==================== serial_uart_bridge
Fig. 1: serial_uart_bridge, drive-strength map
Bar = 50 µm.
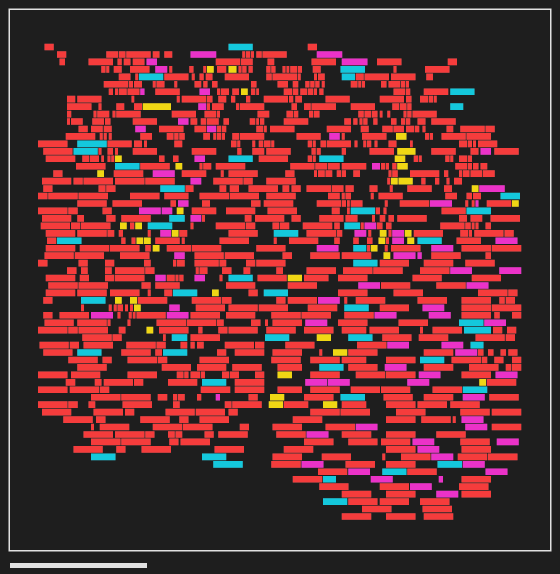

<file path="src/rtl/serial_uart_pkg.sv">
// Shared definitions for the serial UART bridge: FSM state encoding and frame constants.
package serial_uart_pkg;

  // Both RX and TX state machines step through the same four phases of an 8N1 frame
  typedef enum logic [1:0] {
    ST_IDLE  = 2'd0,
    ST_START = 2'd1,
    ST_DATA  = 2'd2,
    ST_STOP  = 2'd3
  } uart_state_e;

  localparam int   UART_DATA_BITS  = 8;
  localparam logic UART_IDLE_LEVEL = 1'b1;

endpackage

</file>
<file path="src/rtl/serial_uart_bridge_byte_fifo.sv">
// Byte-wide show-ahead synchronous FIFO; the head entry is always visible on rdata_o.
module byte_fifo
  import serial_uart_pkg::*;
#(
  parameter int DEPTH = 16
) (
  input  logic                      clock,
  input  logic                      reset,
  input  logic                      push_i,
  input  logic [UART_DATA_BITS-1:0] wdata_i,
  input  logic                      pop_i,
  output logic [UART_DATA_BITS-1:0] rdata_o,
  output logic                      empty_o,
  output logic                      full_o
);

  localparam int AW = (DEPTH > 1) ? $clog2(DEPTH) : 1;

  logic [UART_DATA_BITS-1:0] mem_q [DEPTH];
  logic [AW-1:0]             wrPtr_q;
  logic [AW-1:0]             rdPtr_q;
  logic [AW:0]               count_q;
  logic [AW:0]               count_d;
  logic                      pushOk;
  logic                      popOk;

  assign full_o  = (count_q == (AW+1)'(DEPTH));
  assign empty_o = (count_q == '0);
  assign pushOk  = push_i && !full_o;
  assign popOk   = pop_i && !empty_o;
  // An empty FIFO presents zero so the consumer never sees stale storage
  assign rdata_o = empty_o ? '0 : mem_q[rdPtr_q];

  // Occupancy only moves when exactly one of push/pop is accepted
  always_comb begin
    count_d = count_q;
    if (pushOk && !popOk) begin
      count_d = count_q + 1'b1;
    end else if (popOk && !pushOk) begin
      count_d = count_q - 1'b1;
    end
  end

  // Pointers wrap naturally because DEPTH is a power of two
  always_ff @(posedge clock or negedge reset) begin
    if (!reset) begin
      wrPtr_q <= '0;
      rdPtr_q <= '0;
      count_q <= '0;
    end else begin
      if (pushOk) begin
        wrPtr_q <= wrPtr_q + 1'b1;
      end
      if (popOk) begin
        rdPtr_q <= rdPtr_q + 1'b1;
      end
      count_q <= count_d;
    end
  end

  // Storage needs no reset; entries are only readable once written
  always_ff @(posedge clock) begin
    if (pushOk) begin
      mem_q[wrPtr_q] <= wdata_i;
    end
  end

endmodule

</file>
<file path="src/rtl/serial_uart_bridge.sv">
// Bridge between the processor serial port and the board UART pins (8N1, FIFO on each path).
module serial_uart_bridge
  import serial_uart_pkg::*;
#(
  parameter int CLKS_PER_BIT = 868,
  parameter int FIFO_DEPTH   = 16
) (
  input  logic       clock,
  input  logic       reset,
  input  logic       uart_rx_in,
  output logic       uart_tx_out,
  output logic [7:0] proc_rdata_out,
  output logic       proc_valid_out,
  input  logic       proc_rden_in,
  output logic       proc_ready_out,
  input  logic [7:0] proc_wdata_in,
  input  logic       proc_wren_in,
  output logic       rx_overrun_out,
  output logic       rx_frame_err_out
);

  localparam int              CW           = $clog2(CLKS_PER_BIT);
  localparam logic [CW-1:0]   BIT_LAST     = CW'(CLKS_PER_BIT - 1);
  localparam logic [CW-1:0]   HALF_LAST    = CW'(CLKS_PER_BIT / 2 - 1);
  localparam logic [2:0]      LAST_BIT_IDX = 3'(UART_DATA_BITS - 1);

  logic                      rxMeta_q;
  logic                      rxSync_q;
  uart_state_e               rxState_q;
  logic [CW-1:0]             rxClkCnt_q;
  logic [2:0]                rxBitCnt_q;
  logic [UART_DATA_BITS-1:0] rxShift_q;
  logic                      rxOverrun_q;
  logic                      rxFrameErr_q;
  logic                      rxPush;
  logic                      rxEmpty;
  logic                      rxFull;

  uart_state_e               txState_q;
  logic [CW-1:0]             txClkCnt_q;
  logic [2:0]                txBitCnt_q;
  logic [UART_DATA_BITS-1:0] txShift_q;
  logic                      txOut_q;
  logic                      txPop;
  logic                      txEmpty;
  logic                      txFull;
  logic [UART_DATA_BITS-1:0] txFifoData;

  // RX pin is asynchronous to clock, so it is brought in through two flops before use
  always_ff @(posedge clock or negedge reset) begin
    if (!reset) begin
      rxMeta_q <= UART_IDLE_LEVEL;
      rxSync_q <= UART_IDLE_LEVEL;
    end else begin
      rxMeta_q <= uart_rx_in;
      rxSync_q <= rxMeta_q;
    end
  end

  // A good stop bit pushes the assembled byte in the same edge the FSM returns to idle
  assign rxPush = (rxState_q == ST_STOP) && (rxClkCnt_q == BIT_LAST) && rxSync_q && !rxFull;

  // RX FSM: detect start edge, confirm at mid-bit, then sample each bit at its centre
  always_ff @(posedge clock or negedge reset) begin
    if (!reset) begin
      rxState_q    <= ST_IDLE;
      rxClkCnt_q   <= '0;
      rxBitCnt_q   <= '0;
      rxShift_q    <= '0;
      rxOverrun_q  <= 1'b0;
      rxFrameErr_q <= 1'b0;
    end else begin
      case (rxState_q)
        ST_IDLE: begin
          if (!rxSync_q) begin
            rxState_q  <= ST_START;
            rxClkCnt_q <= '0;
            rxBitCnt_q <= '0;
          end
        end
        ST_START: begin
          if (rxClkCnt_q == HALF_LAST) begin
            rxClkCnt_q <= '0;
            rxState_q  <= rxSync_q ? ST_IDLE : ST_DATA;
          end else begin
            rxClkCnt_q <= rxClkCnt_q + 1'b1;
          end
        end
        ST_DATA: begin
          if (rxClkCnt_q == BIT_LAST) begin
            rxClkCnt_q <= '0;
            rxShift_q  <= {rxSync_q, rxShift_q[UART_DATA_BITS-1:1]};
            rxBitCnt_q <= rxBitCnt_q + 1'b1;
            if (rxBitCnt_q == LAST_BIT_IDX) begin
              rxState_q <= ST_STOP;
            end
          end else begin
            rxClkCnt_q <= rxClkCnt_q + 1'b1;
          end
        end
        ST_STOP: begin
          if (rxClkCnt_q == BIT_LAST) begin
            rxClkCnt_q <= '0;
            rxState_q  <= ST_IDLE;
            if (!rxSync_q) begin
              rxFrameErr_q <= 1'b1;
            end else if (rxFull) begin
              rxOverrun_q <= 1'b1;
            end
          end else begin
            rxClkCnt_q <= rxClkCnt_q + 1'b1;
          end
        end
        default: rxState_q <= ST_IDLE;
      endcase
    end
  end

  byte_fifo #(
    .DEPTH (FIFO_DEPTH)
  ) u_rxFifo (
    .clock   (clock),
    .reset   (reset),
    .push_i  (rxPush),
    .wdata_i (rxShift_q),
    .pop_i   (proc_rden_in),
    .rdata_o (proc_rdata_out),
    .empty_o (rxEmpty),
    .full_o  (rxFull)
  );

  assign proc_valid_out   = !rxEmpty;
  assign rx_overrun_out   = rxOverrun_q;
  assign rx_frame_err_out = rxFrameErr_q;

  // Pop from idle, or at the last stop-bit cycle so queued bytes follow with no idle gap
  assign txPop = !txEmpty &&
                 ((txState_q == ST_IDLE) ||
                  ((txState_q == ST_STOP) && (txClkCnt_q == BIT_LAST)));

  byte_fifo #(
    .DEPTH (FIFO_DEPTH)
  ) u_txFifo (
    .clock   (clock),
    .reset   (reset),
    .push_i  (proc_wren_in),
    .wdata_i (proc_wdata_in),
    .pop_i   (txPop),
    .rdata_o (txFifoData),
    .empty_o (txEmpty),
    .full_o  (txFull)
  );

  assign proc_ready_out = !txFull;

  // TX FSM: each bit, including start and stop, is held for exactly CLKS_PER_BIT cycles
  always_ff @(posedge clock or negedge reset) begin
    if (!reset) begin
      txState_q  <= ST_IDLE;
      txClkCnt_q <= '0;
      txBitCnt_q <= '0;
      txShift_q  <= '0;
      txOut_q    <= UART_IDLE_LEVEL;
    end else begin
      case (txState_q)
        ST_IDLE: begin
          if (txPop) begin
            txShift_q  <= txFifoData;
            txOut_q    <= 1'b0;
            txClkCnt_q <= '0;
            txState_q  <= ST_START;
          end
        end
        ST_START: begin
          if (txClkCnt_q == BIT_LAST) begin
            txClkCnt_q <= '0;
            txOut_q    <= txShift_q[0];
            txShift_q  <= {1'b0, txShift_q[UART_DATA_BITS-1:1]};
            txBitCnt_q <= '0;
            txState_q  <= ST_DATA;
          end else begin
            txClkCnt_q <= txClkCnt_q + 1'b1;
          end
        end
        ST_DATA: begin
          if (txClkCnt_q == BIT_LAST) begin
            txClkCnt_q <= '0;
            if (txBitCnt_q == LAST_BIT_IDX) begin
              txOut_q   <= UART_IDLE_LEVEL;
              txState_q <= ST_STOP;
            end else begin
              txOut_q    <= txShift_q[0];
              txShift_q  <= {1'b0, txShift_q[UART_DATA_BITS-1:1]};
              txBitCnt_q <= txBitCnt_q + 1'b1;
            end
          end else begin
            txClkCnt_q <= txClkCnt_q + 1'b1;
          end
        end
        ST_STOP: begin
          if (txClkCnt_q == BIT_LAST) begin
            txClkCnt_q <= '0;
            if (txPop) begin
              txShift_q <= txFifoData;
              txOut_q   <= 1'b0;
              txState_q <= ST_START;
            end else begin
              txState_q <= ST_IDLE;
            end
          end else begin
            txClkCnt_q <= txClkCnt_q + 1'b1;
          end
        end
        default: txState_q <= ST_IDLE;
      endcase
    end
  end

  assign uart_tx_out = txOut_q;

endmodule

</file>
<file path="config.mk">
export PLATFORM = sky130hd
export DESIGN_NAME = serial_uart_bridge
export DESIGN_NICKNAME = d
export VERILOG_FILES = /design/src/rtl/serial_uart_pkg.sv /design/src/rtl/serial_uart_bridge_byte_fifo.sv /design/src/rtl/serial_uart_bridge.sv
export SDC_FILE = /design/constraint.sdc
export NUM_CORES = 1
export LEC_CHECK = 0
export CAP_MARGIN = 40
export CORE_MARGIN = 10
export CORE_UTILIZATION = 45
export DETAILED_ROUTE_END_ITERATION = 6
export PLACE_DENSITY_LB_ADDON = 0.15
export SLEW_MARGIN = 20
export SYNTH_ARGS = -nofsm -noshare
export SYNTH_HDL_FRONTEND = slang
export SYNTH_SLANG_ARGS = --single-unit
</file>
<file path="constraint.sdc">
create_clock -name clock -period 3.9 [get_ports clock]
set_clock_uncertainty 0.15 [all_clocks]
set_input_delay 0.39 -clock clock [delete_from_list [all_inputs] [get_ports clock]]
set_output_delay 0.39 -clock clock [all_outputs]
set_load 0.005 [all_outputs]
</file>
==================== button_conditioner
File: src/rtl/btn_cond_pkg.sv
// Purpose : shared types and helpers for the button_conditioner block.
// Latency : n/a (types, constants and constant functions only).
// Backpr. : n/a.
// Contents: per-channel FSM state enum, released-level function, counter-width helpers.
package btn_cond_pkg;

  typedef enum logic [1:0] {
    IDLE = 2'd0,
    HELD = 2'd1,
    LONG = 2'd2
  } btn_state_t;

  // Raw pin value that means "not pressed" for a given polarity.
  function automatic logic released_level(input bit active_low);
    return active_low ? 1'b1 : 1'b0;
  endfunction

  // Bits needed to hold values 0..max_val inclusive (at least 1).
  function automatic int cnt_width(input int max_val);
    return (max_val < 1) ? 1 : $clog2(max_val + 1);
  endfunction

  function automatic int max_int(input int a, input int b);
    return (a > b) ? a : b;
  endfunction

endpackage

File: src/rtl/button_channel.sv
// Purpose : one button: synchroniser, debounce, hold FSM, press/release/long/repeat strobes.
// Latency : pin edge to btn_level/btn_press = SYNC_STAGES + DEBOUNCE_CYCLES + 1 edges incl. the sampling edge.
// Backpr. : none; all outputs are free-running single-cycle strobes or levels.
// Ports   : clk, rst_n (async active-low), raw (pin), repeat_en;
//           btn_level, btn_press, btn_release, btn_long, btn_repeat, btn_action.
module button_channel
  import btn_cond_pkg::*;
#(
  parameter int ACTIVE_LOW        = 1,
  parameter int SYNC_STAGES       = 2,
  parameter int DEBOUNCE_CYCLES   = 500000,
  parameter int LONG_PRESS_CYCLES = 50000000,
  parameter int REPEAT_CYCLES     = 10000000
) (
  input  logic clk,
  input  logic rst_n,
  input  logic raw,
  input  logic repeat_en,
  output logic btn_level,
  output logic btn_press,
  output logic btn_release,
  output logic btn_long,
  output logic btn_repeat,
  output logic btn_action
);

  localparam logic REL    = released_level(ACTIVE_LOW != 0);
  localparam int   DB_W   = cnt_width(DEBOUNCE_CYCLES);
  localparam int   HOLD_W = cnt_width(max_int(LONG_PRESS_CYCLES, REPEAT_CYCLES));

  localparam logic [DB_W-1:0]   DB_MAX  = DB_W'(DEBOUNCE_CYCLES);
  localparam logic [HOLD_W-1:0] LP_LAST = HOLD_W'(LONG_PRESS_CYCLES - 1);
  localparam logic [HOLD_W-1:0] RP_LAST = HOLD_W'(REPEAT_CYCLES - 1);

  logic [SYNC_STAGES-1:0] sync_q;
  logic [DB_W-1:0]        db_cnt;
  logic                   pressed_s;
  logic                   db_done;
  logic                   press_evt;
  logic                   rel_evt;

  btn_state_t             state_q, state_nxt;
  logic [HOLD_W-1:0]      hold_q, hold_nxt;
  logic                   long_nxt;
  logic                   repeat_nxt;

  // XOR with the released level normalises either polarity to pressed=1.
  assign pressed_s = sync_q[SYNC_STAGES-1] ^ REL;

  // Counter holding DB_MAX means the input has disagreed with the level long enough.
  assign db_done   = (pressed_s != btn_level) && (db_cnt == DB_MAX);
  assign press_evt = db_done && !btn_level;
  assign rel_evt   = db_done &&  btn_level;

  always_ff @(posedge clk or negedge rst_n) begin
    if (!rst_n) begin
      sync_q      <= {SYNC_STAGES{REL}};
      db_cnt      <= '0;
      btn_level   <= 1'b0;
      btn_press   <= 1'b0;
      btn_release <= 1'b0;
    end else begin
      sync_q      <= {sync_q[SYNC_STAGES-2:0], raw};
      btn_press   <= press_evt;
      btn_release <= rel_evt;
      if (pressed_s == btn_level) begin
        db_cnt <= '0;
      end else if (db_done) begin
        db_cnt    <= '0;
        btn_level <= ~btn_level;
      end else begin
        db_cnt <= db_cnt + 1'b1;
      end
    end
  end

  always_ff @(posedge clk or negedge rst_n) begin
    if (!rst_n) begin
      state_q    <= IDLE;
      hold_q     <= '0;
      btn_long   <= 1'b0;
      btn_repeat <= 1'b0;
    end else begin
      state_q    <= state_nxt;
      hold_q     <= hold_nxt;
      btn_long   <= long_nxt;
      btn_repeat <= repeat_nxt;
    end
  end

  // Hold counter reads k in the k-th cycle after the press strobe; the long
  // strobe (and first repeat) lands LONG_PRESS_CYCLES after the press strobe.
  // A release in the same cycle pre-empts long/repeat.
  always_comb begin
    state_nxt  = state_q;
    hold_nxt   = hold_q;
    long_nxt   = 1'b0;
    repeat_nxt = 1'b0;
    case (state_q)
      IDLE: begin
        hold_nxt = '0;
        if (press_evt) begin
          state_nxt = HELD;
        end
      end
      HELD: begin
        if (rel_evt) begin
          state_nxt = IDLE;
          hold_nxt  = '0;
        end else if (hold_q == LP_LAST) begin
          state_nxt  = LONG;
          hold_nxt   = '0;
          long_nxt   = 1'b1;
          repeat_nxt = repeat_en;
        end else begin
          hold_nxt = hold_q + 1'b1;
        end
      end
      LONG: begin
        // Period timing runs regardless of repeat_en; enable only gates the strobe.
        if (rel_evt) begin
          state_nxt = IDLE;
          hold_nxt  = '0;
        end else if (hold_q == RP_LAST) begin
          hold_nxt   = '0;
          repeat_nxt = repeat_en;
        end else begin
          hold_nxt = hold_q + 1'b1;
        end
      end
      default: begin
        state_nxt = IDLE;
        hold_nxt  = '0;
      end
    endcase
  end

  assign btn_action = btn_press | btn_repeat;

endmodule

File: src/rtl/button_conditioner.sv
// Purpose : NUM_BTN independent button conditioners (sync, debounce, press/release/long/repeat).
// Latency : pin edge to btn_level/btn_press = SYNC_STAGES + DEBOUNCE_CYCLES + 1 edges incl. the sampling edge.
// Backpr. : none; outputs are levels and single-cycle strobes.
// Ports   : CLOCK, reset_n (async active-low), ORG_BUTTON[NUM_BTN] raw pins, repeat_en[NUM_BTN];
//           btn_level, btn_press, btn_release, btn_long, btn_repeat, btn_action (all [NUM_BTN]).
module button_conditioner
  import btn_cond_pkg::*;
#(
  parameter int NUM_BTN           = 3,
  parameter int ACTIVE_LOW        = 1,
  parameter int SYNC_STAGES       = 2,
  parameter int DEBOUNCE_CYCLES   = 500000,
  parameter int LONG_PRESS_CYCLES = 50000000,
  parameter int REPEAT_CYCLES     = 10000000
) (
  input  logic               CLOCK,
  input  logic               reset_n,
  input  logic [NUM_BTN-1:0] ORG_BUTTON,
  input  logic [NUM_BTN-1:0] repeat_en,
  output logic [NUM_BTN-1:0] btn_level,
  output logic [NUM_BTN-1:0] btn_press,
  output logic [NUM_BTN-1:0] btn_release,
  output logic [NUM_BTN-1:0] btn_long,
  output logic [NUM_BTN-1:0] btn_repeat,
  output logic [NUM_BTN-1:0] btn_action
);

  // Elaboration-time legality checks.
  if (NUM_BTN < 1) begin : g_bad_num_btn
    $error("button_conditioner: NUM_BTN must be >= 1");
  end
  if (SYNC_STAGES < 2) begin : g_bad_sync
    $error("button_conditioner: SYNC_STAGES must be >= 2");
  end
  if (DEBOUNCE_CYCLES < 1) begin : g_bad_debounce
    $error("button_conditioner: DEBOUNCE_CYCLES must be >= 1");
  end
  if (LONG_PRESS_CYCLES <= DEBOUNCE_CYCLES) begin : g_bad_long
    $error("button_conditioner: LONG_PRESS_CYCLES must exceed DEBOUNCE_CYCLES");
  end
  if (REPEAT_CYCLES < 2) begin : g_bad_repeat
    $error("button_conditioner: REPEAT_CYCLES must be >= 2");
  end

  for (genvar i = 0; i < NUM_BTN; i++) begin : g_ch
    button_channel #(
      .ACTIVE_LOW        (ACTIVE_LOW),
      .SYNC_STAGES       (SYNC_STAGES),
      .DEBOUNCE_CYCLES   (DEBOUNCE_CYCLES),
      .LONG_PRESS_CYCLES (LONG_PRESS_CYCLES),
      .REPEAT_CYCLES     (REPEAT_CYCLES)
    ) u_ch (
      .clk         (CLOCK),
      .rst_n       (reset_n),
      .raw         (ORG_BUTTON[i]),
      .repeat_en   (repeat_en[i]),
      .btn_level   (btn_level[i]),
      .btn_press   (btn_press[i]),
      .btn_release (btn_release[i]),
      .btn_long    (btn_long[i]),
      .btn_repeat  (btn_repeat[i]),
      .btn_action  (btn_action[i])
    );
  end

endmodule

File: config.mk
export PLATFORM = sky130hd
export DESIGN_NAME = button_conditioner
export DESIGN_NICKNAME = d
export VERILOG_FILES = /design/src/rtl/btn_cond_pkg.sv /design/src/rtl/button_channel.sv /design/src/rtl/button_conditioner.sv
export SDC_FILE = /design/constraint.sdc
export NUM_CORES = 1
export LEC_CHECK = 0
export CORE_MARGIN = 10
export CORE_UTILIZATION = 37
export CTS_CLUSTER_SIZE = 8
export DETAILED_ROUTE_END_ITERATION = 8
export RECOVER_POWER = 100
export SKIP_CTS_REPAIR_TIMING = 1
export SLEW_MARGIN = 20
export SYNTH_ARGS = -nofsm -noshare
export SYNTH_HDL_FRONTEND = slang
export SYNTH_SLANG_ARGS = --single-unit
File: constraint.sdc
create_clock -name CLOCK -period 2.4 [get_ports CLOCK]
set_input_delay 0.48 -clock CLOCK [delete_from_list [all_inputs] [get_ports CLOCK]]
set_output_delay 0.48 -clock CLOCK [all_outputs]
set_load 0.01 [all_outputs]
==================== dmem_port_arbiter
===== src/rtl/dmem_port_arbiter.sv =====
// Data-memory port arbiter: shares one single-ported memory between the core
// load/store port and the debug/loader port.
// Each access runs IDLE -> ISSUE (strobe) -> optional WAIT (read latency) -> IDLE.
// Round-robin arbitration. core_stall holds the core while its access is pending.
module dmem_port_arbiter #(
    parameter int DATA_W  = 32,
    parameter int ADDR_W  = 9,
    parameter int MEM_LAT = 1
) (
    input  logic              clk,
    input  logic              rst,
    // core load/store port
    input  logic              core_req,
    input  logic              core_we,
    input  logic [ADDR_W-1:0] core_addr,
    input  logic [DATA_W-1:0] core_wdata,
    output logic              core_gnt,
    output logic              core_rvalid,
    output logic [DATA_W-1:0] core_rdata,
    output logic              core_stall,
    // debug/loader port
    input  logic              dbg_req,
    input  logic              dbg_we,
    input  logic [ADDR_W-1:0] dbg_addr,
    input  logic [DATA_W-1:0] dbg_wdata,
    output logic              dbg_gnt,
    output logic              dbg_rvalid,
    output logic [DATA_W-1:0] dbg_rdata,
    // memory side
    output logic              mem_wr,
    output logic              mem_rd,
    output logic [ADDR_W-1:0] mem_addr,
    output logic [DATA_W-1:0] mem_wdata,
    input  logic [DATA_W-1:0] mem_rdata
);

    // Port identifiers; also the index of the per-port generate blocks.
    localparam logic OWN_CORE = 1'b0;
    localparam logic OWN_DBG  = 1'b1;
    // Wide enough for MEM_LAT-1 up to 3.
    localparam int   CNT_W    = 3;

    typedef enum logic [1:0] {
        IDLE  = 2'd0,
        ISSUE = 2'd1,
        WAIT  = 2'd2
    } state_t;

    state_t            state_reg, state_next;
    logic [CNT_W-1:0]  cnt_reg;
    logic              owner_reg;
    logic              last_owner_reg;
    logic              we_reg;
    logic              core_rd_out_reg;
    logic              mem_wr_reg, mem_rd_reg;
    logic [ADDR_W-1:0] mem_addr_reg;
    logic [DATA_W-1:0] mem_wdata_reg;

    logic              grant_now;
    logic              sample_rd;
    logic              win_next;
    logic              sel_we;
    logic [ADDR_W-1:0] sel_addr;
    logic [DATA_W-1:0] sel_wdata;

    // Arbitration, next-state and read-sample decision.
    always_comb begin
        state_next = state_reg;
        grant_now  = 1'b0;
        sample_rd  = 1'b0;
        // Debug wins when alone, or on a tie when the core was served last.
        win_next   = dbg_req & (~core_req | (last_owner_reg == OWN_CORE));
        sel_we     = win_next ? dbg_we    : core_we;
        sel_addr   = win_next ? dbg_addr  : core_addr;
        sel_wdata  = win_next ? dbg_wdata : core_wdata;
        case (state_reg)
            IDLE: begin
                if (core_req | dbg_req) begin
                    grant_now  = 1'b1;
                    state_next = ISSUE;
                end
            end
            ISSUE: begin
                if (we_reg) begin
                    state_next = IDLE;
                end else if (MEM_LAT == 1) begin
                    // Asynchronous memory: data is already valid in the strobe cycle.
                    sample_rd  = 1'b1;
                    state_next = IDLE;
                end else begin
                    state_next = WAIT;
                end
            end
            WAIT: begin
                if (cnt_reg == CNT_W'(1)) begin
                    sample_rd  = 1'b1;
                    state_next = IDLE;
                end
            end
            default: state_next = IDLE;
        endcase
    end

    // State register.
    always_ff @(posedge clk or posedge rst) begin
        if (rst) begin
            state_reg <= IDLE;
        end else begin
            state_reg <= state_next;
        end
    end

    // Latched access, memory strobes, latency counter and ownership tracking.
    always_ff @(posedge clk or posedge rst) begin
        if (rst) begin
            owner_reg       <= OWN_CORE;
            last_owner_reg  <= OWN_DBG;
            we_reg          <= 1'b0;
            mem_wr_reg      <= 1'b0;
            mem_rd_reg      <= 1'b0;
            mem_addr_reg    <= '0;
            mem_wdata_reg   <= '0;
            cnt_reg         <= '0;
            core_rd_out_reg <= 1'b0;
        end else begin
            // Strobes are single-cycle; they are only raised on a grant.
            mem_wr_reg <= 1'b0;
            mem_rd_reg <= 1'b0;
            if (grant_now) begin
                owner_reg      <= win_next;
                last_owner_reg <= win_next;
                we_reg         <= sel_we;
                mem_addr_reg   <= sel_addr;
                mem_wdata_reg  <= sel_we ? sel_wdata : '0;
                mem_wr_reg     <= sel_we;
                mem_rd_reg     <= ~sel_we;
            end
            if (state_reg == ISSUE) begin
                cnt_reg <= CNT_W'(MEM_LAT - 1);
            end else if (state_reg == WAIT) begin
                cnt_reg <= cnt_reg - CNT_W'(1);
            end
            // A core load stays outstanding until its data is captured.
            if (grant_now && (win_next == OWN_CORE) && !sel_we) begin
                core_rd_out_reg <= 1'b1;
            end else if (sample_rd) begin
                core_rd_out_reg <= 1'b0;
            end
        end
    end

    // Per-port grant pulse, read-valid pulse and held read data.
    for (genvar gi = 0; gi < 2; gi++) begin : g_port
        localparam logic PORT_ID = 1'(gi);
        logic              gnt_reg;
        logic              rvalid_reg;
        logic [DATA_W-1:0] rdata_reg;

        // Grant/valid pulses for this port; rdata holds until its next read.
        always_ff @(posedge clk or posedge rst) begin
            if (rst) begin
                gnt_reg    <= 1'b0;
                rvalid_reg <= 1'b0;
                rdata_reg  <= '0;
            end else begin
                gnt_reg    <= grant_now && (win_next == PORT_ID);
                rvalid_reg <= sample_rd && (owner_reg == PORT_ID);
                if (sample_rd && (owner_reg == PORT_ID)) begin
                    rdata_reg <= mem_rdata;
                end
            end
        end
    end

    assign core_gnt    = g_port[0].gnt_reg;
    assign core_rvalid = g_port[0].rvalid_reg;
    assign core_rdata  = g_port[0].rdata_reg;
    assign dbg_gnt     = g_port[1].gnt_reg;
    assign dbg_rvalid  = g_port[1].rvalid_reg;
    assign dbg_rdata   = g_port[1].rdata_reg;

    assign mem_wr    = mem_wr_reg;
    assign mem_rd    = mem_rd_reg;
    assign mem_addr  = mem_addr_reg;
    assign mem_wdata = mem_wdata_reg;

    // Core holds while its request is ungranted or its load data is still due.
    assign core_stall = (core_req & ~core_gnt) | (core_rd_out_reg & ~core_rvalid);

endmodule


===== config.mk =====
export PLATFORM = sky130hd
export DESIGN_NAME = dmem_port_arbiter
export DESIGN_NICKNAME = d
export VERILOG_FILES = /design/src/rtl/dmem_port_arbiter.sv
export SDC_FILE = /design/constraint.sdc
export NUM_CORES = 1
export LEC_CHECK = 0
export ABC_AREA = 1
export CAP_MARGIN = 10
export CELL_PAD_IN_SITES_DETAIL_PLACEMENT = 1
export CELL_PAD_IN_SITES_GLOBAL_PLACEMENT = 2
export CORE_ASPECT_RATIO = 1.75
export CORE_MARGIN = 2
export CORE_UTILIZATION = 20
export DETAILED_ROUTE_END_ITERATION = 10
export GPL_TIMING_DRIVEN = 0
export PLACE_DENSITY_LB_ADDON = 0.25
export SYNTH_ARGS = -nofsm -noshare
export SYNTH_HDL_FRONTEND = slang
export SYNTH_SLANG_ARGS = --single-unit

===== constraint.sdc =====
create_clock -name clk -period 3.9 [get_ports clk]
set_clock_uncertainty 0.15 [all_clocks]
set_input_delay 0.585 -clock clk [delete_from_list [all_inputs] [get_ports clk]]
set_output_delay 0.585 -clock clk [all_outputs]
set_load 0.01 [all_outputs]

==================== axis_signed_divider
## src/rtl/axis_signed_divider.sv

```systemverilog
// Iterative signed fixed-point divider (restoring, one quotient bit per cycle).
// Quotient is truncated toward zero, saturated, and returned as a single-cycle dout pulse.
module axis_signed_divider #(
    parameter int DOUT_TDATA_WIDTH     = 48,
    parameter int DIVISOR_TDATA_WIDTH  = 32,
    parameter int DIVIDEND_TDATA_WIDTH = 32
) (
    input  logic                            clk,
    input  logic                            rst_n,
    input  logic [DIVISOR_TDATA_WIDTH-1:0]  s_axis_divisor_tdata,
    input  logic                            s_axis_divisor_tvalid,
    output logic                            s_axis_divisor_tready,
    input  logic [DIVIDEND_TDATA_WIDTH-1:0] s_axis_dividend_tdata,
    input  logic                            s_axis_dividend_tvalid,
    output logic                            s_axis_dividend_tready,
    output logic [DOUT_TDATA_WIDTH-1:0]     m_axis_dout_tdata,
    output logic                            m_axis_dout_tvalid,
    output logic                            divide_by_zero
);

    localparam int DW   = DOUT_TDATA_WIDTH;
    localparam int VW   = DIVISOR_TDATA_WIDTH;
    localparam int NW   = DIVIDEND_TDATA_WIDTH;
    localparam int FRAC = DW - NW;
    localparam int CW   = $clog2(DW);

    localparam logic [DW-1:0] SAT_POS = {1'b0, {(DW-1){1'b1}}};
    localparam logic [DW-1:0] SAT_NEG = {1'b1, {(DW-1){1'b0}}};

    typedef enum logic [1:0] {
        IDLE = 2'd0,
        CALC = 2'd1,
        DONE = 2'd2
    } state_t;

    state_t        state;
    logic [DW-1:0] num_q;
    logic [DW-1:0] quo_q;
    logic [VW-1:0] den_q;
    logic [VW:0]   rem_q;
    logic [CW-1:0] cnt_q;
    logic          neg_q;
    logic          dvd_neg_q;
    logic          dz_q;
    logic          tready_q;

    logic          accept;
    logic [NW-1:0] dvd_abs;
    logic [VW-1:0] dvs_abs;
    logic [VW:0]   rem_shift;
    logic          rem_ge;
    logic [VW:0]   rem_next;
    logic [DW-1:0] result;

    assign accept = (state == IDLE) && s_axis_divisor_tvalid && s_axis_dividend_tvalid;

    assign s_axis_divisor_tready  = tready_q;
    assign s_axis_dividend_tready = tready_q;

    always_comb begin
        dvd_abs   = s_axis_dividend_tdata;
        dvs_abs   = s_axis_divisor_tdata;
        rem_shift = {rem_q[VW-1:0], num_q[DW-1]};
        rem_ge    = 1'b0;
        rem_next  = rem_shift;
        result    = quo_q;

        // Two's-complement negate in operand width keeps the most-negative magnitude exact as unsigned.
        if (s_axis_dividend_tdata[NW-1]) dvd_abs = ~s_axis_dividend_tdata + NW'(1);
        if (s_axis_divisor_tdata[VW-1])  dvs_abs = ~s_axis_divisor_tdata + VW'(1);

        if (rem_shift >= {1'b0, den_q}) begin
            rem_ge   = 1'b1;
            rem_next = rem_shift - {1'b0, den_q};
        end

        if (dz_q) begin
            result = dvd_neg_q ? SAT_NEG : SAT_POS;
        end else if (neg_q) begin
            result = (quo_q > SAT_NEG) ? SAT_NEG : (~quo_q + DW'(1));
        end else begin
            result = (quo_q > SAT_POS) ? SAT_POS : quo_q;
        end
    end

    always_ff @(posedge clk or negedge rst_n) begin
        if (!rst_n) begin
            state              <= IDLE;
            num_q              <= '0;
            quo_q              <= '0;
            den_q              <= '0;
            rem_q              <= '0;
            cnt_q              <= '0;
            neg_q              <= 1'b0;
            dvd_neg_q          <= 1'b0;
            dz_q               <= 1'b0;
            tready_q           <= 1'b1;
            m_axis_dout_tdata  <= '0;
            m_axis_dout_tvalid <= 1'b0;
            divide_by_zero     <= 1'b0;
        end else begin
            // tready lags the state by one cycle so it rises together with tvalid falling.
            tready_q           <= (state == IDLE) && !accept;
            m_axis_dout_tvalid <= (state == DONE);
            divide_by_zero     <= (state == DONE) && dz_q;

            case (state)
                IDLE: begin
                    if (accept) begin
                        num_q     <= DW'(dvd_abs) << FRAC;
                        den_q     <= dvs_abs;
                        rem_q     <= '0;
                        quo_q     <= '0;
                        neg_q     <= s_axis_dividend_tdata[NW-1] ^ s_axis_divisor_tdata[VW-1];
                        dvd_neg_q <= s_axis_dividend_tdata[NW-1];
                        dz_q      <= (s_axis_divisor_tdata == '0);
                        cnt_q     <= CW'(DW - 1);
                        state     <= CALC;
                    end
                end
                CALC: begin
                    rem_q <= rem_next;
                    num_q <= num_q << 1;
                    quo_q <= {quo_q[DW-2:0], rem_ge};
                    if (cnt_q == '0) begin
                        state <= DONE;
                    end else begin
                        cnt_q <= cnt_q - CW'(1);
                    end
                end
                DONE: begin
                    m_axis_dout_tdata <= result;
                    state             <= IDLE;
                end
                default: state <= IDLE;
            endcase
        end
    end

endmodule

```

## config.mk

```make
export PLATFORM = sky130hd
export DESIGN_NAME = axis_signed_divider
export DESIGN_NICKNAME = d
export VERILOG_FILES = /design/src/rtl/axis_signed_divider.sv
export SDC_FILE = /design/constraint.sdc
export NUM_CORES = 1
export LEC_CHECK = 0
export CORE_MARGIN = 2
export CORE_UTILIZATION = 28
export DETAILED_ROUTE_END_ITERATION = 7
export SETUP_SLACK_MARGIN = 0.1
export SYNTH_ARGS = -nofsm -noshare
export SYNTH_HDL_FRONTEND = slang
export SYNTH_SLANG_ARGS = --single-unit
```

## constraint.sdc

```tcl
create_clock -name clk -period 6.83 [get_ports clk]
set_clock_uncertainty 0.1 [all_clocks]
set_input_delay 0.683 -clock clk [delete_from_list [all_inputs] [get_ports clk]]
set_output_delay 0.683 -clock clk [all_outputs]
set_load 0.01 [all_outputs]
```

Fig. 2: axis_signed_divider, close-up of the layout
Bar = 10 µm. Window x 89 to 129, y 45 to 85 µm. Cells in gray, sequential cells in the stronger gray; small squares are vias.
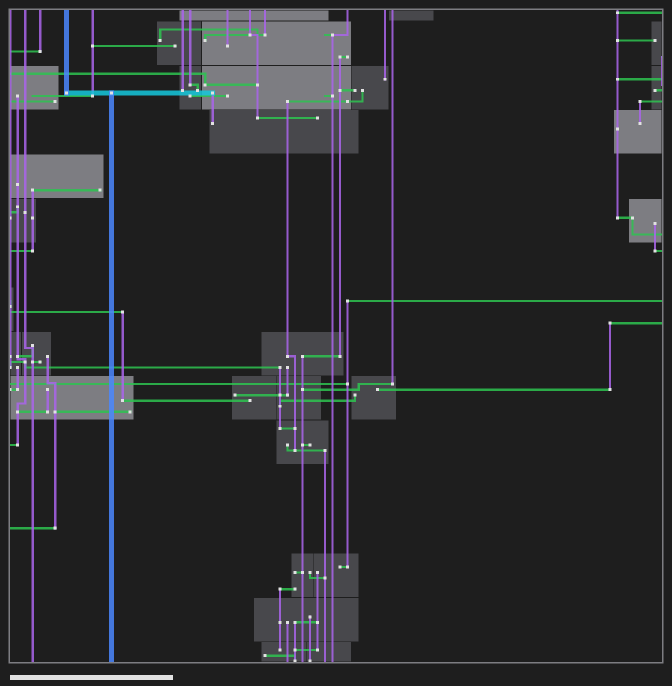
- blue: met4
- purple: met2
- green: met1
- cyan: met3
- most frequent: buf_4 (5), dfrtp_1 (4)
- sequential cells in the window: 4
- cells with their middle in the window: 18
- netlist names of flops here include: rem_q (2), state (2)

==> changes_impl.md, axis_signed_divider <==
### Metrics

* CP Buf/Inv Count at 1
* Metal3 WL at 1790 µm
* Util after Layout at 0.338
* CP Capture Type: register
* Status: complete, no violations
* Die Wd at 218 µm
* GRT Total Usage at 0.156
* Yosys cell count at ~1600
* DRC at 0
* Tot Pwr at 0.00268 W
* Post-Route M1 WL at about 18000 µm
* Adder share at 0.0377
* Crit path max-delay family: simple AND/OR/NAND/NOR gates
* Cts hold-fix bufs at 0
* Post-Synthesis Mean Instance Area at ~8.2 µm²
* GR Overflow Total at 0
-- axis_signed_divider: power breakdown --
group | switching (W) | leakage, nW | internal [W]
sequential | 0 | 2.61 | 0.00122
combinational | 0.0000721 | 3.09 | 0.0000581
clock | 0.000541 | 0.386 | 0.000784
total | 0.000613 | 6.09 | 0.00206
-- axis_signed_divider: through the flow --
step,hold WS [ps],instance area [µm²]
2_1_floorplan,287,12800
3_3_place_gp,365,14500
3_5_place_dp,371,14500
4_1_cts,48.6,15300
5_1_grt,70.3,15300
6_report,37.4,15300
-- axis_signed_divider: final cells by class --
class                           instances  area (µm²)
Tap cell                              600         751
Sequential cell                       206        5160
Clock inverter                         16         171
Timing Repair Buffer                  135        1320
Inverter                               56         210
Multi-Input combinational cell       1200        7060
Clock buffer                           28         637
Fill cell                            4740       30000
-- axis_signed_divider: state kept, by name (all words and copies together) (netlist names) --
signal                  flops
quo_q                      48
den_q                      32
state                       2
num_q                      32
m_axis_dout_tvalid          1
s_axis_dividend_tready      1
rem_q                      32
dvd_neg_q                   1
neg_q                       1
cnt_q                       6
dz_q                        1
m_axis_dout_tdata          48
divide_by_zero              1
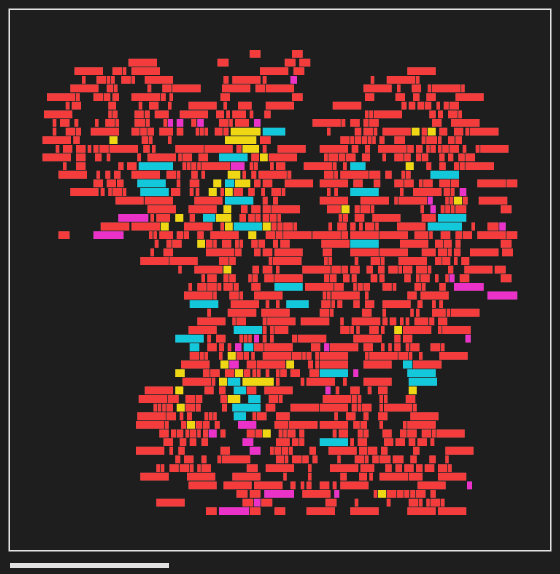
Fig. 3. Drive-strength map (button_conditioner).
Bar = 50 µm.
- cyan: drive 6 and up (cells 32; share 3.5%; most used clkbuf_16)
- red: drive 1 or less (cells 819; share 89%; most used nor2_1)
- yellow: drive 3 to 4 (cells 39; share 4.2%; most used buf_4)
- magenta: drive 2 (cells 31; share 3.4%; most used or2_2)
Final Cell Area: 0.00970 mm²
PnR worst setup slack: 35.3 ps
Area growth syn-to-layout: 16.2%
nonclk buf count: 68

==> changes_impl.md, button_conditioner <==
### Metrics

* Status: complete, no violations
* Yosys Chip Area at 0.00835 mm²
* Tmin final at 2360 ps
* DP HPWL at 11000 µm
* GRT Total Usage at 0.116
* FFs w/ async S/R, synth at 1.00
* Clk latency late pin at around 430 ps
* Routed wire per std cell at 13.5 µm
* IO buf count at 25
* Mux share at 0
* CTS tree: done
* Top cells, area: dfrtp_1 (47%), xor2_1 (9.0%), nor2_1 (7.3%)
* Clock Tree Buf Depth at 2
* Root Buffer: clkbuf_16
* Slew headroom at 0.0622
* Post-Syn Area at 0.00835 mm²
* Final tally of setup violations at 0
* Total core area at 0.0220 mm²
* Max Transition Viols Final at 0
* Arrival time of the worst setup path at 2680 ps
* Synth top cells by count: nor2_1 (163), dfrtp_1 (156), xor2_1 (86)
* Fillers at 2134
* TNS Setup at 0 ps
* Worst R2R Start: g_ch[0].u_ch.hold_q[11]$_DFF_PN0_
* Reg2Reg Setup Slack at 40 ps
[button_conditioner: placed cells by master, fill, tap and decap left out, types with 6 or more instances in the layout]
cell type,n
nor3_1,15
clkbuf_2,7
and4_1,10
nand3_1,59
dfstp_2,6
o21ai_0,7
nand2_1,50
and3_1,29
clkbuf_16,18
nor2_1,163
or2_2,8
xnor2_1,38
nor4b_1,9
nor4_1,17
dlygate4sd3_1,21
nand4_1,46
buf_4,27
dfrtp_1,156
ha_1,19
inv_1,31
xor2_1,86
[button_conditioner: power by group]
part           internal (W)  switching, W  total (W)
Clock               0.00157       0.00115    0.00272
Sequential          0.00275     0.0000196    0.00277
Combinational     0.0000359     0.0000871   0.000123
[button_conditioner: critical path: stages (launching register included)]
cell,delay (ps)
dfrtp_1,400
or4b_4,550
or4_4,550
o21a_4,230
o221ai_4,250
clkbuf_16,220
nor2_1,50
[button_conditioner: routing by layer]
metal,GRT usage,wire [µm],vias up
li1,-,-,3056
met3,0.0259,442,20
met4,0.0420,242,0
met2,0.183,7570,59
met5,0,0,-
met1,0.153,7970,2957
Fig. 4: dmem_port_arbiter, drive-strength map
Bar = 20 µm.
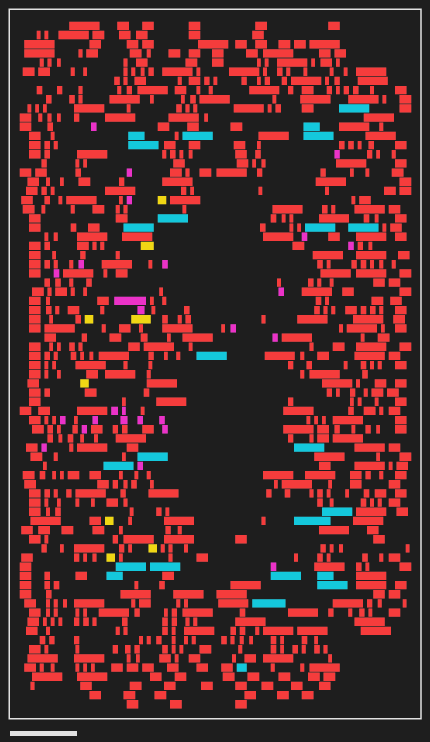
- cyan: drive 6 and up (cells 24; share 2.9%; most used clkbuf_16)
- magenta: drive 2 (cells 26; share 3.1%; most used buf_2)
- red: drive 1 or less (cells 776; share 93%; most used clkdlybuf4s50_1)
- yellow: drive 3 to 4 (cells 8; share 0.96%)
PnR worst setup slack: 1210 ps
nonclk buf count: 266
Area growth syn-to-layout: 67.7%
Final Cell Area: 0.00814 mm²

==> changes_impl.md, dmem_port_arbiter <==
### Metrics

* Tmin final at 2690 ps
* Xor/xnor share at 0
* Top Layout Cells: clkdlybuf4s50_1 (230), nand2_1 (223), dfrtp_1 (115)
* Max-area cell share at 0.593
* Vias per cell at around 4.1
* I/O pin cnt at 232
* Crit. path cell count at 4
* Net switching power at ~0.0016 W
* Max Transition Viols Final at 0
* Req. time, crit path at 3160 ps
* Internal cell power at 0.00353 W
* Cts hold-fix bufs at 0
* GR Overflow Total at 0
* Top cells, area: dfrtp_1 (59%), nand2_1 (17%), nand3_1 (7.8%)
* 1st-iter DRT viols at 147
* WL final at 18200 µm
* Most used logic cell in the final layout: clkdlybuf4s50_1
* Status: complete, no violations
* Fin Hold WS at ~330 ps
* Unrepaired setup endpoints after global routing: no
* Yosys Chip Area at 0.00485 mm²
* Reg2Reg Setup Slack at 2170 ps
* Via count at about 4700
* # clock sinks at 116
* Clock power frac at 0.290
* Mux share at 0
* First-pass GRT wire length at ~29000 µm
* Flops after synth at 116
* Root Buffer: clkbuf_16
* Lkg Pwr at 3.87 nW
* Non-filler instance count after layout at 1142
* CP Buf/Inv Count at 3
* Reg-to-reg endpoint: mem_wdata[4]$_DFFE_PP0N_
* Antenna-violating nets left at 0
-- dmem_port_arbiter: worst min-delay path: cells and delay by family, from the launching register on --
family / cells / cell delay (ps)
flip-flops: 1 / 370
AND/OR/NAND/NOR: 2 / 110
-- dmem_port_arbiter: worst max path at each step --
stage              from                        end  slack (ps)
2_1_floorplan       rst         core_gnt$_DFF_PP0_          90
3_3_place_gp        rst  dbg_rdata[14]$_DFFE_PP0P_       -1790
3_5_place_dp   core_req                 core_stall        1230
4_1_cts        core_req                 core_stall        1220
5_1_grt        core_req                 core_stall        1190
6_report       core_req                 core_stall        1210
-- dmem_port_arbiter: routing by layer --
| metal | vias to the layer above | routed length (µm) | global-route usage |
|---|---|---|---|
| met3 | 17 | 1390 | 0.0533 |
| met1 | 2245 | 6400 | 0.147 |
| met5 | - | 0 | 0 |
| li1 | 2304 | - | - |
| met2 | 172 | 10100 | 0.280 |
| met4 | 0 | 316 | 0.0499 |
-- dmem_port_arbiter: final cells by class --
cell class	instances	area, µm²
Fill cell	2836	15800
Buffer	35	163
Sequential cell	116	2900
Inverter	43	166
Timing Repair Buffer	231	2330
Tap cell	308	385
Clock inverter	9	77.6
Multi-Input combinational cell	377	1630
Clock buffer	23	488
Fig. 5: serial_uart_bridge, metal 2
Bar = 50 µm. Cells faint in the background.
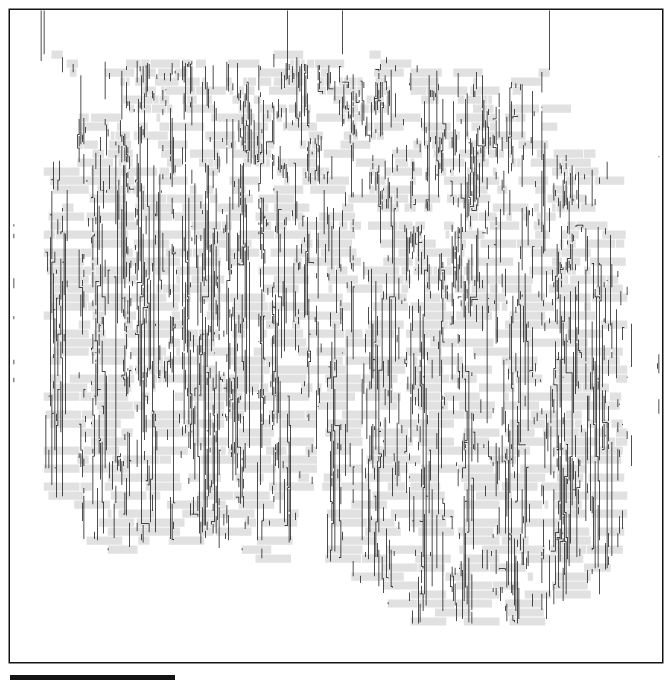
- share of all routed wire: 47%
- longest straight run: 67.3 µm

## Picture notes: Fig. 1
- red: drive 1 or less (cells 788; share 83%; most used edfxtp_1)
- magenta: drive 2 (cells 77; share 8.1%; most used mux4_2)
- cyan: drive 6 and up (cells 48; share 5.0%; most used clkbuf_16)
- yellow: drive 3 to 4 (cells 41; share 4.3%; most used buf_4)

==> changes_impl.md, serial_uart_bridge <==
### Metrics

* Status: complete, no violations
* Root Buffer: clkbuf_16
* GR Overflow Total at 0
* CP Capture Type: primary output
* Invs w/o clock at 22
* Comb power at 0.000476 W
* CTS tree: done
* Crit-path slowest cell: mux4_2
* Pwr Density at 490 mW/mm²
* Final tally of setup violations at 0
* EDFF count, synth at 256
* DRC at 0
* GRT Total Usage at 0.147
* FP Rows at about 64
* Fin Hold WS at about 120 ps
* Top Layout Cells: edfxtp_1 (256), dfrtp_1 (72), mux2i_1 (56)
* Largest net degree at the start of global routing at 52
* Adder share at 0.0285
* Seq pwr share at 0.519
## serial_uart_bridge: sequential cells by signal, indices dropped and copies added, names as in the netlist, 5 cells and up, named ones only
signal,cells
txClkCnt_q,10
rxShift_q,8
u_txFifo.mem_q,128
txShift_q,8
u_rxFifo.mem_q,128
u_txFifo.count_q,5
rxClkCnt_q,10
u_rxFifo.count_q,5
## serial_uart_bridge: how the worst min path moves through the flow
stage | startpoint | to | slack, ps | cells after the start
4_1_cts | uart_rx_in | rxMeta_q$_DFF_PN1_ | 110 | 1
5_1_grt | uart_rx_in | rxMeta_q$_DFF_PN1_ | 100 | 1
3_5_place_dp | reset | rxShift_q[1]$_DFFE_PN0P_ | 140 | 1
2_1_floorplan | reset | asynchronous set/reset pin | -60 | 0
6_report | uart_rx_in | rxMeta_q$_DFF_PN1_ | 120 | 1
3_3_place_gp | rxMeta_q$_DFF_PN1_ | rxSync_q$_DFF_PN1_ | 200 | 0
## serial_uart_bridge: layer usage
layer,wire length (µm),vias to the layer above
met5,0,-
li1,-,3492
met1,13100,3757
met4,480,0
met3,1120,33
met2,13100,135

==================== rstseq
$ cat src/rtl/rstseq.sv
// Reset sequencer: holds every downstream domain in reset, then releases them one
// at a time in index order, waiting for each domain's ready (bounded by a timeout).
module rstseq #(
  parameter int NDOMAINS = 4,
  parameter int HOLD     = 8,
  parameter int DELAY    = 16,
  parameter int TIMEOUT  = 255,
  localparam int IW      = (NDOMAINS > 1) ? $clog2(NDOMAINS) : 1
) (
  input  logic                clock,
  input  logic                reset,
  input  logic                swreq,
  input  logic [NDOMAINS-1:0] ready,
  output logic [NDOMAINS-1:0] rstout,
  output logic                done,
  output logic                error,
  output logic [IW-1:0]       errdomain
);

  localparam int MAXP = (HOLD > DELAY) ? ((HOLD > TIMEOUT) ? HOLD : TIMEOUT)
                                       : ((DELAY > TIMEOUT) ? DELAY : TIMEOUT);
  localparam int CW   = $clog2(MAXP) + 1;

  localparam logic [CW-1:0] HOLD_LAST    = CW'(HOLD - 1);
  localparam logic [CW-1:0] DELAY_LAST   = CW'(DELAY - 1);
  localparam logic [CW-1:0] TIMEOUT_LAST = CW'(TIMEOUT - 1);
  localparam logic [IW-1:0] IDX_LAST     = IW'(NDOMAINS - 1);

  typedef enum logic [1:0] {
    S_HOLD,
    S_DELAY,
    S_WAIT,
    S_RUN
  } state_t;

  state_t        state;
  logic [CW-1:0] cnt;
  logic [IW-1:0] idx;

  // The acknowledge phase advances on ready, or on timeout with the error recorded.
  logic advance;
  assign advance = ready[idx] || (cnt == TIMEOUT_LAST);

  // NOTE: every register here is updated with non-blocking assignments so all state
  // moves together on the edge and no branch sees a half-updated value.
  always_ff @(posedge clock or posedge reset) begin
    if (reset) begin
      state     <= S_HOLD;
      cnt       <= '0;
      idx       <= '0;
      rstout    <= '1;
      done      <= 1'b0;
      error     <= 1'b0;
      errdomain <= '0;
    end else if (swreq) begin
      // Counter stays at zero while swreq is held, so HOLD starts when it drops.
      state     <= S_HOLD;
      cnt       <= '0;
      idx       <= '0;
      rstout    <= '1;
      done      <= 1'b0;
      error     <= 1'b0;
      errdomain <= '0;
    end else begin
      unique case (state)
        S_HOLD: begin
          if (cnt == HOLD_LAST) begin
            cnt   <= '0;
            state <= S_DELAY;
          end else begin
            cnt <= cnt + 1'b1;
          end
        end

        S_DELAY: begin
          if (cnt == DELAY_LAST) begin
            rstout[idx] <= 1'b0;
            cnt         <= '0;
            state       <= S_WAIT;
          end else begin
            cnt <= cnt + 1'b1;
          end
        end

        S_WAIT: begin
          if (advance) begin
            if (!ready[idx]) begin
              error     <= 1'b1;
              errdomain <= idx;
            end
            cnt <= '0;
            if (idx == IDX_LAST) begin
              state <= S_RUN;
              done  <= 1'b1;
            end else begin
              idx   <= idx + 1'b1;
              state <= S_DELAY;
            end
          end else begin
            cnt <= cnt + 1'b1;
          end
        end

        S_RUN: begin
          state <= S_RUN;
        end

        default: begin
          state <= S_HOLD;
          cnt   <= '0;
        end
      endcase
    end
  end

endmodule
$ cat config.mk
export PLATFORM = sky130hd
export DESIGN_NAME = rstseq
export DESIGN_NICKNAME = d
export VERILOG_FILES = /design/src/rtl/rstseq.sv
export SDC_FILE = /design/constraint.sdc
export NUM_CORES = 1
export LEC_CHECK = 0
export CORE_MARGIN = 10
export CORE_UTILIZATION = 49
export CTS_CLUSTER_SIZE = 8
export DETAILED_ROUTE_END_ITERATION = 10
export GPL_TIMING_DRIVEN = 0
export PLACE_DENSITY = 0.81
export SYNTH_ARGS = -nofsm -noshare
export SYNTH_HDL_FRONTEND = slang
export SYNTH_SLANG_ARGS = --single-unit
export TNS_END_PERCENT = 1
$ cat constraint.sdc
create_clock -name clock -period 1.95 [get_ports clock]
set_input_delay 0.585 -clock clock [delete_from_list [all_inputs] [get_ports clock]]
set_output_delay 0.585 -clock clock [all_outputs]
set_load 0.005 [all_outputs]
==================== tap_controller
<file path="src/rtl/tap_controller.sv">
// IEEE 1149.1 TAP state machine: samples tms on rising tck and decodes the
// current state into IR/DR capture/shift/update strobes, TDO mux select and enable.
module tap_controller (
  input  logic       tck,
  input  logic       rst,
  input  logic       tms,
  output logic [3:0] state,
  output logic       tlr,
  output logic       sel,
  output logic       enable,
  output logic       capture_dr,
  output logic       shift_dr,
  output logic       update_dr,
  output logic       capture_ir,
  output logic       shift_ir,
  output logic       update_ir
);

  localparam logic [3:0] TEST_LOGIC_RESET = 4'hF;
  localparam logic [3:0] RUN_TEST_IDLE    = 4'hC;
  localparam logic [3:0] SELECT_DR        = 4'h7;
  localparam logic [3:0] CAPTURE_DR       = 4'h6;
  localparam logic [3:0] SHIFT_DR         = 4'h2;
  localparam logic [3:0] EXIT1_DR         = 4'h1;
  localparam logic [3:0] PAUSE_DR         = 4'h3;
  localparam logic [3:0] EXIT2_DR         = 4'h0;
  localparam logic [3:0] UPDATE_DR        = 4'h5;
  localparam logic [3:0] SELECT_IR        = 4'h4;
  localparam logic [3:0] CAPTURE_IR       = 4'hE;
  localparam logic [3:0] SHIFT_IR         = 4'hA;
  localparam logic [3:0] EXIT1_IR         = 4'h9;
  localparam logic [3:0] PAUSE_IR         = 4'hB;
  localparam logic [3:0] EXIT2_IR         = 4'h8;
  localparam logic [3:0] UPDATE_IR        = 4'hD;

  logic [3:0] state_reg;
  logic [3:0] state_next;

  always_ff @(posedge tck or posedge rst) begin
    if (rst) state_reg <= TEST_LOGIC_RESET;
    else     state_reg <= state_next;
  end

  // All 16 encodings are legal states, so the case is fully covered.
  always_comb begin
    state_next = state_reg;
    case (state_reg)
      TEST_LOGIC_RESET: state_next = tms ? TEST_LOGIC_RESET : RUN_TEST_IDLE;
      RUN_TEST_IDLE:    state_next = tms ? SELECT_DR        : RUN_TEST_IDLE;
      SELECT_DR:        state_next = tms ? SELECT_IR        : CAPTURE_DR;
      CAPTURE_DR:       state_next = tms ? EXIT1_DR         : SHIFT_DR;
      SHIFT_DR:         state_next = tms ? EXIT1_DR         : SHIFT_DR;
      EXIT1_DR:         state_next = tms ? UPDATE_DR        : PAUSE_DR;
      PAUSE_DR:         state_next = tms ? EXIT2_DR         : PAUSE_DR;
      EXIT2_DR:         state_next = tms ? UPDATE_DR        : SHIFT_DR;
      UPDATE_DR:        state_next = tms ? SELECT_DR        : RUN_TEST_IDLE;
      SELECT_IR:        state_next = tms ? TEST_LOGIC_RESET : CAPTURE_IR;
      CAPTURE_IR:       state_next = tms ? EXIT1_IR         : SHIFT_IR;
      SHIFT_IR:         state_next = tms ? EXIT1_IR         : SHIFT_IR;
      EXIT1_IR:         state_next = tms ? UPDATE_IR        : PAUSE_IR;
      PAUSE_IR:         state_next = tms ? EXIT2_IR         : PAUSE_IR;
      EXIT2_IR:         state_next = tms ? UPDATE_IR        : SHIFT_IR;
      UPDATE_IR:        state_next = tms ? SELECT_DR        : RUN_TEST_IDLE;
      default:          state_next = TEST_LOGIC_RESET;
    endcase
  end

  always_comb begin
    state      = state_reg;
    tlr        = (state_reg == TEST_LOGIC_RESET);
    capture_dr = (state_reg == CAPTURE_DR);
    shift_dr   = (state_reg == SHIFT_DR);
    update_dr  = (state_reg == UPDATE_DR);
    capture_ir = (state_reg == CAPTURE_IR);
    shift_ir   = (state_reg == SHIFT_IR);
    update_ir  = (state_reg == UPDATE_IR);
    enable     = shift_dr | shift_ir;
    // IR-side states: SELECT_IR through UPDATE_IR steer the TDO mux to the IR.
    sel = (state_reg == SELECT_IR) || (state_reg == CAPTURE_IR) ||
          (state_reg == SHIFT_IR)  || (state_reg == EXIT1_IR)   ||
          (state_reg == PAUSE_IR)  || (state_reg == EXIT2_IR)   ||
          (state_reg == UPDATE_IR);
  end

endmodule

</file>
<file path="config.mk">
export PLATFORM = sky130hd
export DESIGN_NAME = tap_controller
export DESIGN_NICKNAME = d
export VERILOG_FILES = /design/src/rtl/tap_controller.sv
export SDC_FILE = /design/constraint.sdc
export NUM_CORES = 1
export LEC_CHECK = 0
export ABC_AREA = 1
export ABC_CLOCK_PERIOD_IN_PS = 2500
export CAP_MARGIN = 20
export CORE_AREA = 2 2 39 41
export DETAILED_ROUTE_END_ITERATION = 6
export DIE_AREA = 0 0 41 43
export PLACE_DENSITY = 0.63
export SETUP_SLACK_MARGIN = 0.3
export SYNTH_ARGS = -nofsm -noshare
export SYNTH_HDL_FRONTEND = slang
export SYNTH_SLANG_ARGS = --single-unit
</file>
<file path="constraint.sdc">
create_clock -name tck -period 2.5 [get_ports tck]
set_input_delay 0.5 -clock tck [delete_from_list [all_inputs] [get_ports tck]]
set_output_delay 0.5 -clock tck [all_outputs]
set_load 0.02 [all_outputs]
</file>
Fig. 6: rstseq, drive-strength map
Bar = 20 µm.
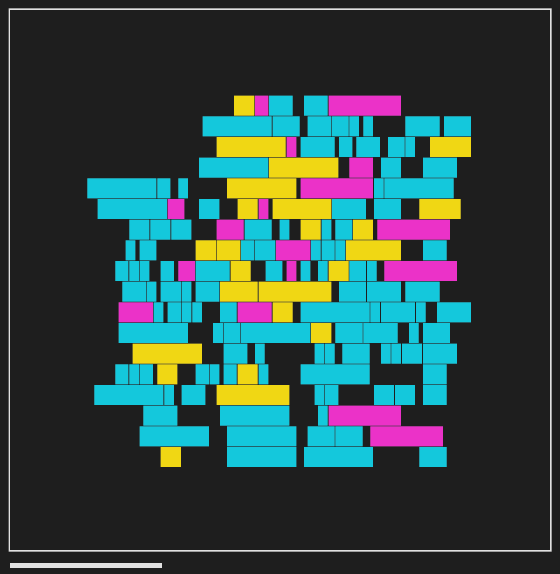
- yellow: drive 3 to 4 (cells 24; share 15%; most used buf_4)
- magenta: drive 2 (cells 17; share 11%; most used dfstp_2)
- cyan: drive 1 or less (cells 114; share 74%; most used nand2_1)

==> changes_impl.md, rstseq <==
### Metrics

* Status: complete, no violations
* Total tool warning count at 35
* Clock Tree Buf Depth at 2
* Via count at 1066
* Worst-margin pin slew at around 830 ps
* Yosys cell count at 129
* CTS H-Tree Depth at 1
* Unrepaired setup endpoints after global routing: yes
* Flops after synth at 21
* Tapcells at 30
* IO buf count at 14
* Post-Synthesis Mean Instance Area at 9.90 µm²
* Fin Hold WS at 519 ps
* Nets@finish at about 170
* Crit. path cell count at 6
* CTS clk-pin slew, worst paths at 120 ps
* Number of global-route vias before repair at 1053
* EDFF count, synth at 0
* Reg-to-reg endpoint: cnt[2]$_DFFE_PP0P_
* Data buffer area share at 0.131
* Comb area share at 0.487
* Root Buffer: clkbuf_4
* Area growth syn-to-layout at 30.4%
* Lkg Pwr at 0.722 nW
* CP Capture Type: register
* Clock skew at 0.775 ps
* Antenna violations before repair at 0
* Flop share of the area at 0.320
* Total core area at 0.00248 mm²
* Yosys Chip Area at 0.00128 mm²
* 1st-iter DRT viols at between 50 and 60
* DP HPWL at 2070 µm
* Final Cycle Share at 0.965
* Top-count cell post-synth: nand2_1
* Arrival time of the worst setup path at 2100 ps
* Synth logic family: simple AND/OR/NAND/NOR gates
## rstseq: sequential cells by signal, indices dropped and copies added (netlist names)
signal,flops
cnt,9
done,1
errdomain,2
idx,2
error,1
rstout,4
state,2
## rstseq: routing by layer
metal / vias up / part of all wire / GRT usage
li1: 509 / - / -
met1: 526 / 0.41 / 0.127
met2: 24 / 0.52 / 0.207
met3: 7 / 0.046 / 0.0251
met4: 0 / 0.021 / 0.0387
met5: - / 0 / 0
## rstseq: cells by family (layout without fill, tap and decap cells)
group	Yosys count	in the layout
DFF	21	21
and+or+nand+nor	47	47
muxes	6	6
adders and majority gates	10	10
AOI/OAI and AO/OA	29	29
buffers and inverters	12	38
xor gates and xnor gates	4	4
## rstseq: report_power, final
group	total (W)	internal, W	leakage [nW]	switching, W
Sequential	0.000503	0.000466	0.274	0.0000377
Clock	0.000213	0.0000767	0.0177	0.000137
Combinational	0.000356	0.000173	0.431	0.000183
## rstseq: what timing repair did
| item | CTS | global route |
|---|---|---|
| pin swaps | 4 | 7 |
| buffers inserted | 5 | 4 |
| setup endpoints to repair | 12 | 11 |
| gates resized | 18 | 14 |
| hold buffers | 0 | 0 |
Fig. 7: tap_controller, routing congestion
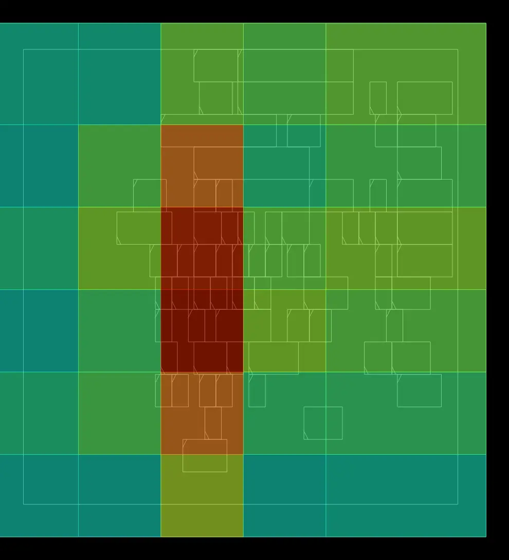
GR Layer Usage met3: 0.0471
Routed wire per std cell: 11.1 µm
GRT Total Usage: 0.119

Fig. 8: tap_controller, signal wires on met1
Bar = 10 µm. Supply wires on this layer in gray. Cells faint in the background.
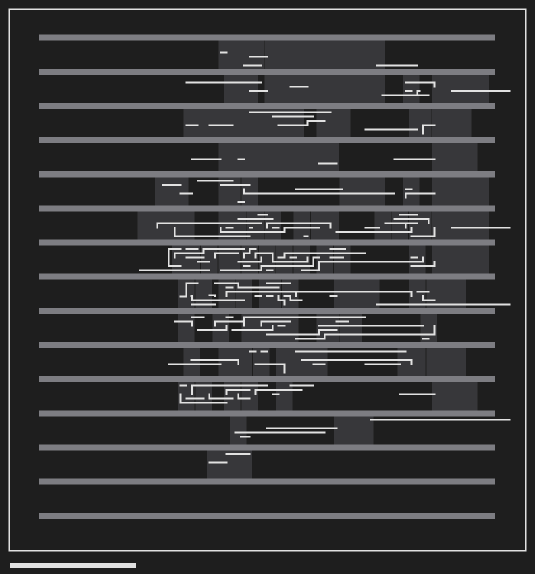
- share of all routed wire: 42%
- main direction: horizontal
- nets with wire on the layer: 62

==> changes_impl.md, tap_controller <==
### Metrics

* CP Capture Type: primary output
* DP HPWL at about 730 µm
* Worst R2R Start: state[2]$_DFF_PP1_
* Register area share after synthesis at 0.315
* Status: complete, no violations
* Antenna-violating nets left at 0
* Sw Share at 0.519
* Final Cycle Share at 0.800
* Synth warn at 0
* Reg2Reg Setup Slack at roughly 1200 ps
* First-pass GRT wire length at 1410 µm
* 1st-iter DRT viols at 20
* Fin Hold WS at 624 ps
* # clock sinks at 4
* Max frequency at 0.500 GHz
* Total tool warning count at 26
* Comb power at 0.000512 W
* Critical path peak fanout at 10
* IO buf count at 15
## tap_controller: logic make-up (layout without fill, tap and decap cells)
| logic type | count (synthesis) | count (layout) | share of synthesized area |
|---|---|---|---|
| AND/OR/NAND/NOR | 35 | 35 | 0.472 |
| buffers and inverters | 9 | 26 | 0.124 |
| AND-OR/OR-AND | 4 | 4 | 0.0899 |
| flip-flops | 4 | 4 | 0.315 |
## tap_controller: routing by layer
metal | vias to the layer above | share of wire | wire [µm] | track usage
met4 | 0 | 0.012 | 11 | 0.0467
li1 | 195 | - | - | -
met2 | 26 | 0.49 | 459 | 0.200
met5 | - | 0 | 0 | 0
met1 | 173 | 0.42 | 392 | 0.124
met3 | 2 | 0.082 | 77 | 0.0471
## tap_controller: area by class of cell
cell class / instances / share of cell area
Clock buffer: 3 / 0.0433
Multi-Input combinational cell: 39 / 0.370
Sequential cell: 4 / 0.202
Timing Repair Buffer: 15 / 0.288
Tap cell: 16 / 0.0385
Inverter: 8 / 0.0577
## tap_controller: worst reg2reg max path: stages (launching register included)
cell and delay (ps):
dfstp_2 630, inv_2 60, nor2_2 180, nand3b_1 160, o211ai_2 90, nand2_1 90

==================== registro_banderas
Fig. 9: registro_banderas, signal wires on met1
Bar = 20 µm. Supply wires on this layer in gray. Cells faint in the background.
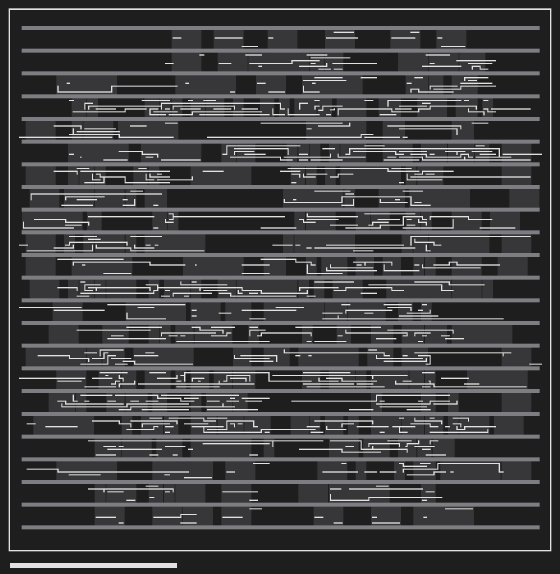

===== config.mk =====
export PLATFORM = sky130hd
export DESIGN_NAME = registro_banderas
export DESIGN_NICKNAME = d
export VERILOG_FILES = /design/src/rtl/registro_banderas.sv
export SDC_FILE = /design/constraint.sdc
export NUM_CORES = 1
export LEC_CHECK = 0
export CORE_UTILIZATION = 40
export CTS_BUF_LIST = sky130_fd_sc_hd__clkbuf_4
export DETAILED_ROUTE_END_ITERATION = 10
export GPL_TIMING_DRIVEN = 0
export PLACE_DENSITY = 0.72
export SLEW_MARGIN = 20
export SYNTH_ARGS = -nofsm -noshare
export SYNTH_HDL_FRONTEND = slang
export SYNTH_SLANG_ARGS = --single-unit

===== constraint.sdc =====
create_clock -name clk -period 5.72 [get_ports clk]
set_clock_uncertainty 0.05 [all_clocks]
set_input_delay 1.144 -clock clk [delete_from_list [all_inputs] [get_ports clk]]
set_output_delay 1.144 -clock clk [all_outputs]
set_load 0.1 [all_outputs]

===== src/rtl/registro_banderas.sv =====
// Status register behind the ALU flag controller: captures NZCV, result and opcode on a valid strobe,
// accumulates sticky flags, counts accepted/refused captures and evaluates condition codes.
//
//  state  | meaning
//  -------+------------------------------------------------
//  ESPERA | no capture accepted on the last edge, listo=0
//  ACK    | capture accepted on the last edge, listo=1
module registro_banderas #(
    parameter int ancho      = 3,
    parameter int ANCHO_CONT = 8
) (
    input  logic                  clk,
    input  logic                  rst,
    input  logic                  valido,
    input  logic                  congelar,
    input  logic                  limpiar,
    input  logic                  N_in,
    input  logic                  Z_in,
    input  logic                  C_in,
    input  logic                  V_in,
    input  logic [ancho:0]        resultado_in,
    input  logic [3:0]            seleccion_in,
    input  logic [3:0]            condicion,
    output logic                  N,
    output logic                  Z,
    output logic                  C,
    output logic                  V,
    output logic [ancho:0]        resultado,
    output logic [3:0]            seleccion,
    output logic [3:0]            pegajosas,
    output logic                  cond_cumplida,
    output logic                  listo,
    output logic [ANCHO_CONT-1:0] cuenta_ops,
    output logic [ANCHO_CONT-1:0] cuenta_perdidas
);

    localparam logic [0:0] ESPERA = 1'b0;
    localparam logic [0:0] ACK    = 1'b1;

    localparam logic [ANCHO_CONT-1:0] CONT_MAX = {ANCHO_CONT{1'b1}};
    localparam logic [ANCHO_CONT-1:0] CONT_UNO = ANCHO_CONT'(1);

    logic                  acepta;
    logic                  rechaza;
    logic [3:0]            banderas_in;

    logic [3:0]            banderas_q,        banderas_d;
    logic [ancho:0]        resultado_q,       resultado_d;
    logic [3:0]            seleccion_q,       seleccion_d;
    logic [3:0]            pegajosas_q,       pegajosas_d;
    logic [0:0]            estado_q,          estado_d;
    logic [ANCHO_CONT-1:0] cuenta_ops_q,      cuenta_ops_d;
    logic [ANCHO_CONT-1:0] cuenta_perdidas_q, cuenta_perdidas_d;
    logic [ANCHO_CONT-1:0] ops_base;
    logic [ANCHO_CONT-1:0] perdidas_base;

    assign acepta      = valido & ~congelar;
    assign rechaza     = valido &  congelar;
    assign banderas_in = {N_in, Z_in, C_in, V_in};

    always_comb begin
        banderas_d  = banderas_q;
        resultado_d = resultado_q;
        seleccion_d = seleccion_q;
        if (acepta) begin
            banderas_d  = banderas_in;
            resultado_d = resultado_in;
            seleccion_d = seleccion_in;
        end
    end

    // Clear takes effect before the same-cycle capture/refusal is accumulated.
    always_comb begin
        pegajosas_d   = limpiar ? 4'b0000 : pegajosas_q;
        ops_base      = limpiar ? '0 : cuenta_ops_q;
        perdidas_base = limpiar ? '0 : cuenta_perdidas_q;

        if (acepta) begin
            pegajosas_d = pegajosas_d | banderas_in;
        end

        cuenta_ops_d = ops_base;
        if (acepta && (ops_base != CONT_MAX)) begin
            cuenta_ops_d = ops_base + CONT_UNO;
        end

        cuenta_perdidas_d = perdidas_base;
        if (rechaza && (perdidas_base != CONT_MAX)) begin
            cuenta_perdidas_d = perdidas_base + CONT_UNO;
        end
    end

    always_comb begin
        estado_d = ESPERA;
        case (estado_q)
            ESPERA:  estado_d = acepta ? ACK : ESPERA;
            ACK:     estado_d = acepta ? ACK : ESPERA;
            default: estado_d = ESPERA;
        endcase
    end

    always_ff @(posedge clk) begin
        if (rst) begin
            banderas_q        <= 4'b0000;
            resultado_q       <= '0;
            seleccion_q       <= 4'b0000;
            pegajosas_q       <= 4'b0000;
            estado_q          <= ESPERA;
            cuenta_ops_q      <= '0;
            cuenta_perdidas_q <= '0;
        end else begin
            banderas_q        <= banderas_d;
            resultado_q       <= resultado_d;
            seleccion_q       <= seleccion_d;
            pegajosas_q       <= pegajosas_d;
            estado_q          <= estado_d;
            cuenta_ops_q      <= cuenta_ops_d;
            cuenta_perdidas_q <= cuenta_perdidas_d;
        end
    end

    assign N               = banderas_q[3];
    assign Z               = banderas_q[2];
    assign C               = banderas_q[1];
    assign V               = banderas_q[0];
    assign resultado       = resultado_q;
    assign seleccion       = seleccion_q;
    assign pegajosas       = pegajosas_q;
    assign listo           = (estado_q == ACK);
    assign cuenta_ops      = cuenta_ops_q;
    assign cuenta_perdidas = cuenta_perdidas_q;

    // Condition evaluation works on stored flags only, so it is stable between captures.
    always_comb begin
        cond_cumplida = 1'b0;
        case (condicion)
            4'b0000: cond_cumplida = Z;
            4'b0001: cond_cumplida = ~Z;
            4'b0010: cond_cumplida = C;
            4'b0011: cond_cumplida = ~C;
            4'b0100: cond_cumplida = N;
            4'b0101: cond_cumplida = ~N;
            4'b0110: cond_cumplida = V;
            4'b0111: cond_cumplida = ~V;
            4'b1000: cond_cumplida = C & ~Z;
            4'b1001: cond_cumplida = ~C | Z;
            4'b1010: cond_cumplida = (N == V);
            4'b1011: cond_cumplida = (N != V);
            4'b1100: cond_cumplida = ~Z & (N == V);
            4'b1101: cond_cumplida = Z | (N != V);
            4'b1110: cond_cumplida = 1'b1;
            default: cond_cumplida = 1'b0;
        endcase
    end

endmodule


==================== uart_rx
$ cat config.mk
export PLATFORM = sky130hd
export DESIGN_NAME = uart_rx
export DESIGN_NICKNAME = d
export VERILOG_FILES = /design/src/rtl/uart_pkg.sv /design/src/rtl/uart_rx_fsm.sv /design/src/rtl/uart_rx.sv
export SDC_FILE = /design/constraint.sdc
export NUM_CORES = 1
export LEC_CHECK = 0
export ABC_AREA = 1
export CORE_MARGIN = 3
export CORE_UTILIZATION = 30
export DETAILED_ROUTE_END_ITERATION = 7
export GPL_TIMING_DRIVEN = 0
export SLEW_MARGIN = 40
export SYNTH_ARGS = -nofsm -noshare
export SYNTH_HDL_FRONTEND = slang
export SYNTH_SLANG_ARGS = --single-unit
$ cat constraint.sdc
create_clock -name clock -period 2.21 [get_ports clock]
set_clock_uncertainty 0.15 [all_clocks]
set_input_delay 0.442 -clock clock [delete_from_list [all_inputs] [get_ports clock]]
set_output_delay 0.442 -clock clock [all_outputs]
set_load 0.03 [all_outputs]
$ cat src/rtl/uart_pkg.sv
// rtl/uart_pkg.sv - shared UART rx state type, frame width and default link rates.
// UART_RX_MAJORITY_VOTE_EN moves the per-bit decision from sample 7 to sample 8.
package uart_pkg;

  localparam int UART_CLK_HZ      = 25000000;
  localparam int UART_BAUD_RATE   = 9600;
  localparam int UART_SAMPLE_RATE = 16;
  localparam int UART_DATA_W      = 9;

  localparam logic [3:0] RX_LAST_BIT = 4'(UART_DATA_W - 1);
  localparam logic [3:0] RX_WRAP_IDX = 4'd15;

`ifdef UART_RX_MAJORITY_VOTE_EN
  localparam logic [3:0] RX_DECIDE_IDX = 4'd8;
`else
  localparam logic [3:0] RX_DECIDE_IDX = 4'd7;
`endif

  typedef enum logic [2:0] {
    RX_IDLE  = 3'd0,
    RX_START = 3'd1,
    RX_DATA  = 3'd2,
    RX_STOP  = 3'd3,
    RX_BREAK = 3'd4
  } rx_state_e;

endpackage

$ cat src/rtl/uart_rx_fsm.sv
// rtl/uart_rx_fsm.sv - frame sequencing for the UART receiver.
// Turns decision/wrap ticks into counter, shift and strobe controls.
module uart_rx_fsm
  import uart_pkg::*;
(
  input  logic       clock,
  input  logic       reset,
  input  logic       tick_i,
  input  logic [3:0] sample_cnt_i,
  input  logic [3:0] bit_cnt_i,
  input  logic       bit_i,
  input  logic       rx_s_i,
  input  logic       start_edge_i,
  output logic       cnt_clear_o,
  output logic       bit_clear_o,
  output logic       bit_inc_o,
  output logic       shift_en_o,
  output logic       load_data_o,
  output logic       frame_err_o,
  output logic       busy_o
);

  rx_state_e state_q, state_d;
  logic      decide;
  logic      wrap;

  assign decide = tick_i && (sample_cnt_i == RX_DECIDE_IDX);
  assign wrap   = tick_i && (sample_cnt_i == RX_WRAP_IDX);
  assign busy_o = (state_q != RX_IDLE);

  always_ff @(posedge clock or posedge reset) begin
    if (reset) begin
      state_q <= RX_IDLE;
    end else begin
      state_q <= state_d;
    end
  end

  always_comb begin
    state_d     = state_q;
    cnt_clear_o = 1'b0;
    bit_clear_o = 1'b0;
    bit_inc_o   = 1'b0;
    shift_en_o  = 1'b0;
    load_data_o = 1'b0;
    frame_err_o = 1'b0;
    case (state_q)
      RX_IDLE: begin
        if (start_edge_i) begin
          state_d     = RX_START;
          cnt_clear_o = 1'b1;
        end
      end
      RX_START: begin
        if (decide && bit_i) begin
          state_d = RX_IDLE;
        end else if (wrap) begin
          state_d     = RX_DATA;
          bit_clear_o = 1'b1;
        end
      end
      RX_DATA: begin
        shift_en_o = decide;
        if (wrap) begin
          if (bit_cnt_i == RX_LAST_BIT) begin
            state_d = RX_STOP;
          end else begin
            bit_inc_o = 1'b1;
          end
        end
      end
      RX_STOP: begin
        // Decide mid stop bit so a slightly fast sender can start its next frame early.
        if (decide) begin
          if (bit_i) begin
            load_data_o = 1'b1;
            state_d     = RX_IDLE;
          end else begin
            frame_err_o = 1'b1;
            state_d     = RX_BREAK;
          end
        end
      end
      RX_BREAK: begin
        if (rx_s_i) begin
          state_d = RX_IDLE;
        end
      end
      default: state_d = RX_IDLE;
    endcase
  end

endmodule

$ cat src/rtl/uart_rx.sv
// rtl/uart_rx.sv - 16x oversampled receiver for 9-bit UART frames (8N1-style, 9 data bits).
// UART_RX_MAJORITY_VOTE_EN selects a 2-of-3 vote over samples 6, 7 and 8.
module uart_rx
  import uart_pkg::*;
#(
  parameter int CLK_HZ      = UART_CLK_HZ,
  parameter int BAUD_RATE   = UART_BAUD_RATE,
  parameter int SAMPLE_RATE = UART_SAMPLE_RATE
) (
  input  logic                   clock,
  input  logic                   reset,
  input  logic                   rx,
  output logic [UART_DATA_W-1:0] data,
  output logic                   data_valid,
  output logic                   framing_error,
  output logic                   busy
);

  localparam int DIVISOR = CLK_HZ / (BAUD_RATE * SAMPLE_RATE);
  localparam int DIV_W   = (DIVISOR > 1) ? $clog2(DIVISOR) : 1;
  localparam logic [DIV_W-1:0] DIV_LAST = DIV_W'(DIVISOR - 1);

  logic                   rx_meta_q, rx_s_q, rx_s_d_q;
  logic [2:0]             fill_q;
  logic [DIV_W-1:0]       div_q, div_d;
  logic [3:0]             sample_cnt_q, sample_cnt_d;
  logic [3:0]             bit_cnt_q, bit_cnt_d;
  logic [UART_DATA_W-1:0] shift_q, shift_d;
  logic [UART_DATA_W-1:0] data_q, data_d;
  logic                   data_valid_q, framing_error_q;

  logic tick, start_edge, rx_bit;
  logic cnt_clear, bit_clear, bit_inc, shift_en, load_data, frame_err;

  // fill_q marks when rx_s_d_q holds a real pin sample, so a line held low
  // through reset release is not mistaken for a start edge.
  always_ff @(posedge clock or posedge reset) begin
    if (reset) begin
      rx_meta_q <= 1'b1;
      rx_s_q    <= 1'b1;
      rx_s_d_q  <= 1'b1;
      fill_q    <= 3'b000;
    end else begin
      rx_meta_q <= rx;
      rx_s_q    <= rx_meta_q;
      rx_s_d_q  <= rx_s_q;
      fill_q    <= {fill_q[1:0], 1'b1};
    end
  end

  assign start_edge = fill_q[2] && rx_s_d_q && !rx_s_q;
  assign tick       = (div_q == DIV_LAST);

`ifdef UART_RX_MAJORITY_VOTE_EN
  logic vote6_q, vote7_q;

  always_ff @(posedge clock or posedge reset) begin
    if (reset) begin
      vote6_q <= 1'b0;
      vote7_q <= 1'b0;
    end else if (tick) begin
      if (sample_cnt_q == 4'd6) vote6_q <= rx_s_q;
      if (sample_cnt_q == 4'd7) vote7_q <= rx_s_q;
    end
  end

  assign rx_bit = (vote6_q & vote7_q) | (vote6_q & rx_s_q) | (vote7_q & rx_s_q);
`else
  assign rx_bit = rx_s_q;
`endif

  always_comb begin
    div_d        = div_q;
    sample_cnt_d = sample_cnt_q;
    bit_cnt_d    = bit_cnt_q;
    shift_d      = shift_q;
    data_d       = data_q;
    if (cnt_clear || tick) begin
      div_d = '0;
    end else begin
      div_d = div_q + 1'b1;
    end
    if (cnt_clear) begin
      sample_cnt_d = 4'd0;
    end else if (tick) begin
      sample_cnt_d = sample_cnt_q + 4'd1;
    end
    if (bit_clear) begin
      bit_cnt_d = 4'd0;
    end else if (bit_inc) begin
      bit_cnt_d = bit_cnt_q + 4'd1;
    end
    if (shift_en) begin
      shift_d = {rx_bit, shift_q[UART_DATA_W-1:1]};
    end
    if (load_data) begin
      data_d = shift_q;
    end
  end

  always_ff @(posedge clock or posedge reset) begin
    if (reset) begin
      div_q           <= '0;
      sample_cnt_q    <= 4'd0;
      bit_cnt_q       <= 4'd0;
      shift_q         <= '0;
      data_q          <= '0;
      data_valid_q    <= 1'b0;
      framing_error_q <= 1'b0;
    end else begin
      div_q           <= div_d;
      sample_cnt_q    <= sample_cnt_d;
      bit_cnt_q       <= bit_cnt_d;
      shift_q         <= shift_d;
      data_q          <= data_d;
      data_valid_q    <= load_data;
      framing_error_q <= frame_err;
    end
  end

  uart_rx_fsm u_fsm (
    .clock        (clock),
    .reset        (reset),
    .tick_i       (tick),
    .sample_cnt_i (sample_cnt_q),
    .bit_cnt_i    (bit_cnt_q),
    .bit_i        (rx_bit),
    .rx_s_i       (rx_s_q),
    .start_edge_i (start_edge),
    .cnt_clear_o  (cnt_clear),
    .bit_clear_o  (bit_clear),
    .bit_inc_o    (bit_inc),
    .shift_en_o   (shift_en),
    .load_data_o  (load_data),
    .frame_err_o  (frame_err),
    .busy_o       (busy)
  );

  assign data          = data_q;
  assign data_valid    = data_valid_q;
  assign framing_error = framing_error_q;

endmodule

==================== uart_rx_ctrl
File: src/rtl/uart_rx_ctrl.sv
// uart_rx_ctrl: 8N1 UART receiver with a valid/ready byte output and sticky error flags; define UART_RX_PARITY_EN for 8E1 with parity_err
module uart_rx_ctrl #(
  parameter int clk_hz = 12000000,
  parameter int baud   = 115200
) (
  input  logic       clk,
  input  logic       reset_n,
  input  logic       rx,
  input  logic       clr_err,
  output logic [7:0] data,
  output logic       valid,
  input  logic       ready,
  output logic       busy,
  output logic       frame_err,
`ifdef UART_RX_PARITY_EN
  output logic       parity_err,
`endif
  output logic       overrun
);
  localparam int BIT  = clk_hz / baud;
  localparam int HALF = BIT >> 1;
  localparam int CW   = $clog2(BIT);
`ifdef UART_RX_PARITY_EN
  localparam int IW   = 4;
`else
  localparam int IW   = 3;
`endif

  typedef enum logic [2:0] {
    IDLE, START, DATA, STOP, BREAK
`ifdef UART_RX_PARITY_EN
    , PARITY
`endif
  } state_t;

  state_t          state_q, state_d;
  logic [CW-1:0]   cnt_q, cnt_d;
  logic [IW-1:0]   idx_q, idx_d;
  logic [7:0]      sh_q, sh_d;
  logic [7:0]      data_q, data_d;
  logic            valid_q, valid_d;
  logic            ferr_q, ferr_d;
  logic            ovr_q, ovr_d;
  logic            s1_q, s2_q, rs_prev_q;
  logic            rs, tick_bit, tick_half, done, ferr_set, load;
`ifdef UART_RX_PARITY_EN
  logic            perr_q, perr_d, perr_set;
`endif

  assign rs        = s2_q;
  assign tick_bit  = cnt_q == CW'(BIT - 1);
  assign tick_half = cnt_q == CW'(HALF - 1);

  // Two-flop synchroniser on the line plus a delayed copy for falling-edge detection
  always_ff @(posedge clk or negedge reset_n) begin
    if (!reset_n) {s1_q, s2_q, rs_prev_q} <= 3'b111;
    else {s1_q, s2_q, rs_prev_q} <= {rx, s1_q, s2_q};
  end

  // Frame sequencing: bit-timing counter, bit index and shift register
  always_comb begin
    state_d  = state_q;
    cnt_d    = '0;
    idx_d    = idx_q;
    sh_d     = sh_q;
    done     = 1'b0;
    ferr_set = 1'b0;
`ifdef UART_RX_PARITY_EN
    perr_set = 1'b0;
`endif
    case (state_q)
      IDLE: if (rs_prev_q && !rs) state_d = START;
      START: begin
        cnt_d = tick_half ? '0 : cnt_q + 1'b1;
        if (tick_half) begin
          state_d = rs ? IDLE : DATA;
          idx_d   = '0;
        end
      end
      DATA: begin
        cnt_d = tick_bit ? '0 : cnt_q + 1'b1;
        if (tick_bit) begin
          sh_d  = {rs, sh_q[7:1]};
          idx_d = idx_q + 1'b1;
`ifdef UART_RX_PARITY_EN
          if (idx_q == IW'(7)) state_d = PARITY;
`else
          if (idx_q == IW'(7)) state_d = STOP;
`endif
        end
      end
`ifdef UART_RX_PARITY_EN
      PARITY: begin
        cnt_d = tick_bit ? '0 : cnt_q + 1'b1;
        if (tick_bit) begin
          perr_set = rs != ^sh_q;
          state_d  = STOP;
        end
      end
`endif
      STOP: begin
        cnt_d = tick_bit ? '0 : cnt_q + 1'b1;
        if (tick_bit) begin
          done     = rs;
          ferr_set = !rs;
          state_d  = rs ? IDLE : BREAK;
        end
      end
      BREAK: if (rs) state_d = IDLE;
      default: state_d = IDLE;
    endcase
  end

  // Output handshake and sticky flags; a completed byte is dropped if the previous one is still pending
  always_comb begin
    load    = done && (!valid_q || ready);
    data_d  = load ? sh_q : data_q;
    valid_d = load || (valid_q && !ready);
    ovr_d   = (done && valid_q && !ready) || (ovr_q && !clr_err);
    ferr_d  = ferr_set || (ferr_q && !clr_err);
`ifdef UART_RX_PARITY_EN
    perr_d  = perr_set || (perr_q && !clr_err);
`endif
  end

  // State and output registers
  always_ff @(posedge clk or negedge reset_n) begin
    if (!reset_n) begin
      state_q <= IDLE;
      cnt_q   <= '0;
      idx_q   <= '0;
      sh_q    <= '0;
      data_q  <= '0;
      valid_q <= 1'b0;
      ferr_q  <= 1'b0;
      ovr_q   <= 1'b0;
`ifdef UART_RX_PARITY_EN
      perr_q  <= 1'b0;
`endif
    end else begin
      state_q <= state_d;
      cnt_q   <= cnt_d;
      idx_q   <= idx_d;
      sh_q    <= sh_d;
      data_q  <= data_d;
      valid_q <= valid_d;
      ferr_q  <= ferr_d;
      ovr_q   <= ovr_d;
`ifdef UART_RX_PARITY_EN
      perr_q  <= perr_d;
`endif
    end
  end

  assign data      = data_q;
  assign valid     = valid_q;
  assign busy      = state_q != IDLE;
  assign frame_err = ferr_q;
  assign overrun   = ovr_q;
`ifdef UART_RX_PARITY_EN
  assign parity_err = perr_q;
`endif
endmodule

File: config.mk
export PLATFORM = sky130hd
export DESIGN_NAME = uart_rx_ctrl
export DESIGN_NICKNAME = d
export VERILOG_FILES = /design/src/rtl/uart_rx_ctrl.sv
export SDC_FILE = /design/constraint.sdc
export NUM_CORES = 1
export LEC_CHECK = 0
export ABC_AREA = 1
export CELL_PAD_IN_SITES_DETAIL_PLACEMENT = 1
export CELL_PAD_IN_SITES_GLOBAL_PLACEMENT = 2
export CORE_ASPECT_RATIO = 1.25
export CORE_UTILIZATION = 37
export CTS_BUF_LIST = sky130_fd_sc_hd__clkbuf_16
export CTS_CLUSTER_DIAMETER = 30
export CTS_CLUSTER_SIZE = 14
export DETAILED_ROUTE_END_ITERATION = 7
export GPL_TIMING_DRIVEN = 0
export PLACE_DENSITY = 0.8
export SYNTH_ARGS = -nofsm -noshare
export SYNTH_HDL_FRONTEND = slang
export SYNTH_SLANG_ARGS = --single-unit
File: constraint.sdc
create_clock -name clk -period 3.7 [get_ports clk]
set_clock_uncertainty 0.05 [all_clocks]
set_input_delay 0.74 -clock clk [delete_from_list [all_inputs] [get_ports clk]]
set_output_delay 0.74 -clock clk [all_outputs]
set_load 0.01 [all_outputs]
Fig. 10: registro_banderas, drive-strength map
Bar = 20 µm.
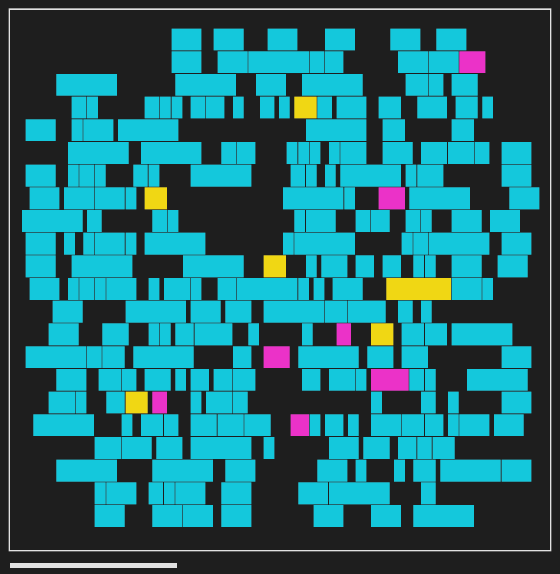
- cyan: drive 1 or less (cells 233; share 95%; most used clkdlybuf4s50_1)
- yellow: drive 3 to 4 (cells 6; share 2.4%; most used clkbuf_4)
- magenta: drive 2 (cells 7; share 2.8%)

About Fig. 9:
- longest straight run: 28.1 µm
- wire length on this layer: 1960 µm
- nets with wire on the layer: 236
via count: 1521
met1 Use GR: 0.248
WL final: 3920 µm

==> changes_impl.md, registro_banderas <==
### Metrics

* WHS Path Cells at 2
* Worst-margin pin slew at 980 ps
* Final Cycle Share at 0.872
* Worst setup SP type: primary input
* Worst setup endpoint: cond_cumplida
* Top-count cell post-synth: dfxtp_1
* Comb power frac at 0.235
* # clock sinks at 33
* Class of the worst hold path: register to register
* CP Buf/Inv Count at 2
* Final tally of setup violations at 0
* Max-area cell share at 0.420
* Seq pwr share at 0.502
* Status: complete, no violations
* Antenna violations before repair at 0
* Crit-path slowest cell: clkdlybuf4s50_1
* Number of global-route vias before repair at 1414
* EDFF count, synth at 0
* Critical Path Start: condicion[0]
* Arrival time of the worst setup path at 3800 ps
* Crit. path cell count at 5
* Post-CTS setup buffer count at 0
* Flops after synth at 33
* 1st-iter DRT viols at 90
* Worst setup path category: primary input to primary output
* Area growth syn-to-layout at 40.7%
* R2R depth at 6
* Adder share at 0.0159
## registro_banderas: per-layer routing
| metal | wire length, µm | GRT usage | part of all wire |
|---|---|---|---|
| met1 | 1960 | 0.248 | 0.50 |
| met3 | 163 | 0.0511 | 0.042 |
| met5 | 0 | 0 | 0 |
| met4 | 82 | 0.100 | 0.021 |
| met2 | 1710 | 0.310 | 0.44 |
## registro_banderas: layout make-up
type	instances	area, µm²
fillers	366	1500
multi-input cells	142	875
flip-flops and latches	33	661
repair buffers	53	531
well taps	48	60.1
clock buffers	5	37.5
plain buffers	8	31.3
clock inverters	3	12.5
inverters	2	7.51
## registro_banderas: state kept, by name, summed over array words and instances (netlist names)
register and flops:
cuenta_ops 8, cuenta_perdidas 8, banderas_q 4, pegajosas 4
resultado 4, seleccion 4, listo 1
## registro_banderas: per-stage QoR
step / setup slack [ps] / total power, W / util
6_report: 730 / 0.000479 / 0.596
5_1_grt: 620 / 0.000502 / 0.596
4_1_cts: 714 / 0.000482 / 0.596
3_5_place_dp: 734 / 0.000358 / 0.582
3_3_place_gp: 750 / 0.000358 / 0.582
2_1_floorplan: 1530 / 0.000322 / -
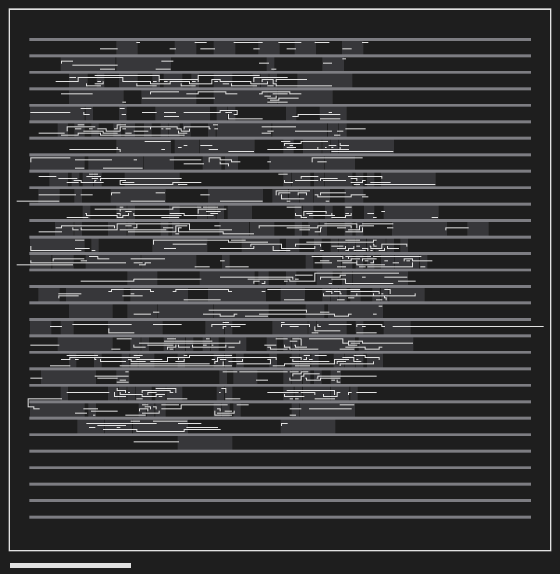
Fig. 11. Signal wires on met1 (uart_rx).
Bar = 20 µm. Supply wires on this layer in gray. Cells faint in the background.
- nets with wire on the layer: 238
- main direction: horizontal
- wire length on this layer: 1840 µm
- longest straight run: 24.8 µm
- share of all routed wire: 54%
met1 Use GR: 0.145
via count: 1435
WL final: 3430 µm

==> changes_impl.md, uart_rx <==
### Metrics

* Status: complete, no violations
* Nonclk buf count at 17
* Flops after synth at 45
* Final hold viol count at 0
* Nets@finish at 251
* TNS Setup at 0 ps
* Global route hottest layer: met2
* Layout cells sized above 1 at 0.148
* Arrival time of the worst setup path at between 1000 and 1500 ps
* Req. time, crit path at 1620 ps
* Post-CTS resize count at 0
* Class of the worst hold path: register to register
* Top cells, area: dfrtp_1 (51%), nand2_1 (8.5%), inv_1 (5.1%)
* Total tool warning count at 28
* GR Layer Usage met3 at 0.0276
* # clock sinks at 45
* Post-Route M1 WL at 1840 µm
* Crit path max-delay family: buffers and inverters
* CP Capture Type: primary output
* Cell Area, Placed at 0.00233 mm²
* Worst vdd ir at 0.000444 V
* Flop share of the area at 0.464
* Clkbuf count at 6
* Final tally of setup violations at 0
* Tot Pwr at 0.00192 W
* Util after Layout at 0.373
[uart_rx: logic make-up after synthesis]
kind of cell	after synthesis	share of synthesized area
simple gates	107	0.259
flops	45	0.544
buf+inv	32	0.0663
compound gates	27	0.0814
fa+ha+maj	5	0.0301
xor+xnor	4	0.0169
other cells	1	0.00181
[uart_rx: Yosys cell counts, drive strengths merged]
cell type	instances
nor3	8
nand2	51
nand3	16
ha	5
dfstp	3
conb	1
buf	2
dfrtp	42
nor3b	4
xor2	4
nand4	2
nor2	23
nand3b	3
o21ai	24
a21oi	3
inv	30
[uart_rx: sequential cells by signal (all words and copies together), names as in the netlist]
name,cells
u_fsm.state_q,3
data_valid,1
div_q,8
rx_s_d_q,1
framing_error,1
fill_q,3
rx_meta_q,1
data,9
bit_cnt_q,4
sample_cnt_q,4
rx_bit,1
shift_q,9
[uart_rx: worst register-to-register path: cells and delay by family (launching register included)]
| kind | cells | cell delay, ps |
|---|---|---|
| adder cells (fa/ha/maj) | 1 | 180 |
| buffers and inverters | 4 | 400 |
| AND/OR/NAND/NOR | 7 | 650 |
| flip-flops | 1 | 420 |
Fig. 12: uart_rx_ctrl, metal 2
Bar = 20 µm. Cells faint in the background.
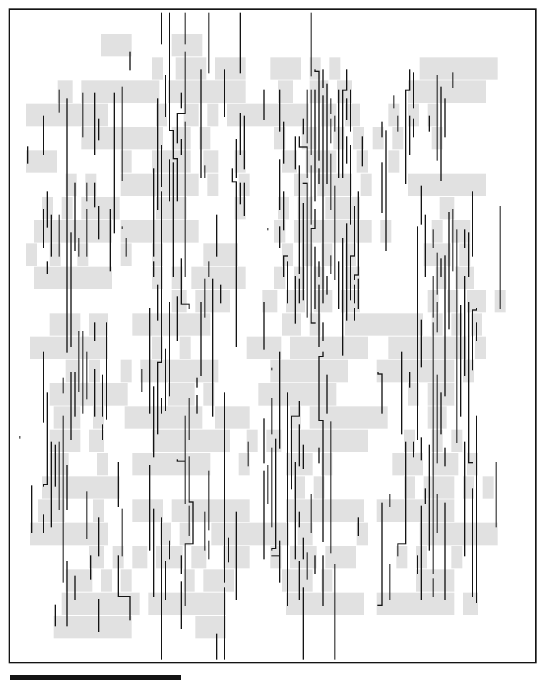
- nets with wire on the layer: 189
- share of all routed wire: 53%
- main direction: vertical
- wire length on this layer: 1840 µm
- longest straight run: 29.6 µm

Fig. 13: uart_rx_ctrl, close-up of the layout
Bar = 10 µm. Window x 11 to 51, y 3 to 43 µm. Cells in gray, sequential cells in the stronger gray; small squares are vias.
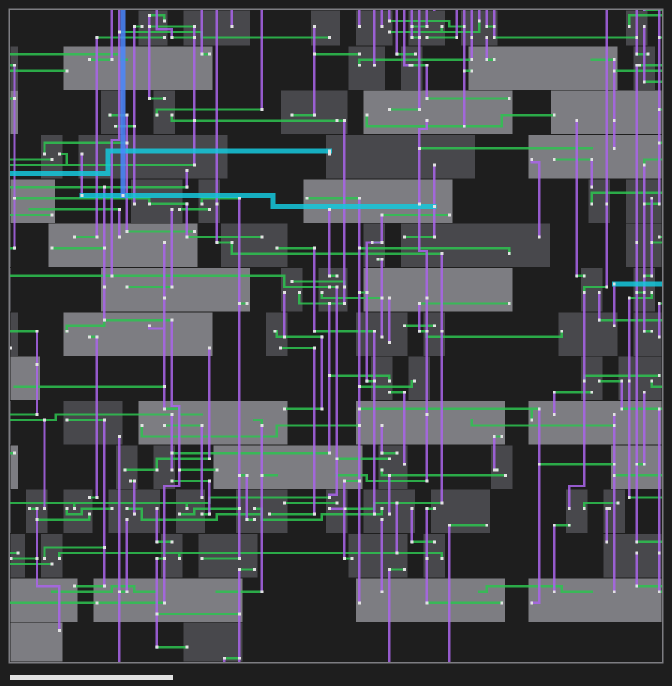
- blue: met4
- cyan: met3
- purple: met2
- green: met1
- sequential cells in the window: 17
- most frequent: dfrtp_1 (17), nand2_1 (13), inv_1 (10)
- cells with their middle in the window: 77
- netlist names of flops here include: cnt_q (5), data (5), sh_q (5)

==> changes_impl.md, uart_rx_ctrl <==
### Metrics

* Non-filler instance count after layout at roughly 260
* WL final at 3440 µm
* Flops after synth at 35
* PnR worst setup slack at between 1000 and 1500 ps
* Pre-CTS WS at 1640 ps
* Metal3 WL at 100 µm
* Total core area at 0.00416 mm²
* Adder share at 0.0230
* Worst setup endpoint: busy
* Worst-margin pin slew at ~770 ps
* Yosys cell count at 179
* Chip area at 0.00467 mm²
* Final Cell Area at 0.00199 mm²
* Antenna violations before repair at 0
* Class of the worst hold path: register to register
* CP Cell Sequence: nor2_1 > nand2_1 > clkdlybuf4s50_1
* Worst vdd ir at 0.000319 V
* Crit-path slowest cell: clkdlybuf4s50_1
* Worst setup SP type: register
* Clock Tree Buf Depth at 2
* FFs w/ async S/R, synth at 1.00
* Root Buffer: clkbuf_16
* Final hold viol count at 0
* 1st-iter DRT viols at 22
* Reg2Reg Setup Slack at 2090 ps
* Util after Layout at 0.478
* Reg-to-reg endpoint: data[6]$_DFFE_PN0P_
* Routed wire per std cell at 13.3 µm
* Fin Hold WS at 305 ps
* Metal2 WL at 1840 µm
* Register Area at 880 µm²
* CTS clk-pin slew, worst paths at 50 ps
* R2R depth at 9
* Status: complete, no violations
* Max_cap viols at 0
* CTS buffer count at 5
* Area growth syn-to-layout at 22.3%
* Clk latency late pin at 270 ps
* Unique cell types at 25
* Post-Route M1 WL at 1450 µm
* Unrepaired setup endpoints after global routing: no
* Worst setup path category: register to primary output
* Max Transition Viols Final at 0
* GRT Total Usage at 0.172
* Vertical die size at 76.2 µm
* EDFF count, synth at 0
* DP HPWL at about 2500 µm
* Synthesized instance count at 179
* Synth warn at 0
* Cts hold-fix bufs at 0
* Max frequency at 0.425 GHz
* First-pass GRT wire length at approximately 6000 µm
* GR Overflow Total at 0
* Slew headroom at 0.490
* Tot Pwr at 0.00110 W
## uart_rx_ctrl: synthesized netlist by cell type (all sizes together) (2+ instances only)
cell	number	area, µm²
nand2	48	200
o21ai	19	125
nor2	23	114
inv	28	105
xor2	2	17.5
dfstp	3	78.8
nand3	11	72.6
buf	3	27.5
ha	3	37.5
nand4	3	18.8
dfrtp	32	801
## uart_rx_ctrl: cells by family (layout without fill, tap and decap cells)
family                     after synthesis  after routing
xor gates and xnor gates                 3              3
DFF                                     35             35
and+or+nand+nor                         86             86
buffers and inverters                   31             55
AOI/OAI and AO/OA                       21             21
adders and majority gates                3              3
## uart_rx_ctrl: report_power, final
part / internal, W / switching [W]
sequential: 0.000420 / 0.0000413
combinational: 0.0000852 / 0.000160
clock: 0.000243 / 0.000147
## uart_rx_ctrl: cell type report
cell class | instances | share of cell area
Multi-Input combinational cell | 113 | 0.310
Tap cell | 56 | 0.0352
Clock inverter | 3 | 0.00628
Clock buffer | 5 | 0.0628
Timing Repair Buffer | 16 | 0.0779
Sequential cell | 35 | 0.442
Buffer | 3 | 0.0138
Inverter | 28 | 0.0528

==================== uart_frame_parser_flat
Fig. 14: uart_frame_parser_flat, close-up of the layout
Bar = 10 µm. Window x 42 to 82, y 21 to 61 µm. Cells in gray, sequential cells in the stronger gray; small squares are vias.
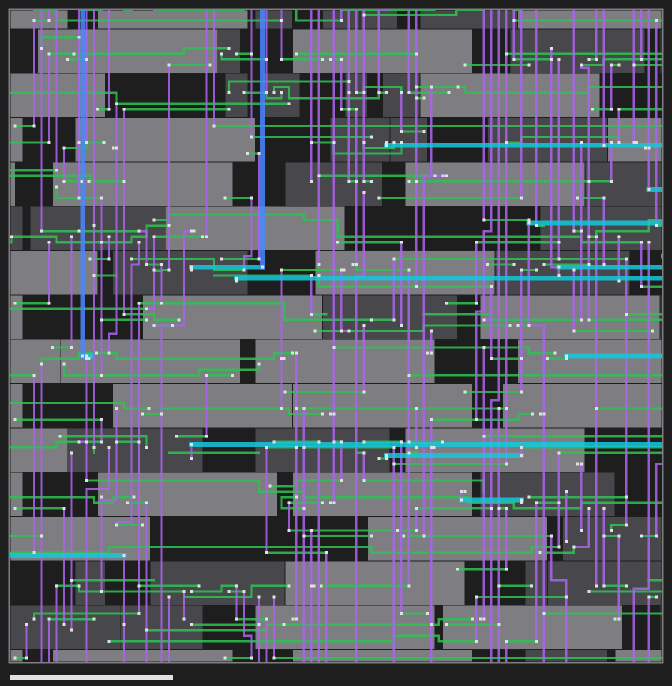

$ cat src/rtl/uart_frame_parser_if.sv
// Byte-stream handshakes around the frame parser: receiver bytes in, verified payload out.
interface uart_frame_parser_if #(parameter int DATA_WIDTH = 8);
    logic [DATA_WIDTH-1:0] rxdata;
    logic                  rxvalid;
    logic                  rxready;
    logic [DATA_WIDTH-1:0] pdata;
    logic                  pvalid;
    logic                  pready;
    logic                  plast;

    modport master (input rxdata, rxvalid, pready, output rxready, pdata, pvalid, plast);
    modport slave  (output rxdata, rxvalid, pready, input rxready, pdata, pvalid, plast);
endinterface

$ cat src/rtl/uart_frame_parser.sv
// Finds SYNC/LEN/payload/CSUM frames in the UART byte stream and releases a buffered
// payload only once its checksum has verified.
module uart_frame_parser #(
    parameter int                    DATA_WIDTH = 8,
    parameter int                    MAX_LEN    = 16,
    parameter logic [DATA_WIDTH-1:0] SYNC_BYTE  = 8'hA5,
    parameter int                    TIMEOUT    = 20000
) (
    input  logic                       clk,
    input  logic                       rstn,
    uart_frame_parser_if.master        bus,
    output logic                       frame_ok,
    output logic                       frame_err,
    output logic [7:0]                 err_cnt
);
    localparam int AW = (MAX_LEN > 1) ? $clog2(MAX_LEN) : 1;
    localparam int TW = $clog2(TIMEOUT + 1);

    typedef enum logic [2:0] {S_SYNC, S_LEN, S_PAY, S_CSUM, S_OUT} state_t;
    state_t state, state_d;

    logic [DATA_WIDTH-1:0] pbuf [MAX_LEN];
    logic [DATA_WIDTH-1:0] len, sum, idx, rd;
    logic [TW-1:0]         idle;
    logic acc, in_frame, timed_out, len_bad, csum_good, out_hs, drop, ok;

    assign bus.rxready = (state != S_OUT);
    assign acc         = bus.rxvalid && bus.rxready;
    assign in_frame    = (state == S_LEN) || (state == S_PAY) || (state == S_CSUM);
    // Firing on the edge where the count would reach TIMEOUT puts frame_err exactly
    // TIMEOUT clocks after the last accepted byte.
    assign timed_out   = in_frame && !acc && (idle == TW'(TIMEOUT - 1));
    assign len_bad     = (bus.rxdata == '0) || (bus.rxdata > DATA_WIDTH'(MAX_LEN));
    assign csum_good   = (DATA_WIDTH'(sum + bus.rxdata) == '0);

    assign bus.pvalid  = (state == S_OUT);
    assign bus.pdata   = bus.pvalid ? pbuf[rd[AW-1:0]] : '0;
    assign bus.plast   = bus.pvalid && (rd == len - 1'b1);
    assign out_hs      = bus.pvalid && bus.pready;

    always_comb begin
        state_d = state;
        drop    = 1'b0;
        ok      = 1'b0;
        case (state)
            S_SYNC: if (acc && bus.rxdata == SYNC_BYTE) state_d = S_LEN;
            S_LEN: if (acc) begin
                if (len_bad) begin
                    drop    = 1'b1;
                    state_d = S_SYNC;
                end else begin
                    state_d = S_PAY;
                end
            end
            S_PAY: if (acc && idx == len - 1'b1) state_d = S_CSUM;
            S_CSUM: if (acc) begin
                if (csum_good) begin
                    ok      = 1'b1;
                    state_d = S_OUT;
                end else begin
                    drop    = 1'b1;
                    state_d = S_SYNC;
                end
            end
            S_OUT: if (out_hs && bus.plast) state_d = S_SYNC;
            default: state_d = S_SYNC;
        endcase
        if (timed_out) begin
            drop    = 1'b1;
            state_d = S_SYNC;
        end
    end

    always_ff @(posedge clk or negedge rstn) begin
        if (!rstn) begin
            state     <= S_SYNC;
            len       <= '0;
            sum       <= '0;
            idx       <= '0;
            rd        <= '0;
            idle      <= '0;
            frame_ok  <= 1'b0;
            frame_err <= 1'b0;
            err_cnt   <= '0;
        end else begin
            state     <= state_d;
            frame_ok  <= ok;
            frame_err <= drop;
            if (drop && err_cnt != 8'hFF) err_cnt <= err_cnt + 1'b1;
            idle <= (!in_frame || acc) ? '0 : idle + 1'b1;
            if (acc && state == S_LEN) begin
                len <= bus.rxdata;
                sum <= bus.rxdata;
                idx <= '0;
            end
            if (acc && state == S_PAY) begin
                sum <= sum + bus.rxdata;
                idx <= idx + 1'b1;
            end
            if (ok)          rd <= '0;
            else if (out_hs) rd <= rd + 1'b1;
        end
    end

    // Payload storage needs no reset; rd/len gate what is ever presented.
    always_ff @(posedge clk) begin
        if (acc && state == S_PAY) pbuf[idx[AW-1:0]] <= bus.rxdata;
    end
endmodule

$ cat src/flat_wrapper.sv
// flat-port wrapper written by rule: the top's interface ports become plain ports
module uart_frame_parser_flat 
#(
    parameter int                    DATA_WIDTH = 8,
    parameter int                    MAX_LEN    = 16,
    parameter logic [DATA_WIDTH-1:0] SYNC_BYTE  = 8'hA5,
    parameter int                    TIMEOUT    = 20000
)
  (clk, rstn, frame_ok, frame_err, err_cnt, bus_rxdata, bus_rxvalid, bus_pready, bus_rxready, bus_pdata, bus_pvalid, bus_plast);
  uart_frame_parser_if #(.DATA_WIDTH(DATA_WIDTH)) bus_i ();
  input  logic clk;
  input  logic rstn;
  output logic frame_ok;
  output logic frame_err;
  output logic [7:0] err_cnt;
  input wire logic [$bits(bus_i.rxdata)-1:0] bus_rxdata;
  input wire logic [$bits(bus_i.rxvalid)-1:0] bus_rxvalid;
  input wire logic [$bits(bus_i.pready)-1:0] bus_pready;
  output wire logic [$bits(bus_i.rxready)-1:0] bus_rxready;
  output wire logic [$bits(bus_i.pdata)-1:0] bus_pdata;
  output wire logic [$bits(bus_i.pvalid)-1:0] bus_pvalid;
  output wire logic [$bits(bus_i.plast)-1:0] bus_plast;
  assign bus_i.rxdata = bus_rxdata;
  assign bus_i.rxvalid = bus_rxvalid;
  assign bus_i.pready = bus_pready;
  assign bus_rxready = bus_i.rxready;
  assign bus_pdata = bus_i.pdata;
  assign bus_pvalid = bus_i.pvalid;
  assign bus_plast = bus_i.plast;
  uart_frame_parser #(.DATA_WIDTH(DATA_WIDTH), .MAX_LEN(MAX_LEN), .SYNC_BYTE(SYNC_BYTE), .TIMEOUT(TIMEOUT)) u_core (.clk(clk), .rstn(rstn), .bus(bus_i), .frame_ok(frame_ok), .frame_err(frame_err), .err_cnt(err_cnt));
endmodule
$ cat config.mk
export PLATFORM = sky130hd
export DESIGN_NAME = uart_frame_parser_flat
export DESIGN_NICKNAME = d
export VERILOG_FILES = /design/src/rtl/uart_frame_parser_if.sv /design/src/rtl/uart_frame_parser.sv /design/src/flat_wrapper.sv
export SDC_FILE = /design/constraint.sdc
export NUM_CORES = 1
export LEC_CHECK = 0
export CAP_MARGIN = 0
export CORE_ASPECT_RATIO = 1.1
export CORE_UTILIZATION = 53
export CTS_BUF_LIST = sky130_fd_sc_hd__clkbuf_8
export CTS_CLUSTER_DIAMETER = 200
export DETAILED_ROUTE_END_ITERATION = 7
export GPL_TIMING_DRIVEN = 0
export PLACE_DENSITY_LB_ADDON = 0.3
export SETUP_SLACK_MARGIN = 0.3
export SYNTH_ARGS = -nofsm -noshare
export SYNTH_HDL_FRONTEND = slang
export SYNTH_SLANG_ARGS = --single-unit
$ cat constraint.sdc
create_clock -name clk -period 3.8 [get_ports clk]
set_input_delay 0.76 -clock clk [delete_from_list [all_inputs] [get_ports clk]]
set_output_delay 0.76 -clock clk [all_outputs]
set_load 0.01 [all_outputs]
==================== g_4strb4_flat
$ cat src/rtl/g_4strb4_if.sv
// Strobe sequencer bus: START/STOP requests in, AN..DN strobes and status out.
interface g_4strb4_if;
    logic START;
    logic STOP;
    logic AN;
    logic BN;
    logic CN;
    logic DN;
    logic BUSY;
    logic DONE;

    modport master (
        output START, STOP,
        input  AN, BN, CN, DN, BUSY, DONE
    );

    modport slave (
        input  START, STOP,
        output AN, BN, CN, DN, BUSY, DONE
    );
endinterface

$ cat src/rtl/g_4strb4.sv
// Four-phase active-low strobe sequencer (A, B, C, D), registered outputs.
// Define G_4STRB4_GAP_EN to insert a one-cycle all-high gap between phases.
module g_4strb4 #(
    parameter int DWELL = 1
) (
    input  logic       CLK,
    input  logic       CD,
    g_4strb4_if.slave  bus
);

    typedef enum logic [2:0] {
        IDLE, PA, PB, PC, PD, GAP
    } state_t;

    localparam logic [7:0] RELOAD = 8'(DWELL - 1);

    if (DWELL < 1 || DWELL > 255) begin : g_dwell_bad
        $error("g_4strb4: DWELL must be in 1..255");
    end

    state_t     state;
    state_t     state_n;
    state_t     nxt;
    logic [7:0] cnt;
    logic [7:0] cnt_n;
    logic       done_n;
`ifdef G_4STRB4_GAP_EN
    state_t     after;
    state_t     after_n;
`endif

    always_comb begin
        state_n = state;
        cnt_n   = cnt;
        done_n  = 1'b0;
        nxt     = IDLE;
`ifdef G_4STRB4_GAP_EN
        after_n = after;
`endif
        if (state == IDLE) begin
            if (bus.START && !bus.STOP) begin
                state_n = PA;
                cnt_n   = RELOAD;
            end
        end else if (bus.STOP) begin
            state_n = IDLE;
            cnt_n   = 8'd0;
        end else if (state == GAP) begin
`ifdef G_4STRB4_GAP_EN
            state_n = after;
`endif
            cnt_n   = RELOAD;
        end else if (cnt != 8'd0) begin
            cnt_n = cnt - 8'd1;
        end else begin
            cnt_n = RELOAD;
            unique case (state)
                PA: nxt = PB;
                PB: nxt = PC;
                PC: nxt = PD;
                PD: begin
                    nxt    = IDLE;
                    done_n = 1'b1;
                end
                default: nxt = IDLE;
            endcase
`ifdef G_4STRB4_GAP_EN
            // Break-before-make: park in GAP, remembering the next phase.
            if (nxt != IDLE) begin
                state_n = GAP;
                after_n = nxt;
            end else begin
                state_n = IDLE;
            end
`else
            state_n = nxt;
`endif
        end
    end

    always_ff @(posedge CLK or posedge CD) begin
        if (CD) begin
            state    <= IDLE;
            cnt      <= 8'd0;
            bus.AN   <= 1'b1;
            bus.BN   <= 1'b1;
            bus.CN   <= 1'b1;
            bus.DN   <= 1'b1;
            bus.BUSY <= 1'b0;
            bus.DONE <= 1'b0;
`ifdef G_4STRB4_GAP_EN
            after    <= IDLE;
`endif
        end else begin
            state    <= state_n;
            cnt      <= cnt_n;
            bus.AN   <= (state_n != PA);
            bus.BN   <= (state_n != PB);
            bus.CN   <= (state_n != PC);
            bus.DN   <= (state_n != PD);
            bus.BUSY <= (state_n != IDLE);
            bus.DONE <= done_n;
`ifdef G_4STRB4_GAP_EN
            after    <= after_n;
`endif
        end
    end

endmodule
$ cat src/flat_wrapper.sv
// flat-port wrapper written by rule: the top's interface ports become plain ports
module g_4strb4_flat 
#(
    parameter int DWELL = 1
)
  (CLK, CD, bus_START, bus_STOP, bus_AN, bus_BN, bus_CN, bus_DN, bus_BUSY, bus_DONE);
  g_4strb4_if bus_i ();
  input  logic CLK;
  input  logic CD;
  input wire logic [$bits(bus_i.START)-1:0] bus_START;
  input wire logic [$bits(bus_i.STOP)-1:0] bus_STOP;
  output wire logic [$bits(bus_i.AN)-1:0] bus_AN;
  output wire logic [$bits(bus_i.BN)-1:0] bus_BN;
  output wire logic [$bits(bus_i.CN)-1:0] bus_CN;
  output wire logic [$bits(bus_i.DN)-1:0] bus_DN;
  output wire logic [$bits(bus_i.BUSY)-1:0] bus_BUSY;
  output wire logic [$bits(bus_i.DONE)-1:0] bus_DONE;
  assign bus_i.START = bus_START;
  assign bus_i.STOP = bus_STOP;
  assign bus_AN = bus_i.AN;
  assign bus_BN = bus_i.BN;
  assign bus_CN = bus_i.CN;
  assign bus_DN = bus_i.DN;
  assign bus_BUSY = bus_i.BUSY;
  assign bus_DONE = bus_i.DONE;
  g_4strb4 #(.DWELL(DWELL)) u_core (.CLK(CLK), .CD(CD), .bus(bus_i));
endmodule
$ cat config.mk
export PLATFORM = sky130hd
export DESIGN_NAME = g_4strb4_flat
export DESIGN_NICKNAME = d
export VERILOG_FILES = /design/src/rtl/g_4strb4_if.sv /design/src/rtl/g_4strb4.sv /design/src/flat_wrapper.sv
export SDC_FILE = /design/constraint.sdc
export NUM_CORES = 1
export LEC_CHECK = 0
export CAP_MARGIN = 20
export CORE_ASPECT_RATIO = 0.5
export CORE_UTILIZATION = 29
export CTS_BUF_LIST = sky130_fd_sc_hd__clkbuf_2
export DETAILED_ROUTE_END_ITERATION = 10
export GPL_ROUTABILITY_DRIVEN = 1
export SLEW_MARGIN = 10
export SYNTH_ARGS = -nofsm -noshare
export SYNTH_HDL_FRONTEND = slang
export SYNTH_SLANG_ARGS = --single-unit
$ cat constraint.sdc
create_clock -name CLK -period 3.99 [get_ports CLK]
set_input_delay 0.399 -clock CLK [delete_from_list [all_inputs] [get_ports CLK]]
set_output_delay 0.399 -clock CLK [all_outputs]
set_load 0.01 [all_outputs]

## Gallery

Signal wires on met1.
Bar = 20 µm. Supply wires on this layer in gray. Cells faint in the background.
image #1
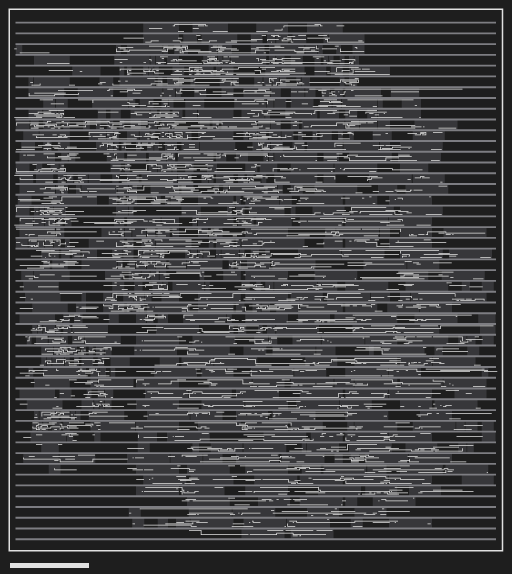
image #2
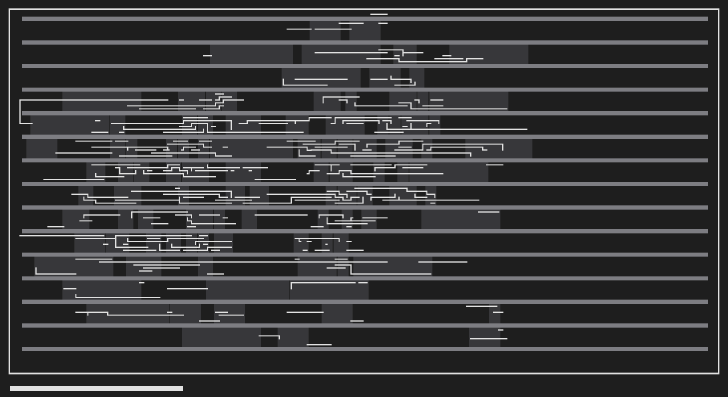
- largest die: image #1
Image #2 is g_4strb4_flat.
Image #1 is uart_frame_parser_flat.

Key to image #1:
- nets with wire on the layer: 660
- wire length on this layer: 7520 µm

Fig. 15: g_4strb4_flat, drive-strength map
Bar = 20 µm.
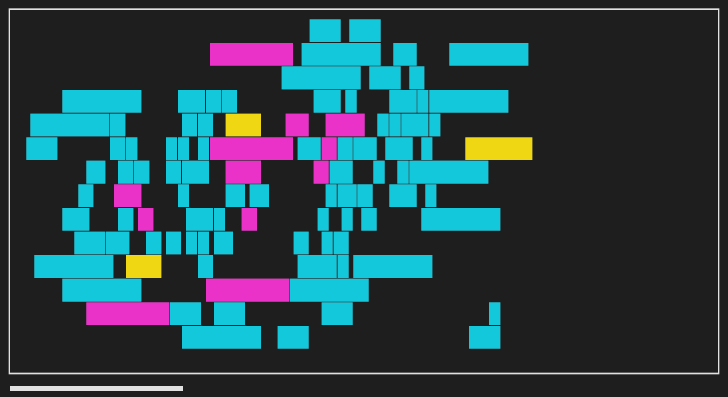
- cyan: drive 1 or less (cells 86; share 85%; most used nor2_1)
- yellow: drive 3 to 4 (cells 3; share 3.0%)
- magenta: drive 2 (cells 12; share 12%)

Fig. 16: g_4strb4_flat, wiring by layer
Only two layers are drawn.
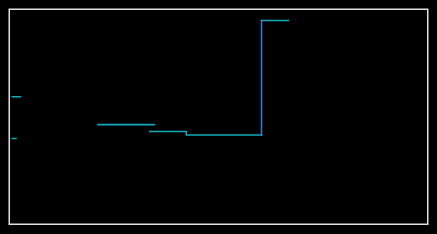
- cyan: met3 (wire length 41.2 µm)
- blue: met4 (wire length 22.4 µm)
via count: 647
GRT Total Usage: 0.115
Routed wire per std cell: 11.6 µm
WL final: 1630 µm

==> changes_impl.md, g_4strb4_flat <==
### Metrics

* Util after Layout at 0.342
* CP Capture Type: register
* CP Cell Sequence: inv_1 > ha_1 > nor3b_2 > a221o_2 > nor2b_1 > o21ba_1
* Mux share at 0
* Clkbuf count at 4
* R2R depth at 6
* Data buffer area share at 0.0874
* Register area share after synthesis at 0.468
* Cts hold-fix bufs at 0
* Lkg Pwr at 0.428 nW
* Tmin final at around 1900 ps
* Max_cap viols at 0
* Tapcells at ~40
* Comb area share at 0.409
* Met1 Use GR at 0.156
* Crit path max-delay family: simple AND/OR/NAND/NOR gates
* Metal2 WL at 693 µm
* Status: complete, no violations
* Post-CTS resize count at 0
* Worst setup endpoint: u_core.cnt[7]$_DFFE_PP0P_
* GPL Wtd Cong at 0.840
* Slew headroom at 0.561
## g_4strb4_flat: Yosys cell counts (all sizes together)
cell type	instances	area (µm²)
a221o	1	11.3
a21oi	2	10.0
nor2	15	56.3
nor3	4	20.0
o21ai	9	45.0
and2	1	7.51
nand3	5	25.0
nor4	2	27.5
a221oi	1	8.76
nor2b	2	12.5
clkbuf	1	3.75
dfstp	4	105
dfrtp	13	325
a21o	1	7.51
ha	1	12.5
or3	1	6.26
inv	5	18.8
nand2	4	22.5
and2b	1	8.76
o211ai	3	22.5
buf	4	45.0
o21a	1	7.51
nor3b	1	12.5
o21ba	1	10.0
or4	1	11.3
a31oi	1	6.26
xnor2	2	17.5
xor2	5	43.8
nor4b	1	8.76
## g_4strb4_flat: power by group
part           leakage, nW  internal [W]  switching [W]
combinational        0.196      0.000117       0.000147
clock               0.0166     0.0000266      0.0000532
sequential           0.215      0.000213      0.0000473
total                0.428      0.000357       0.000248
Fig. 17: uart_frame_parser_flat, routing congestion
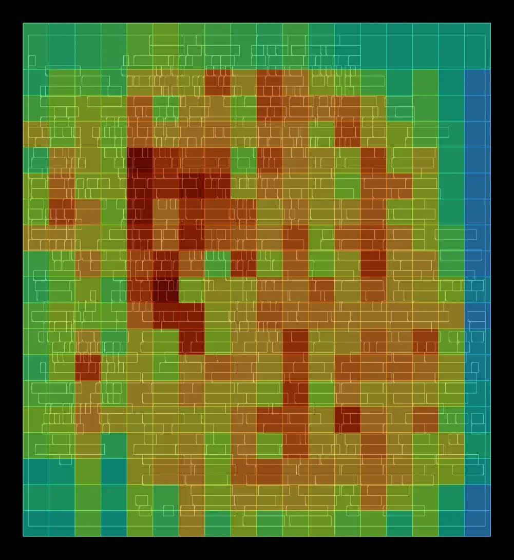
met1 Use GR: 0.285
GRT Total Usage: 0.231
Util after Layout: 0.622

About Fig. 14:
- blue: met4
- green: met1
- purple: met2
- cyan: met3
- most frequent: edfxtp_1 (25), mux4_2 (13), nor2_1 (3)
- netlist names of flops here include: u_core.pbuf (25)
- cells with their middle in the window: 51
- sequential cells in the window: 25

==> changes_impl.md, uart_frame_parser_flat <==
### Metrics

* Status: complete, no violations
* IO buf count at 32
* Comb gates at 386
* 1st-iter DRT viols at 491
* First-pass GRT wire length at 29200 µm
* R2R depth at 8
* Total tool warning count at 31
* Critical Path Start: bus_rxvalid
* Yosys Chip Area at 0.00871 mm²
* Tmin final at about 3600 ps
* Flop share of the area at 0.542
* Chip area at between 0.015 and 0.02 mm²
* CP Cell Sequence: clkdlybuf4s50_1 > inv_1 > nor4_1 > clkbuf_1 > nand2_1 > nor2_1
* Area growth syn-to-layout at 13.1%
* Clkbuf count at 18
* Clock skew at roughly 9.8 ps
* Synth warn at 0
* Reg-to-reg endpoint: u_core.err_cnt[6]$_DFFE_PN0P_
* FFs w/ async S/R, synth at 0.319
* Post-CTS resize count at 58
* Final hold viol count at 0
* Number of global-route vias before repair at 5408
* Invs w/o clock at 14
* Top cells, area: edfxtp_1 (44%), dfrtp_1 (17%), mux4_2 (10%)
* Most used logic cell in the final layout: edfxtp_1
* Req. time, crit path at 3890 ps
* GR Overflow Total at 0
* Dominant class by area: flip-flops and latches
* Yosys cell count at 616
* DP HPWL at 12600 µm
* Floorplan Nets at about 640
* Lkg Pwr at roughly 3.6 nW
* Synth top cells by count: edfxtp_1 (128), dfrtp_1 (60), nand2_1 (50)
* Total core area at 0.0159 mm²
* Layout cells sized above 1 at 0.178
* Clock Tree Buf Depth at 2
* Routed wire per std cell at 21.0 µm
* Data buffer area share at 0.0582
## uart_frame_parser_flat: cell families after synthesis
family / synth area share
flip-flops: 0.614
AND-OR/OR-AND: 0.0577
adder cells (fa/ha/maj): 0.0238
multiplexers: 0.111
buffers and inverters: 0.0204
XOR/XNOR: 0.0500
AND/OR/NAND/NOR: 0.124
## uart_frame_parser_flat: layer usage
metal / vias to the layer above / track usage / wire, µm
met2: 196 / 0.401 / 9700
met1: 2740 / 0.285 / 7520
met3: 26 / 0.0523 / 1000
met4: 0 / 0.0863 / 409
li1: 2446 / - / -
met5: - / 0 / 0
## uart_frame_parser_flat: state kept, by name (all words and copies together), names as in the netlist
register / cells
u_core.sum: 8
u_core.pbuf: 128
u_core.err_cnt: 8
u_core.frame_ok: 1
u_core.rd: 8
u_core.len: 8
u_core.idx: 8
u_core.state: 3
u_core.idle: 15
u_core.frame_err: 1
## uart_frame_parser_flat: where the power goes
| part | internal [W] | leakage [nW] | switching (W) |
|---|---|---|---|
| Clock | 0.000470 | 0.176 | 0.000698 |
| Combinational | 0.000564 | 1.49 | 0.000693 |
| Sequential | 0.00232 | 1.94 | 0.000142 |


==> gallery <==
Metal 2.
picture 1
Bar = 50 µm. Cells faint in the background.
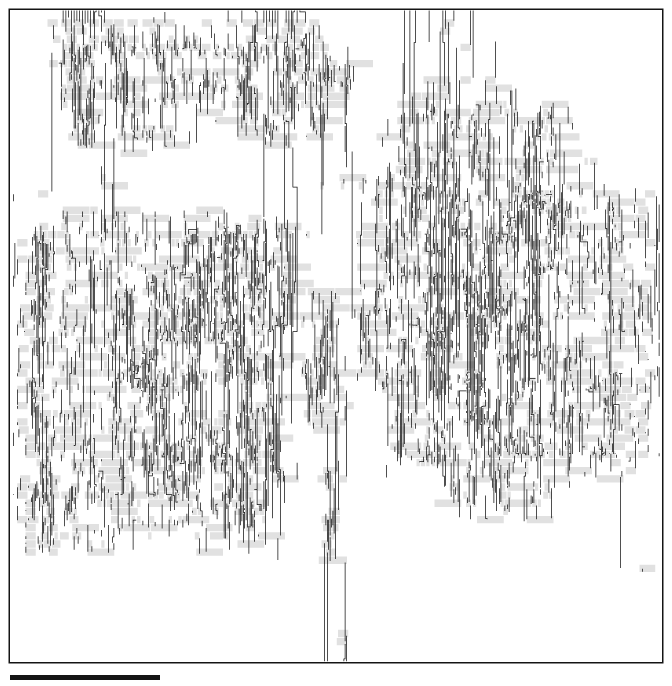
picture 2
Bar = 20 µm. Cells faint in the background.
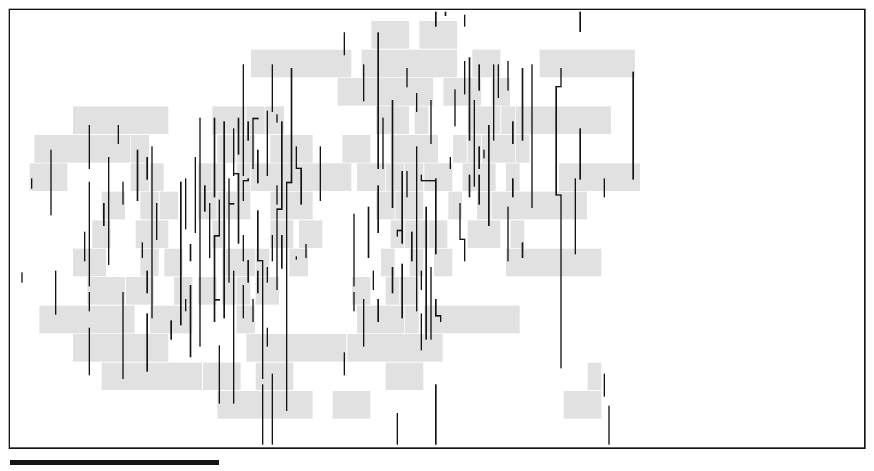
picture 3
Bar = 50 µm. Cells faint in the background.
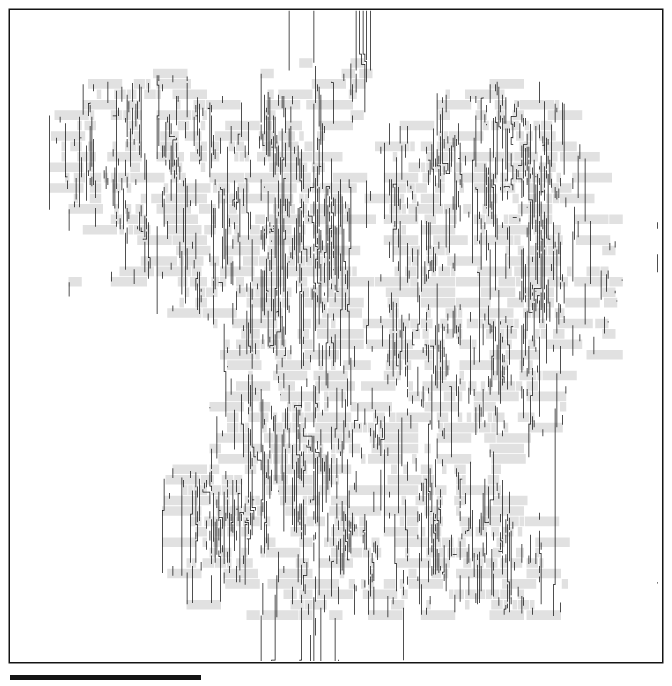
picture 4
Bar = 20 µm. Cells faint in the background.
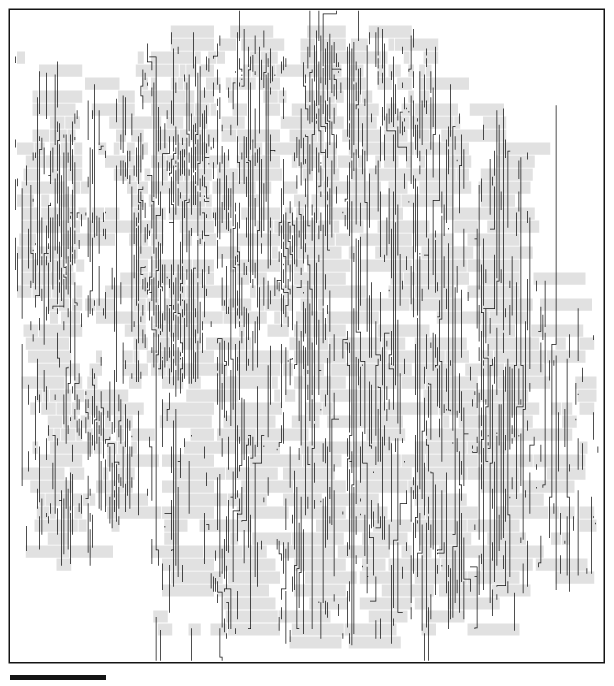
picture 5
Bar = 20 µm. Cells faint in the background.
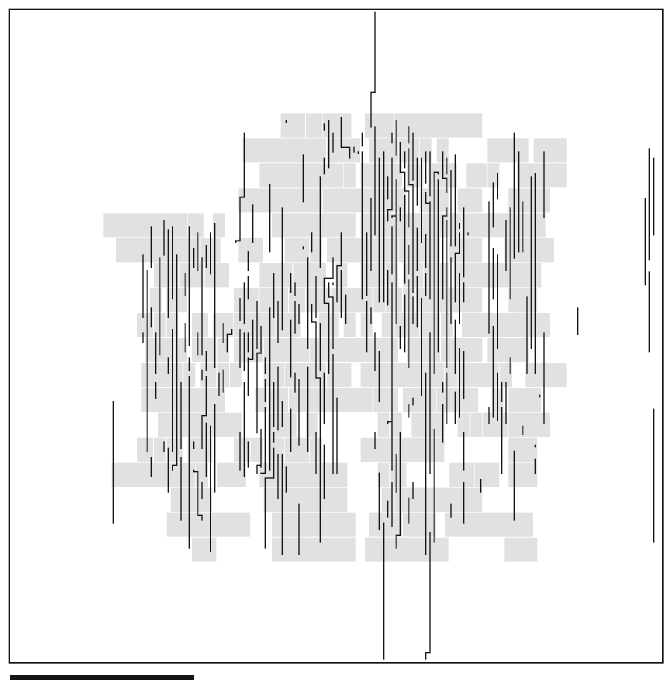
picture 6
Bar = 20 µm. Cells faint in the background.
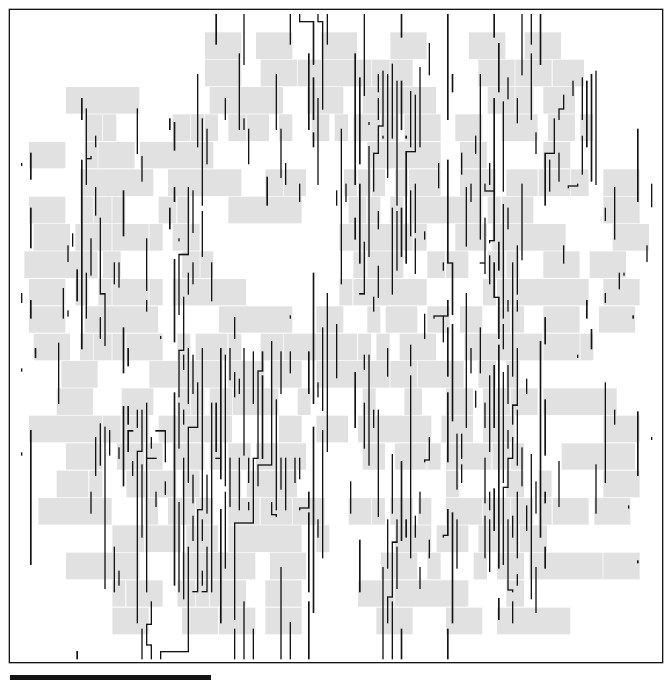
| from | picture |
|---|---|
| button_conditioner | picture 3 |
| registro_banderas | picture 6 |
| axis_signed_divider | picture 1 |
| rstseq | picture 5 |
| uart_frame_parser_flat | picture 4 |
| g_4strb4_flat | picture 2 |

Key to picture 5:
- share of all routed wire: 52%
- main direction: vertical
- nets with wire on the layer: 152


==> screenshots <==
Metal 2.
shot_01.png
Bar = 10 µm. Cells faint in the background.
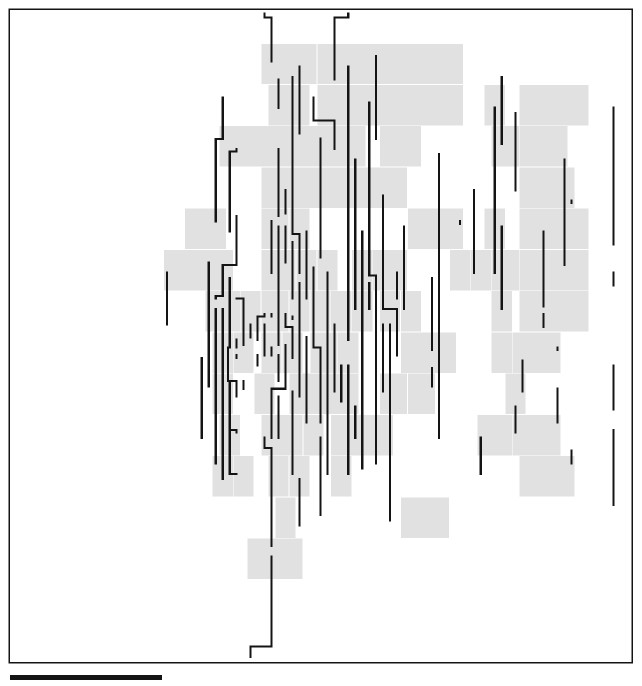
shot_02.png
Bar = 20 µm. Cells faint in the background.
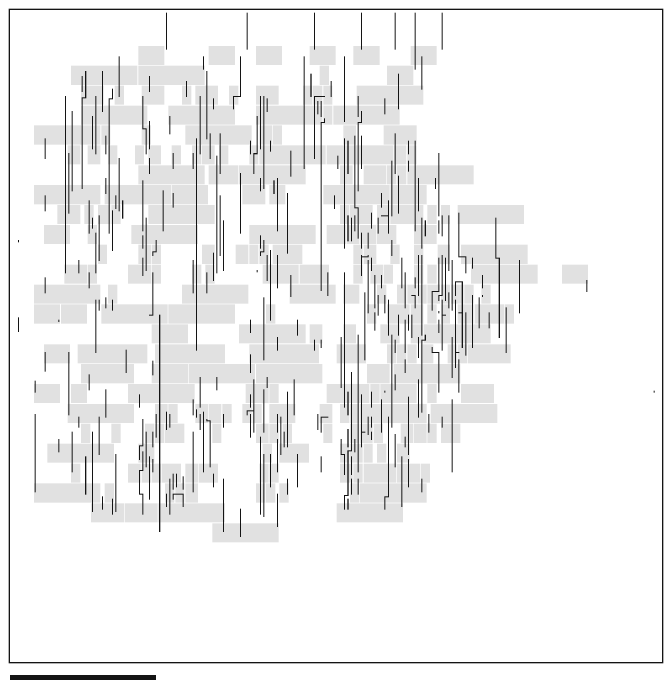
shot_03.png
Bar = 20 µm. Cells faint in the background.
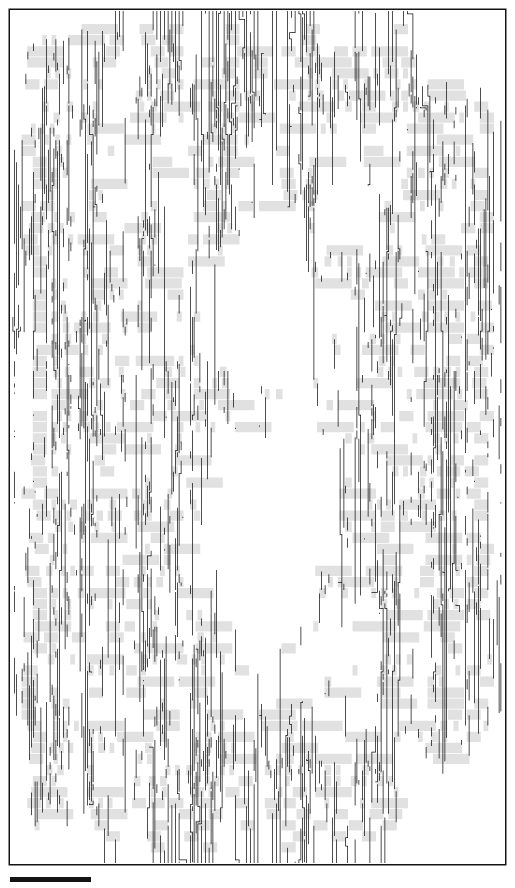
The one with the largest die is shot_03.png.
The one with the smallest die is shot_01.png.
shot_01.png -> tap_controller
shot_03.png -> dmem_port_arbiter
shot_02.png -> uart_rx

Key to shot_01.png:
- main direction: vertical
- share of all routed wire: 49%
- wire length on this layer: 459 µm

Power and IR drop assume default switching activity.
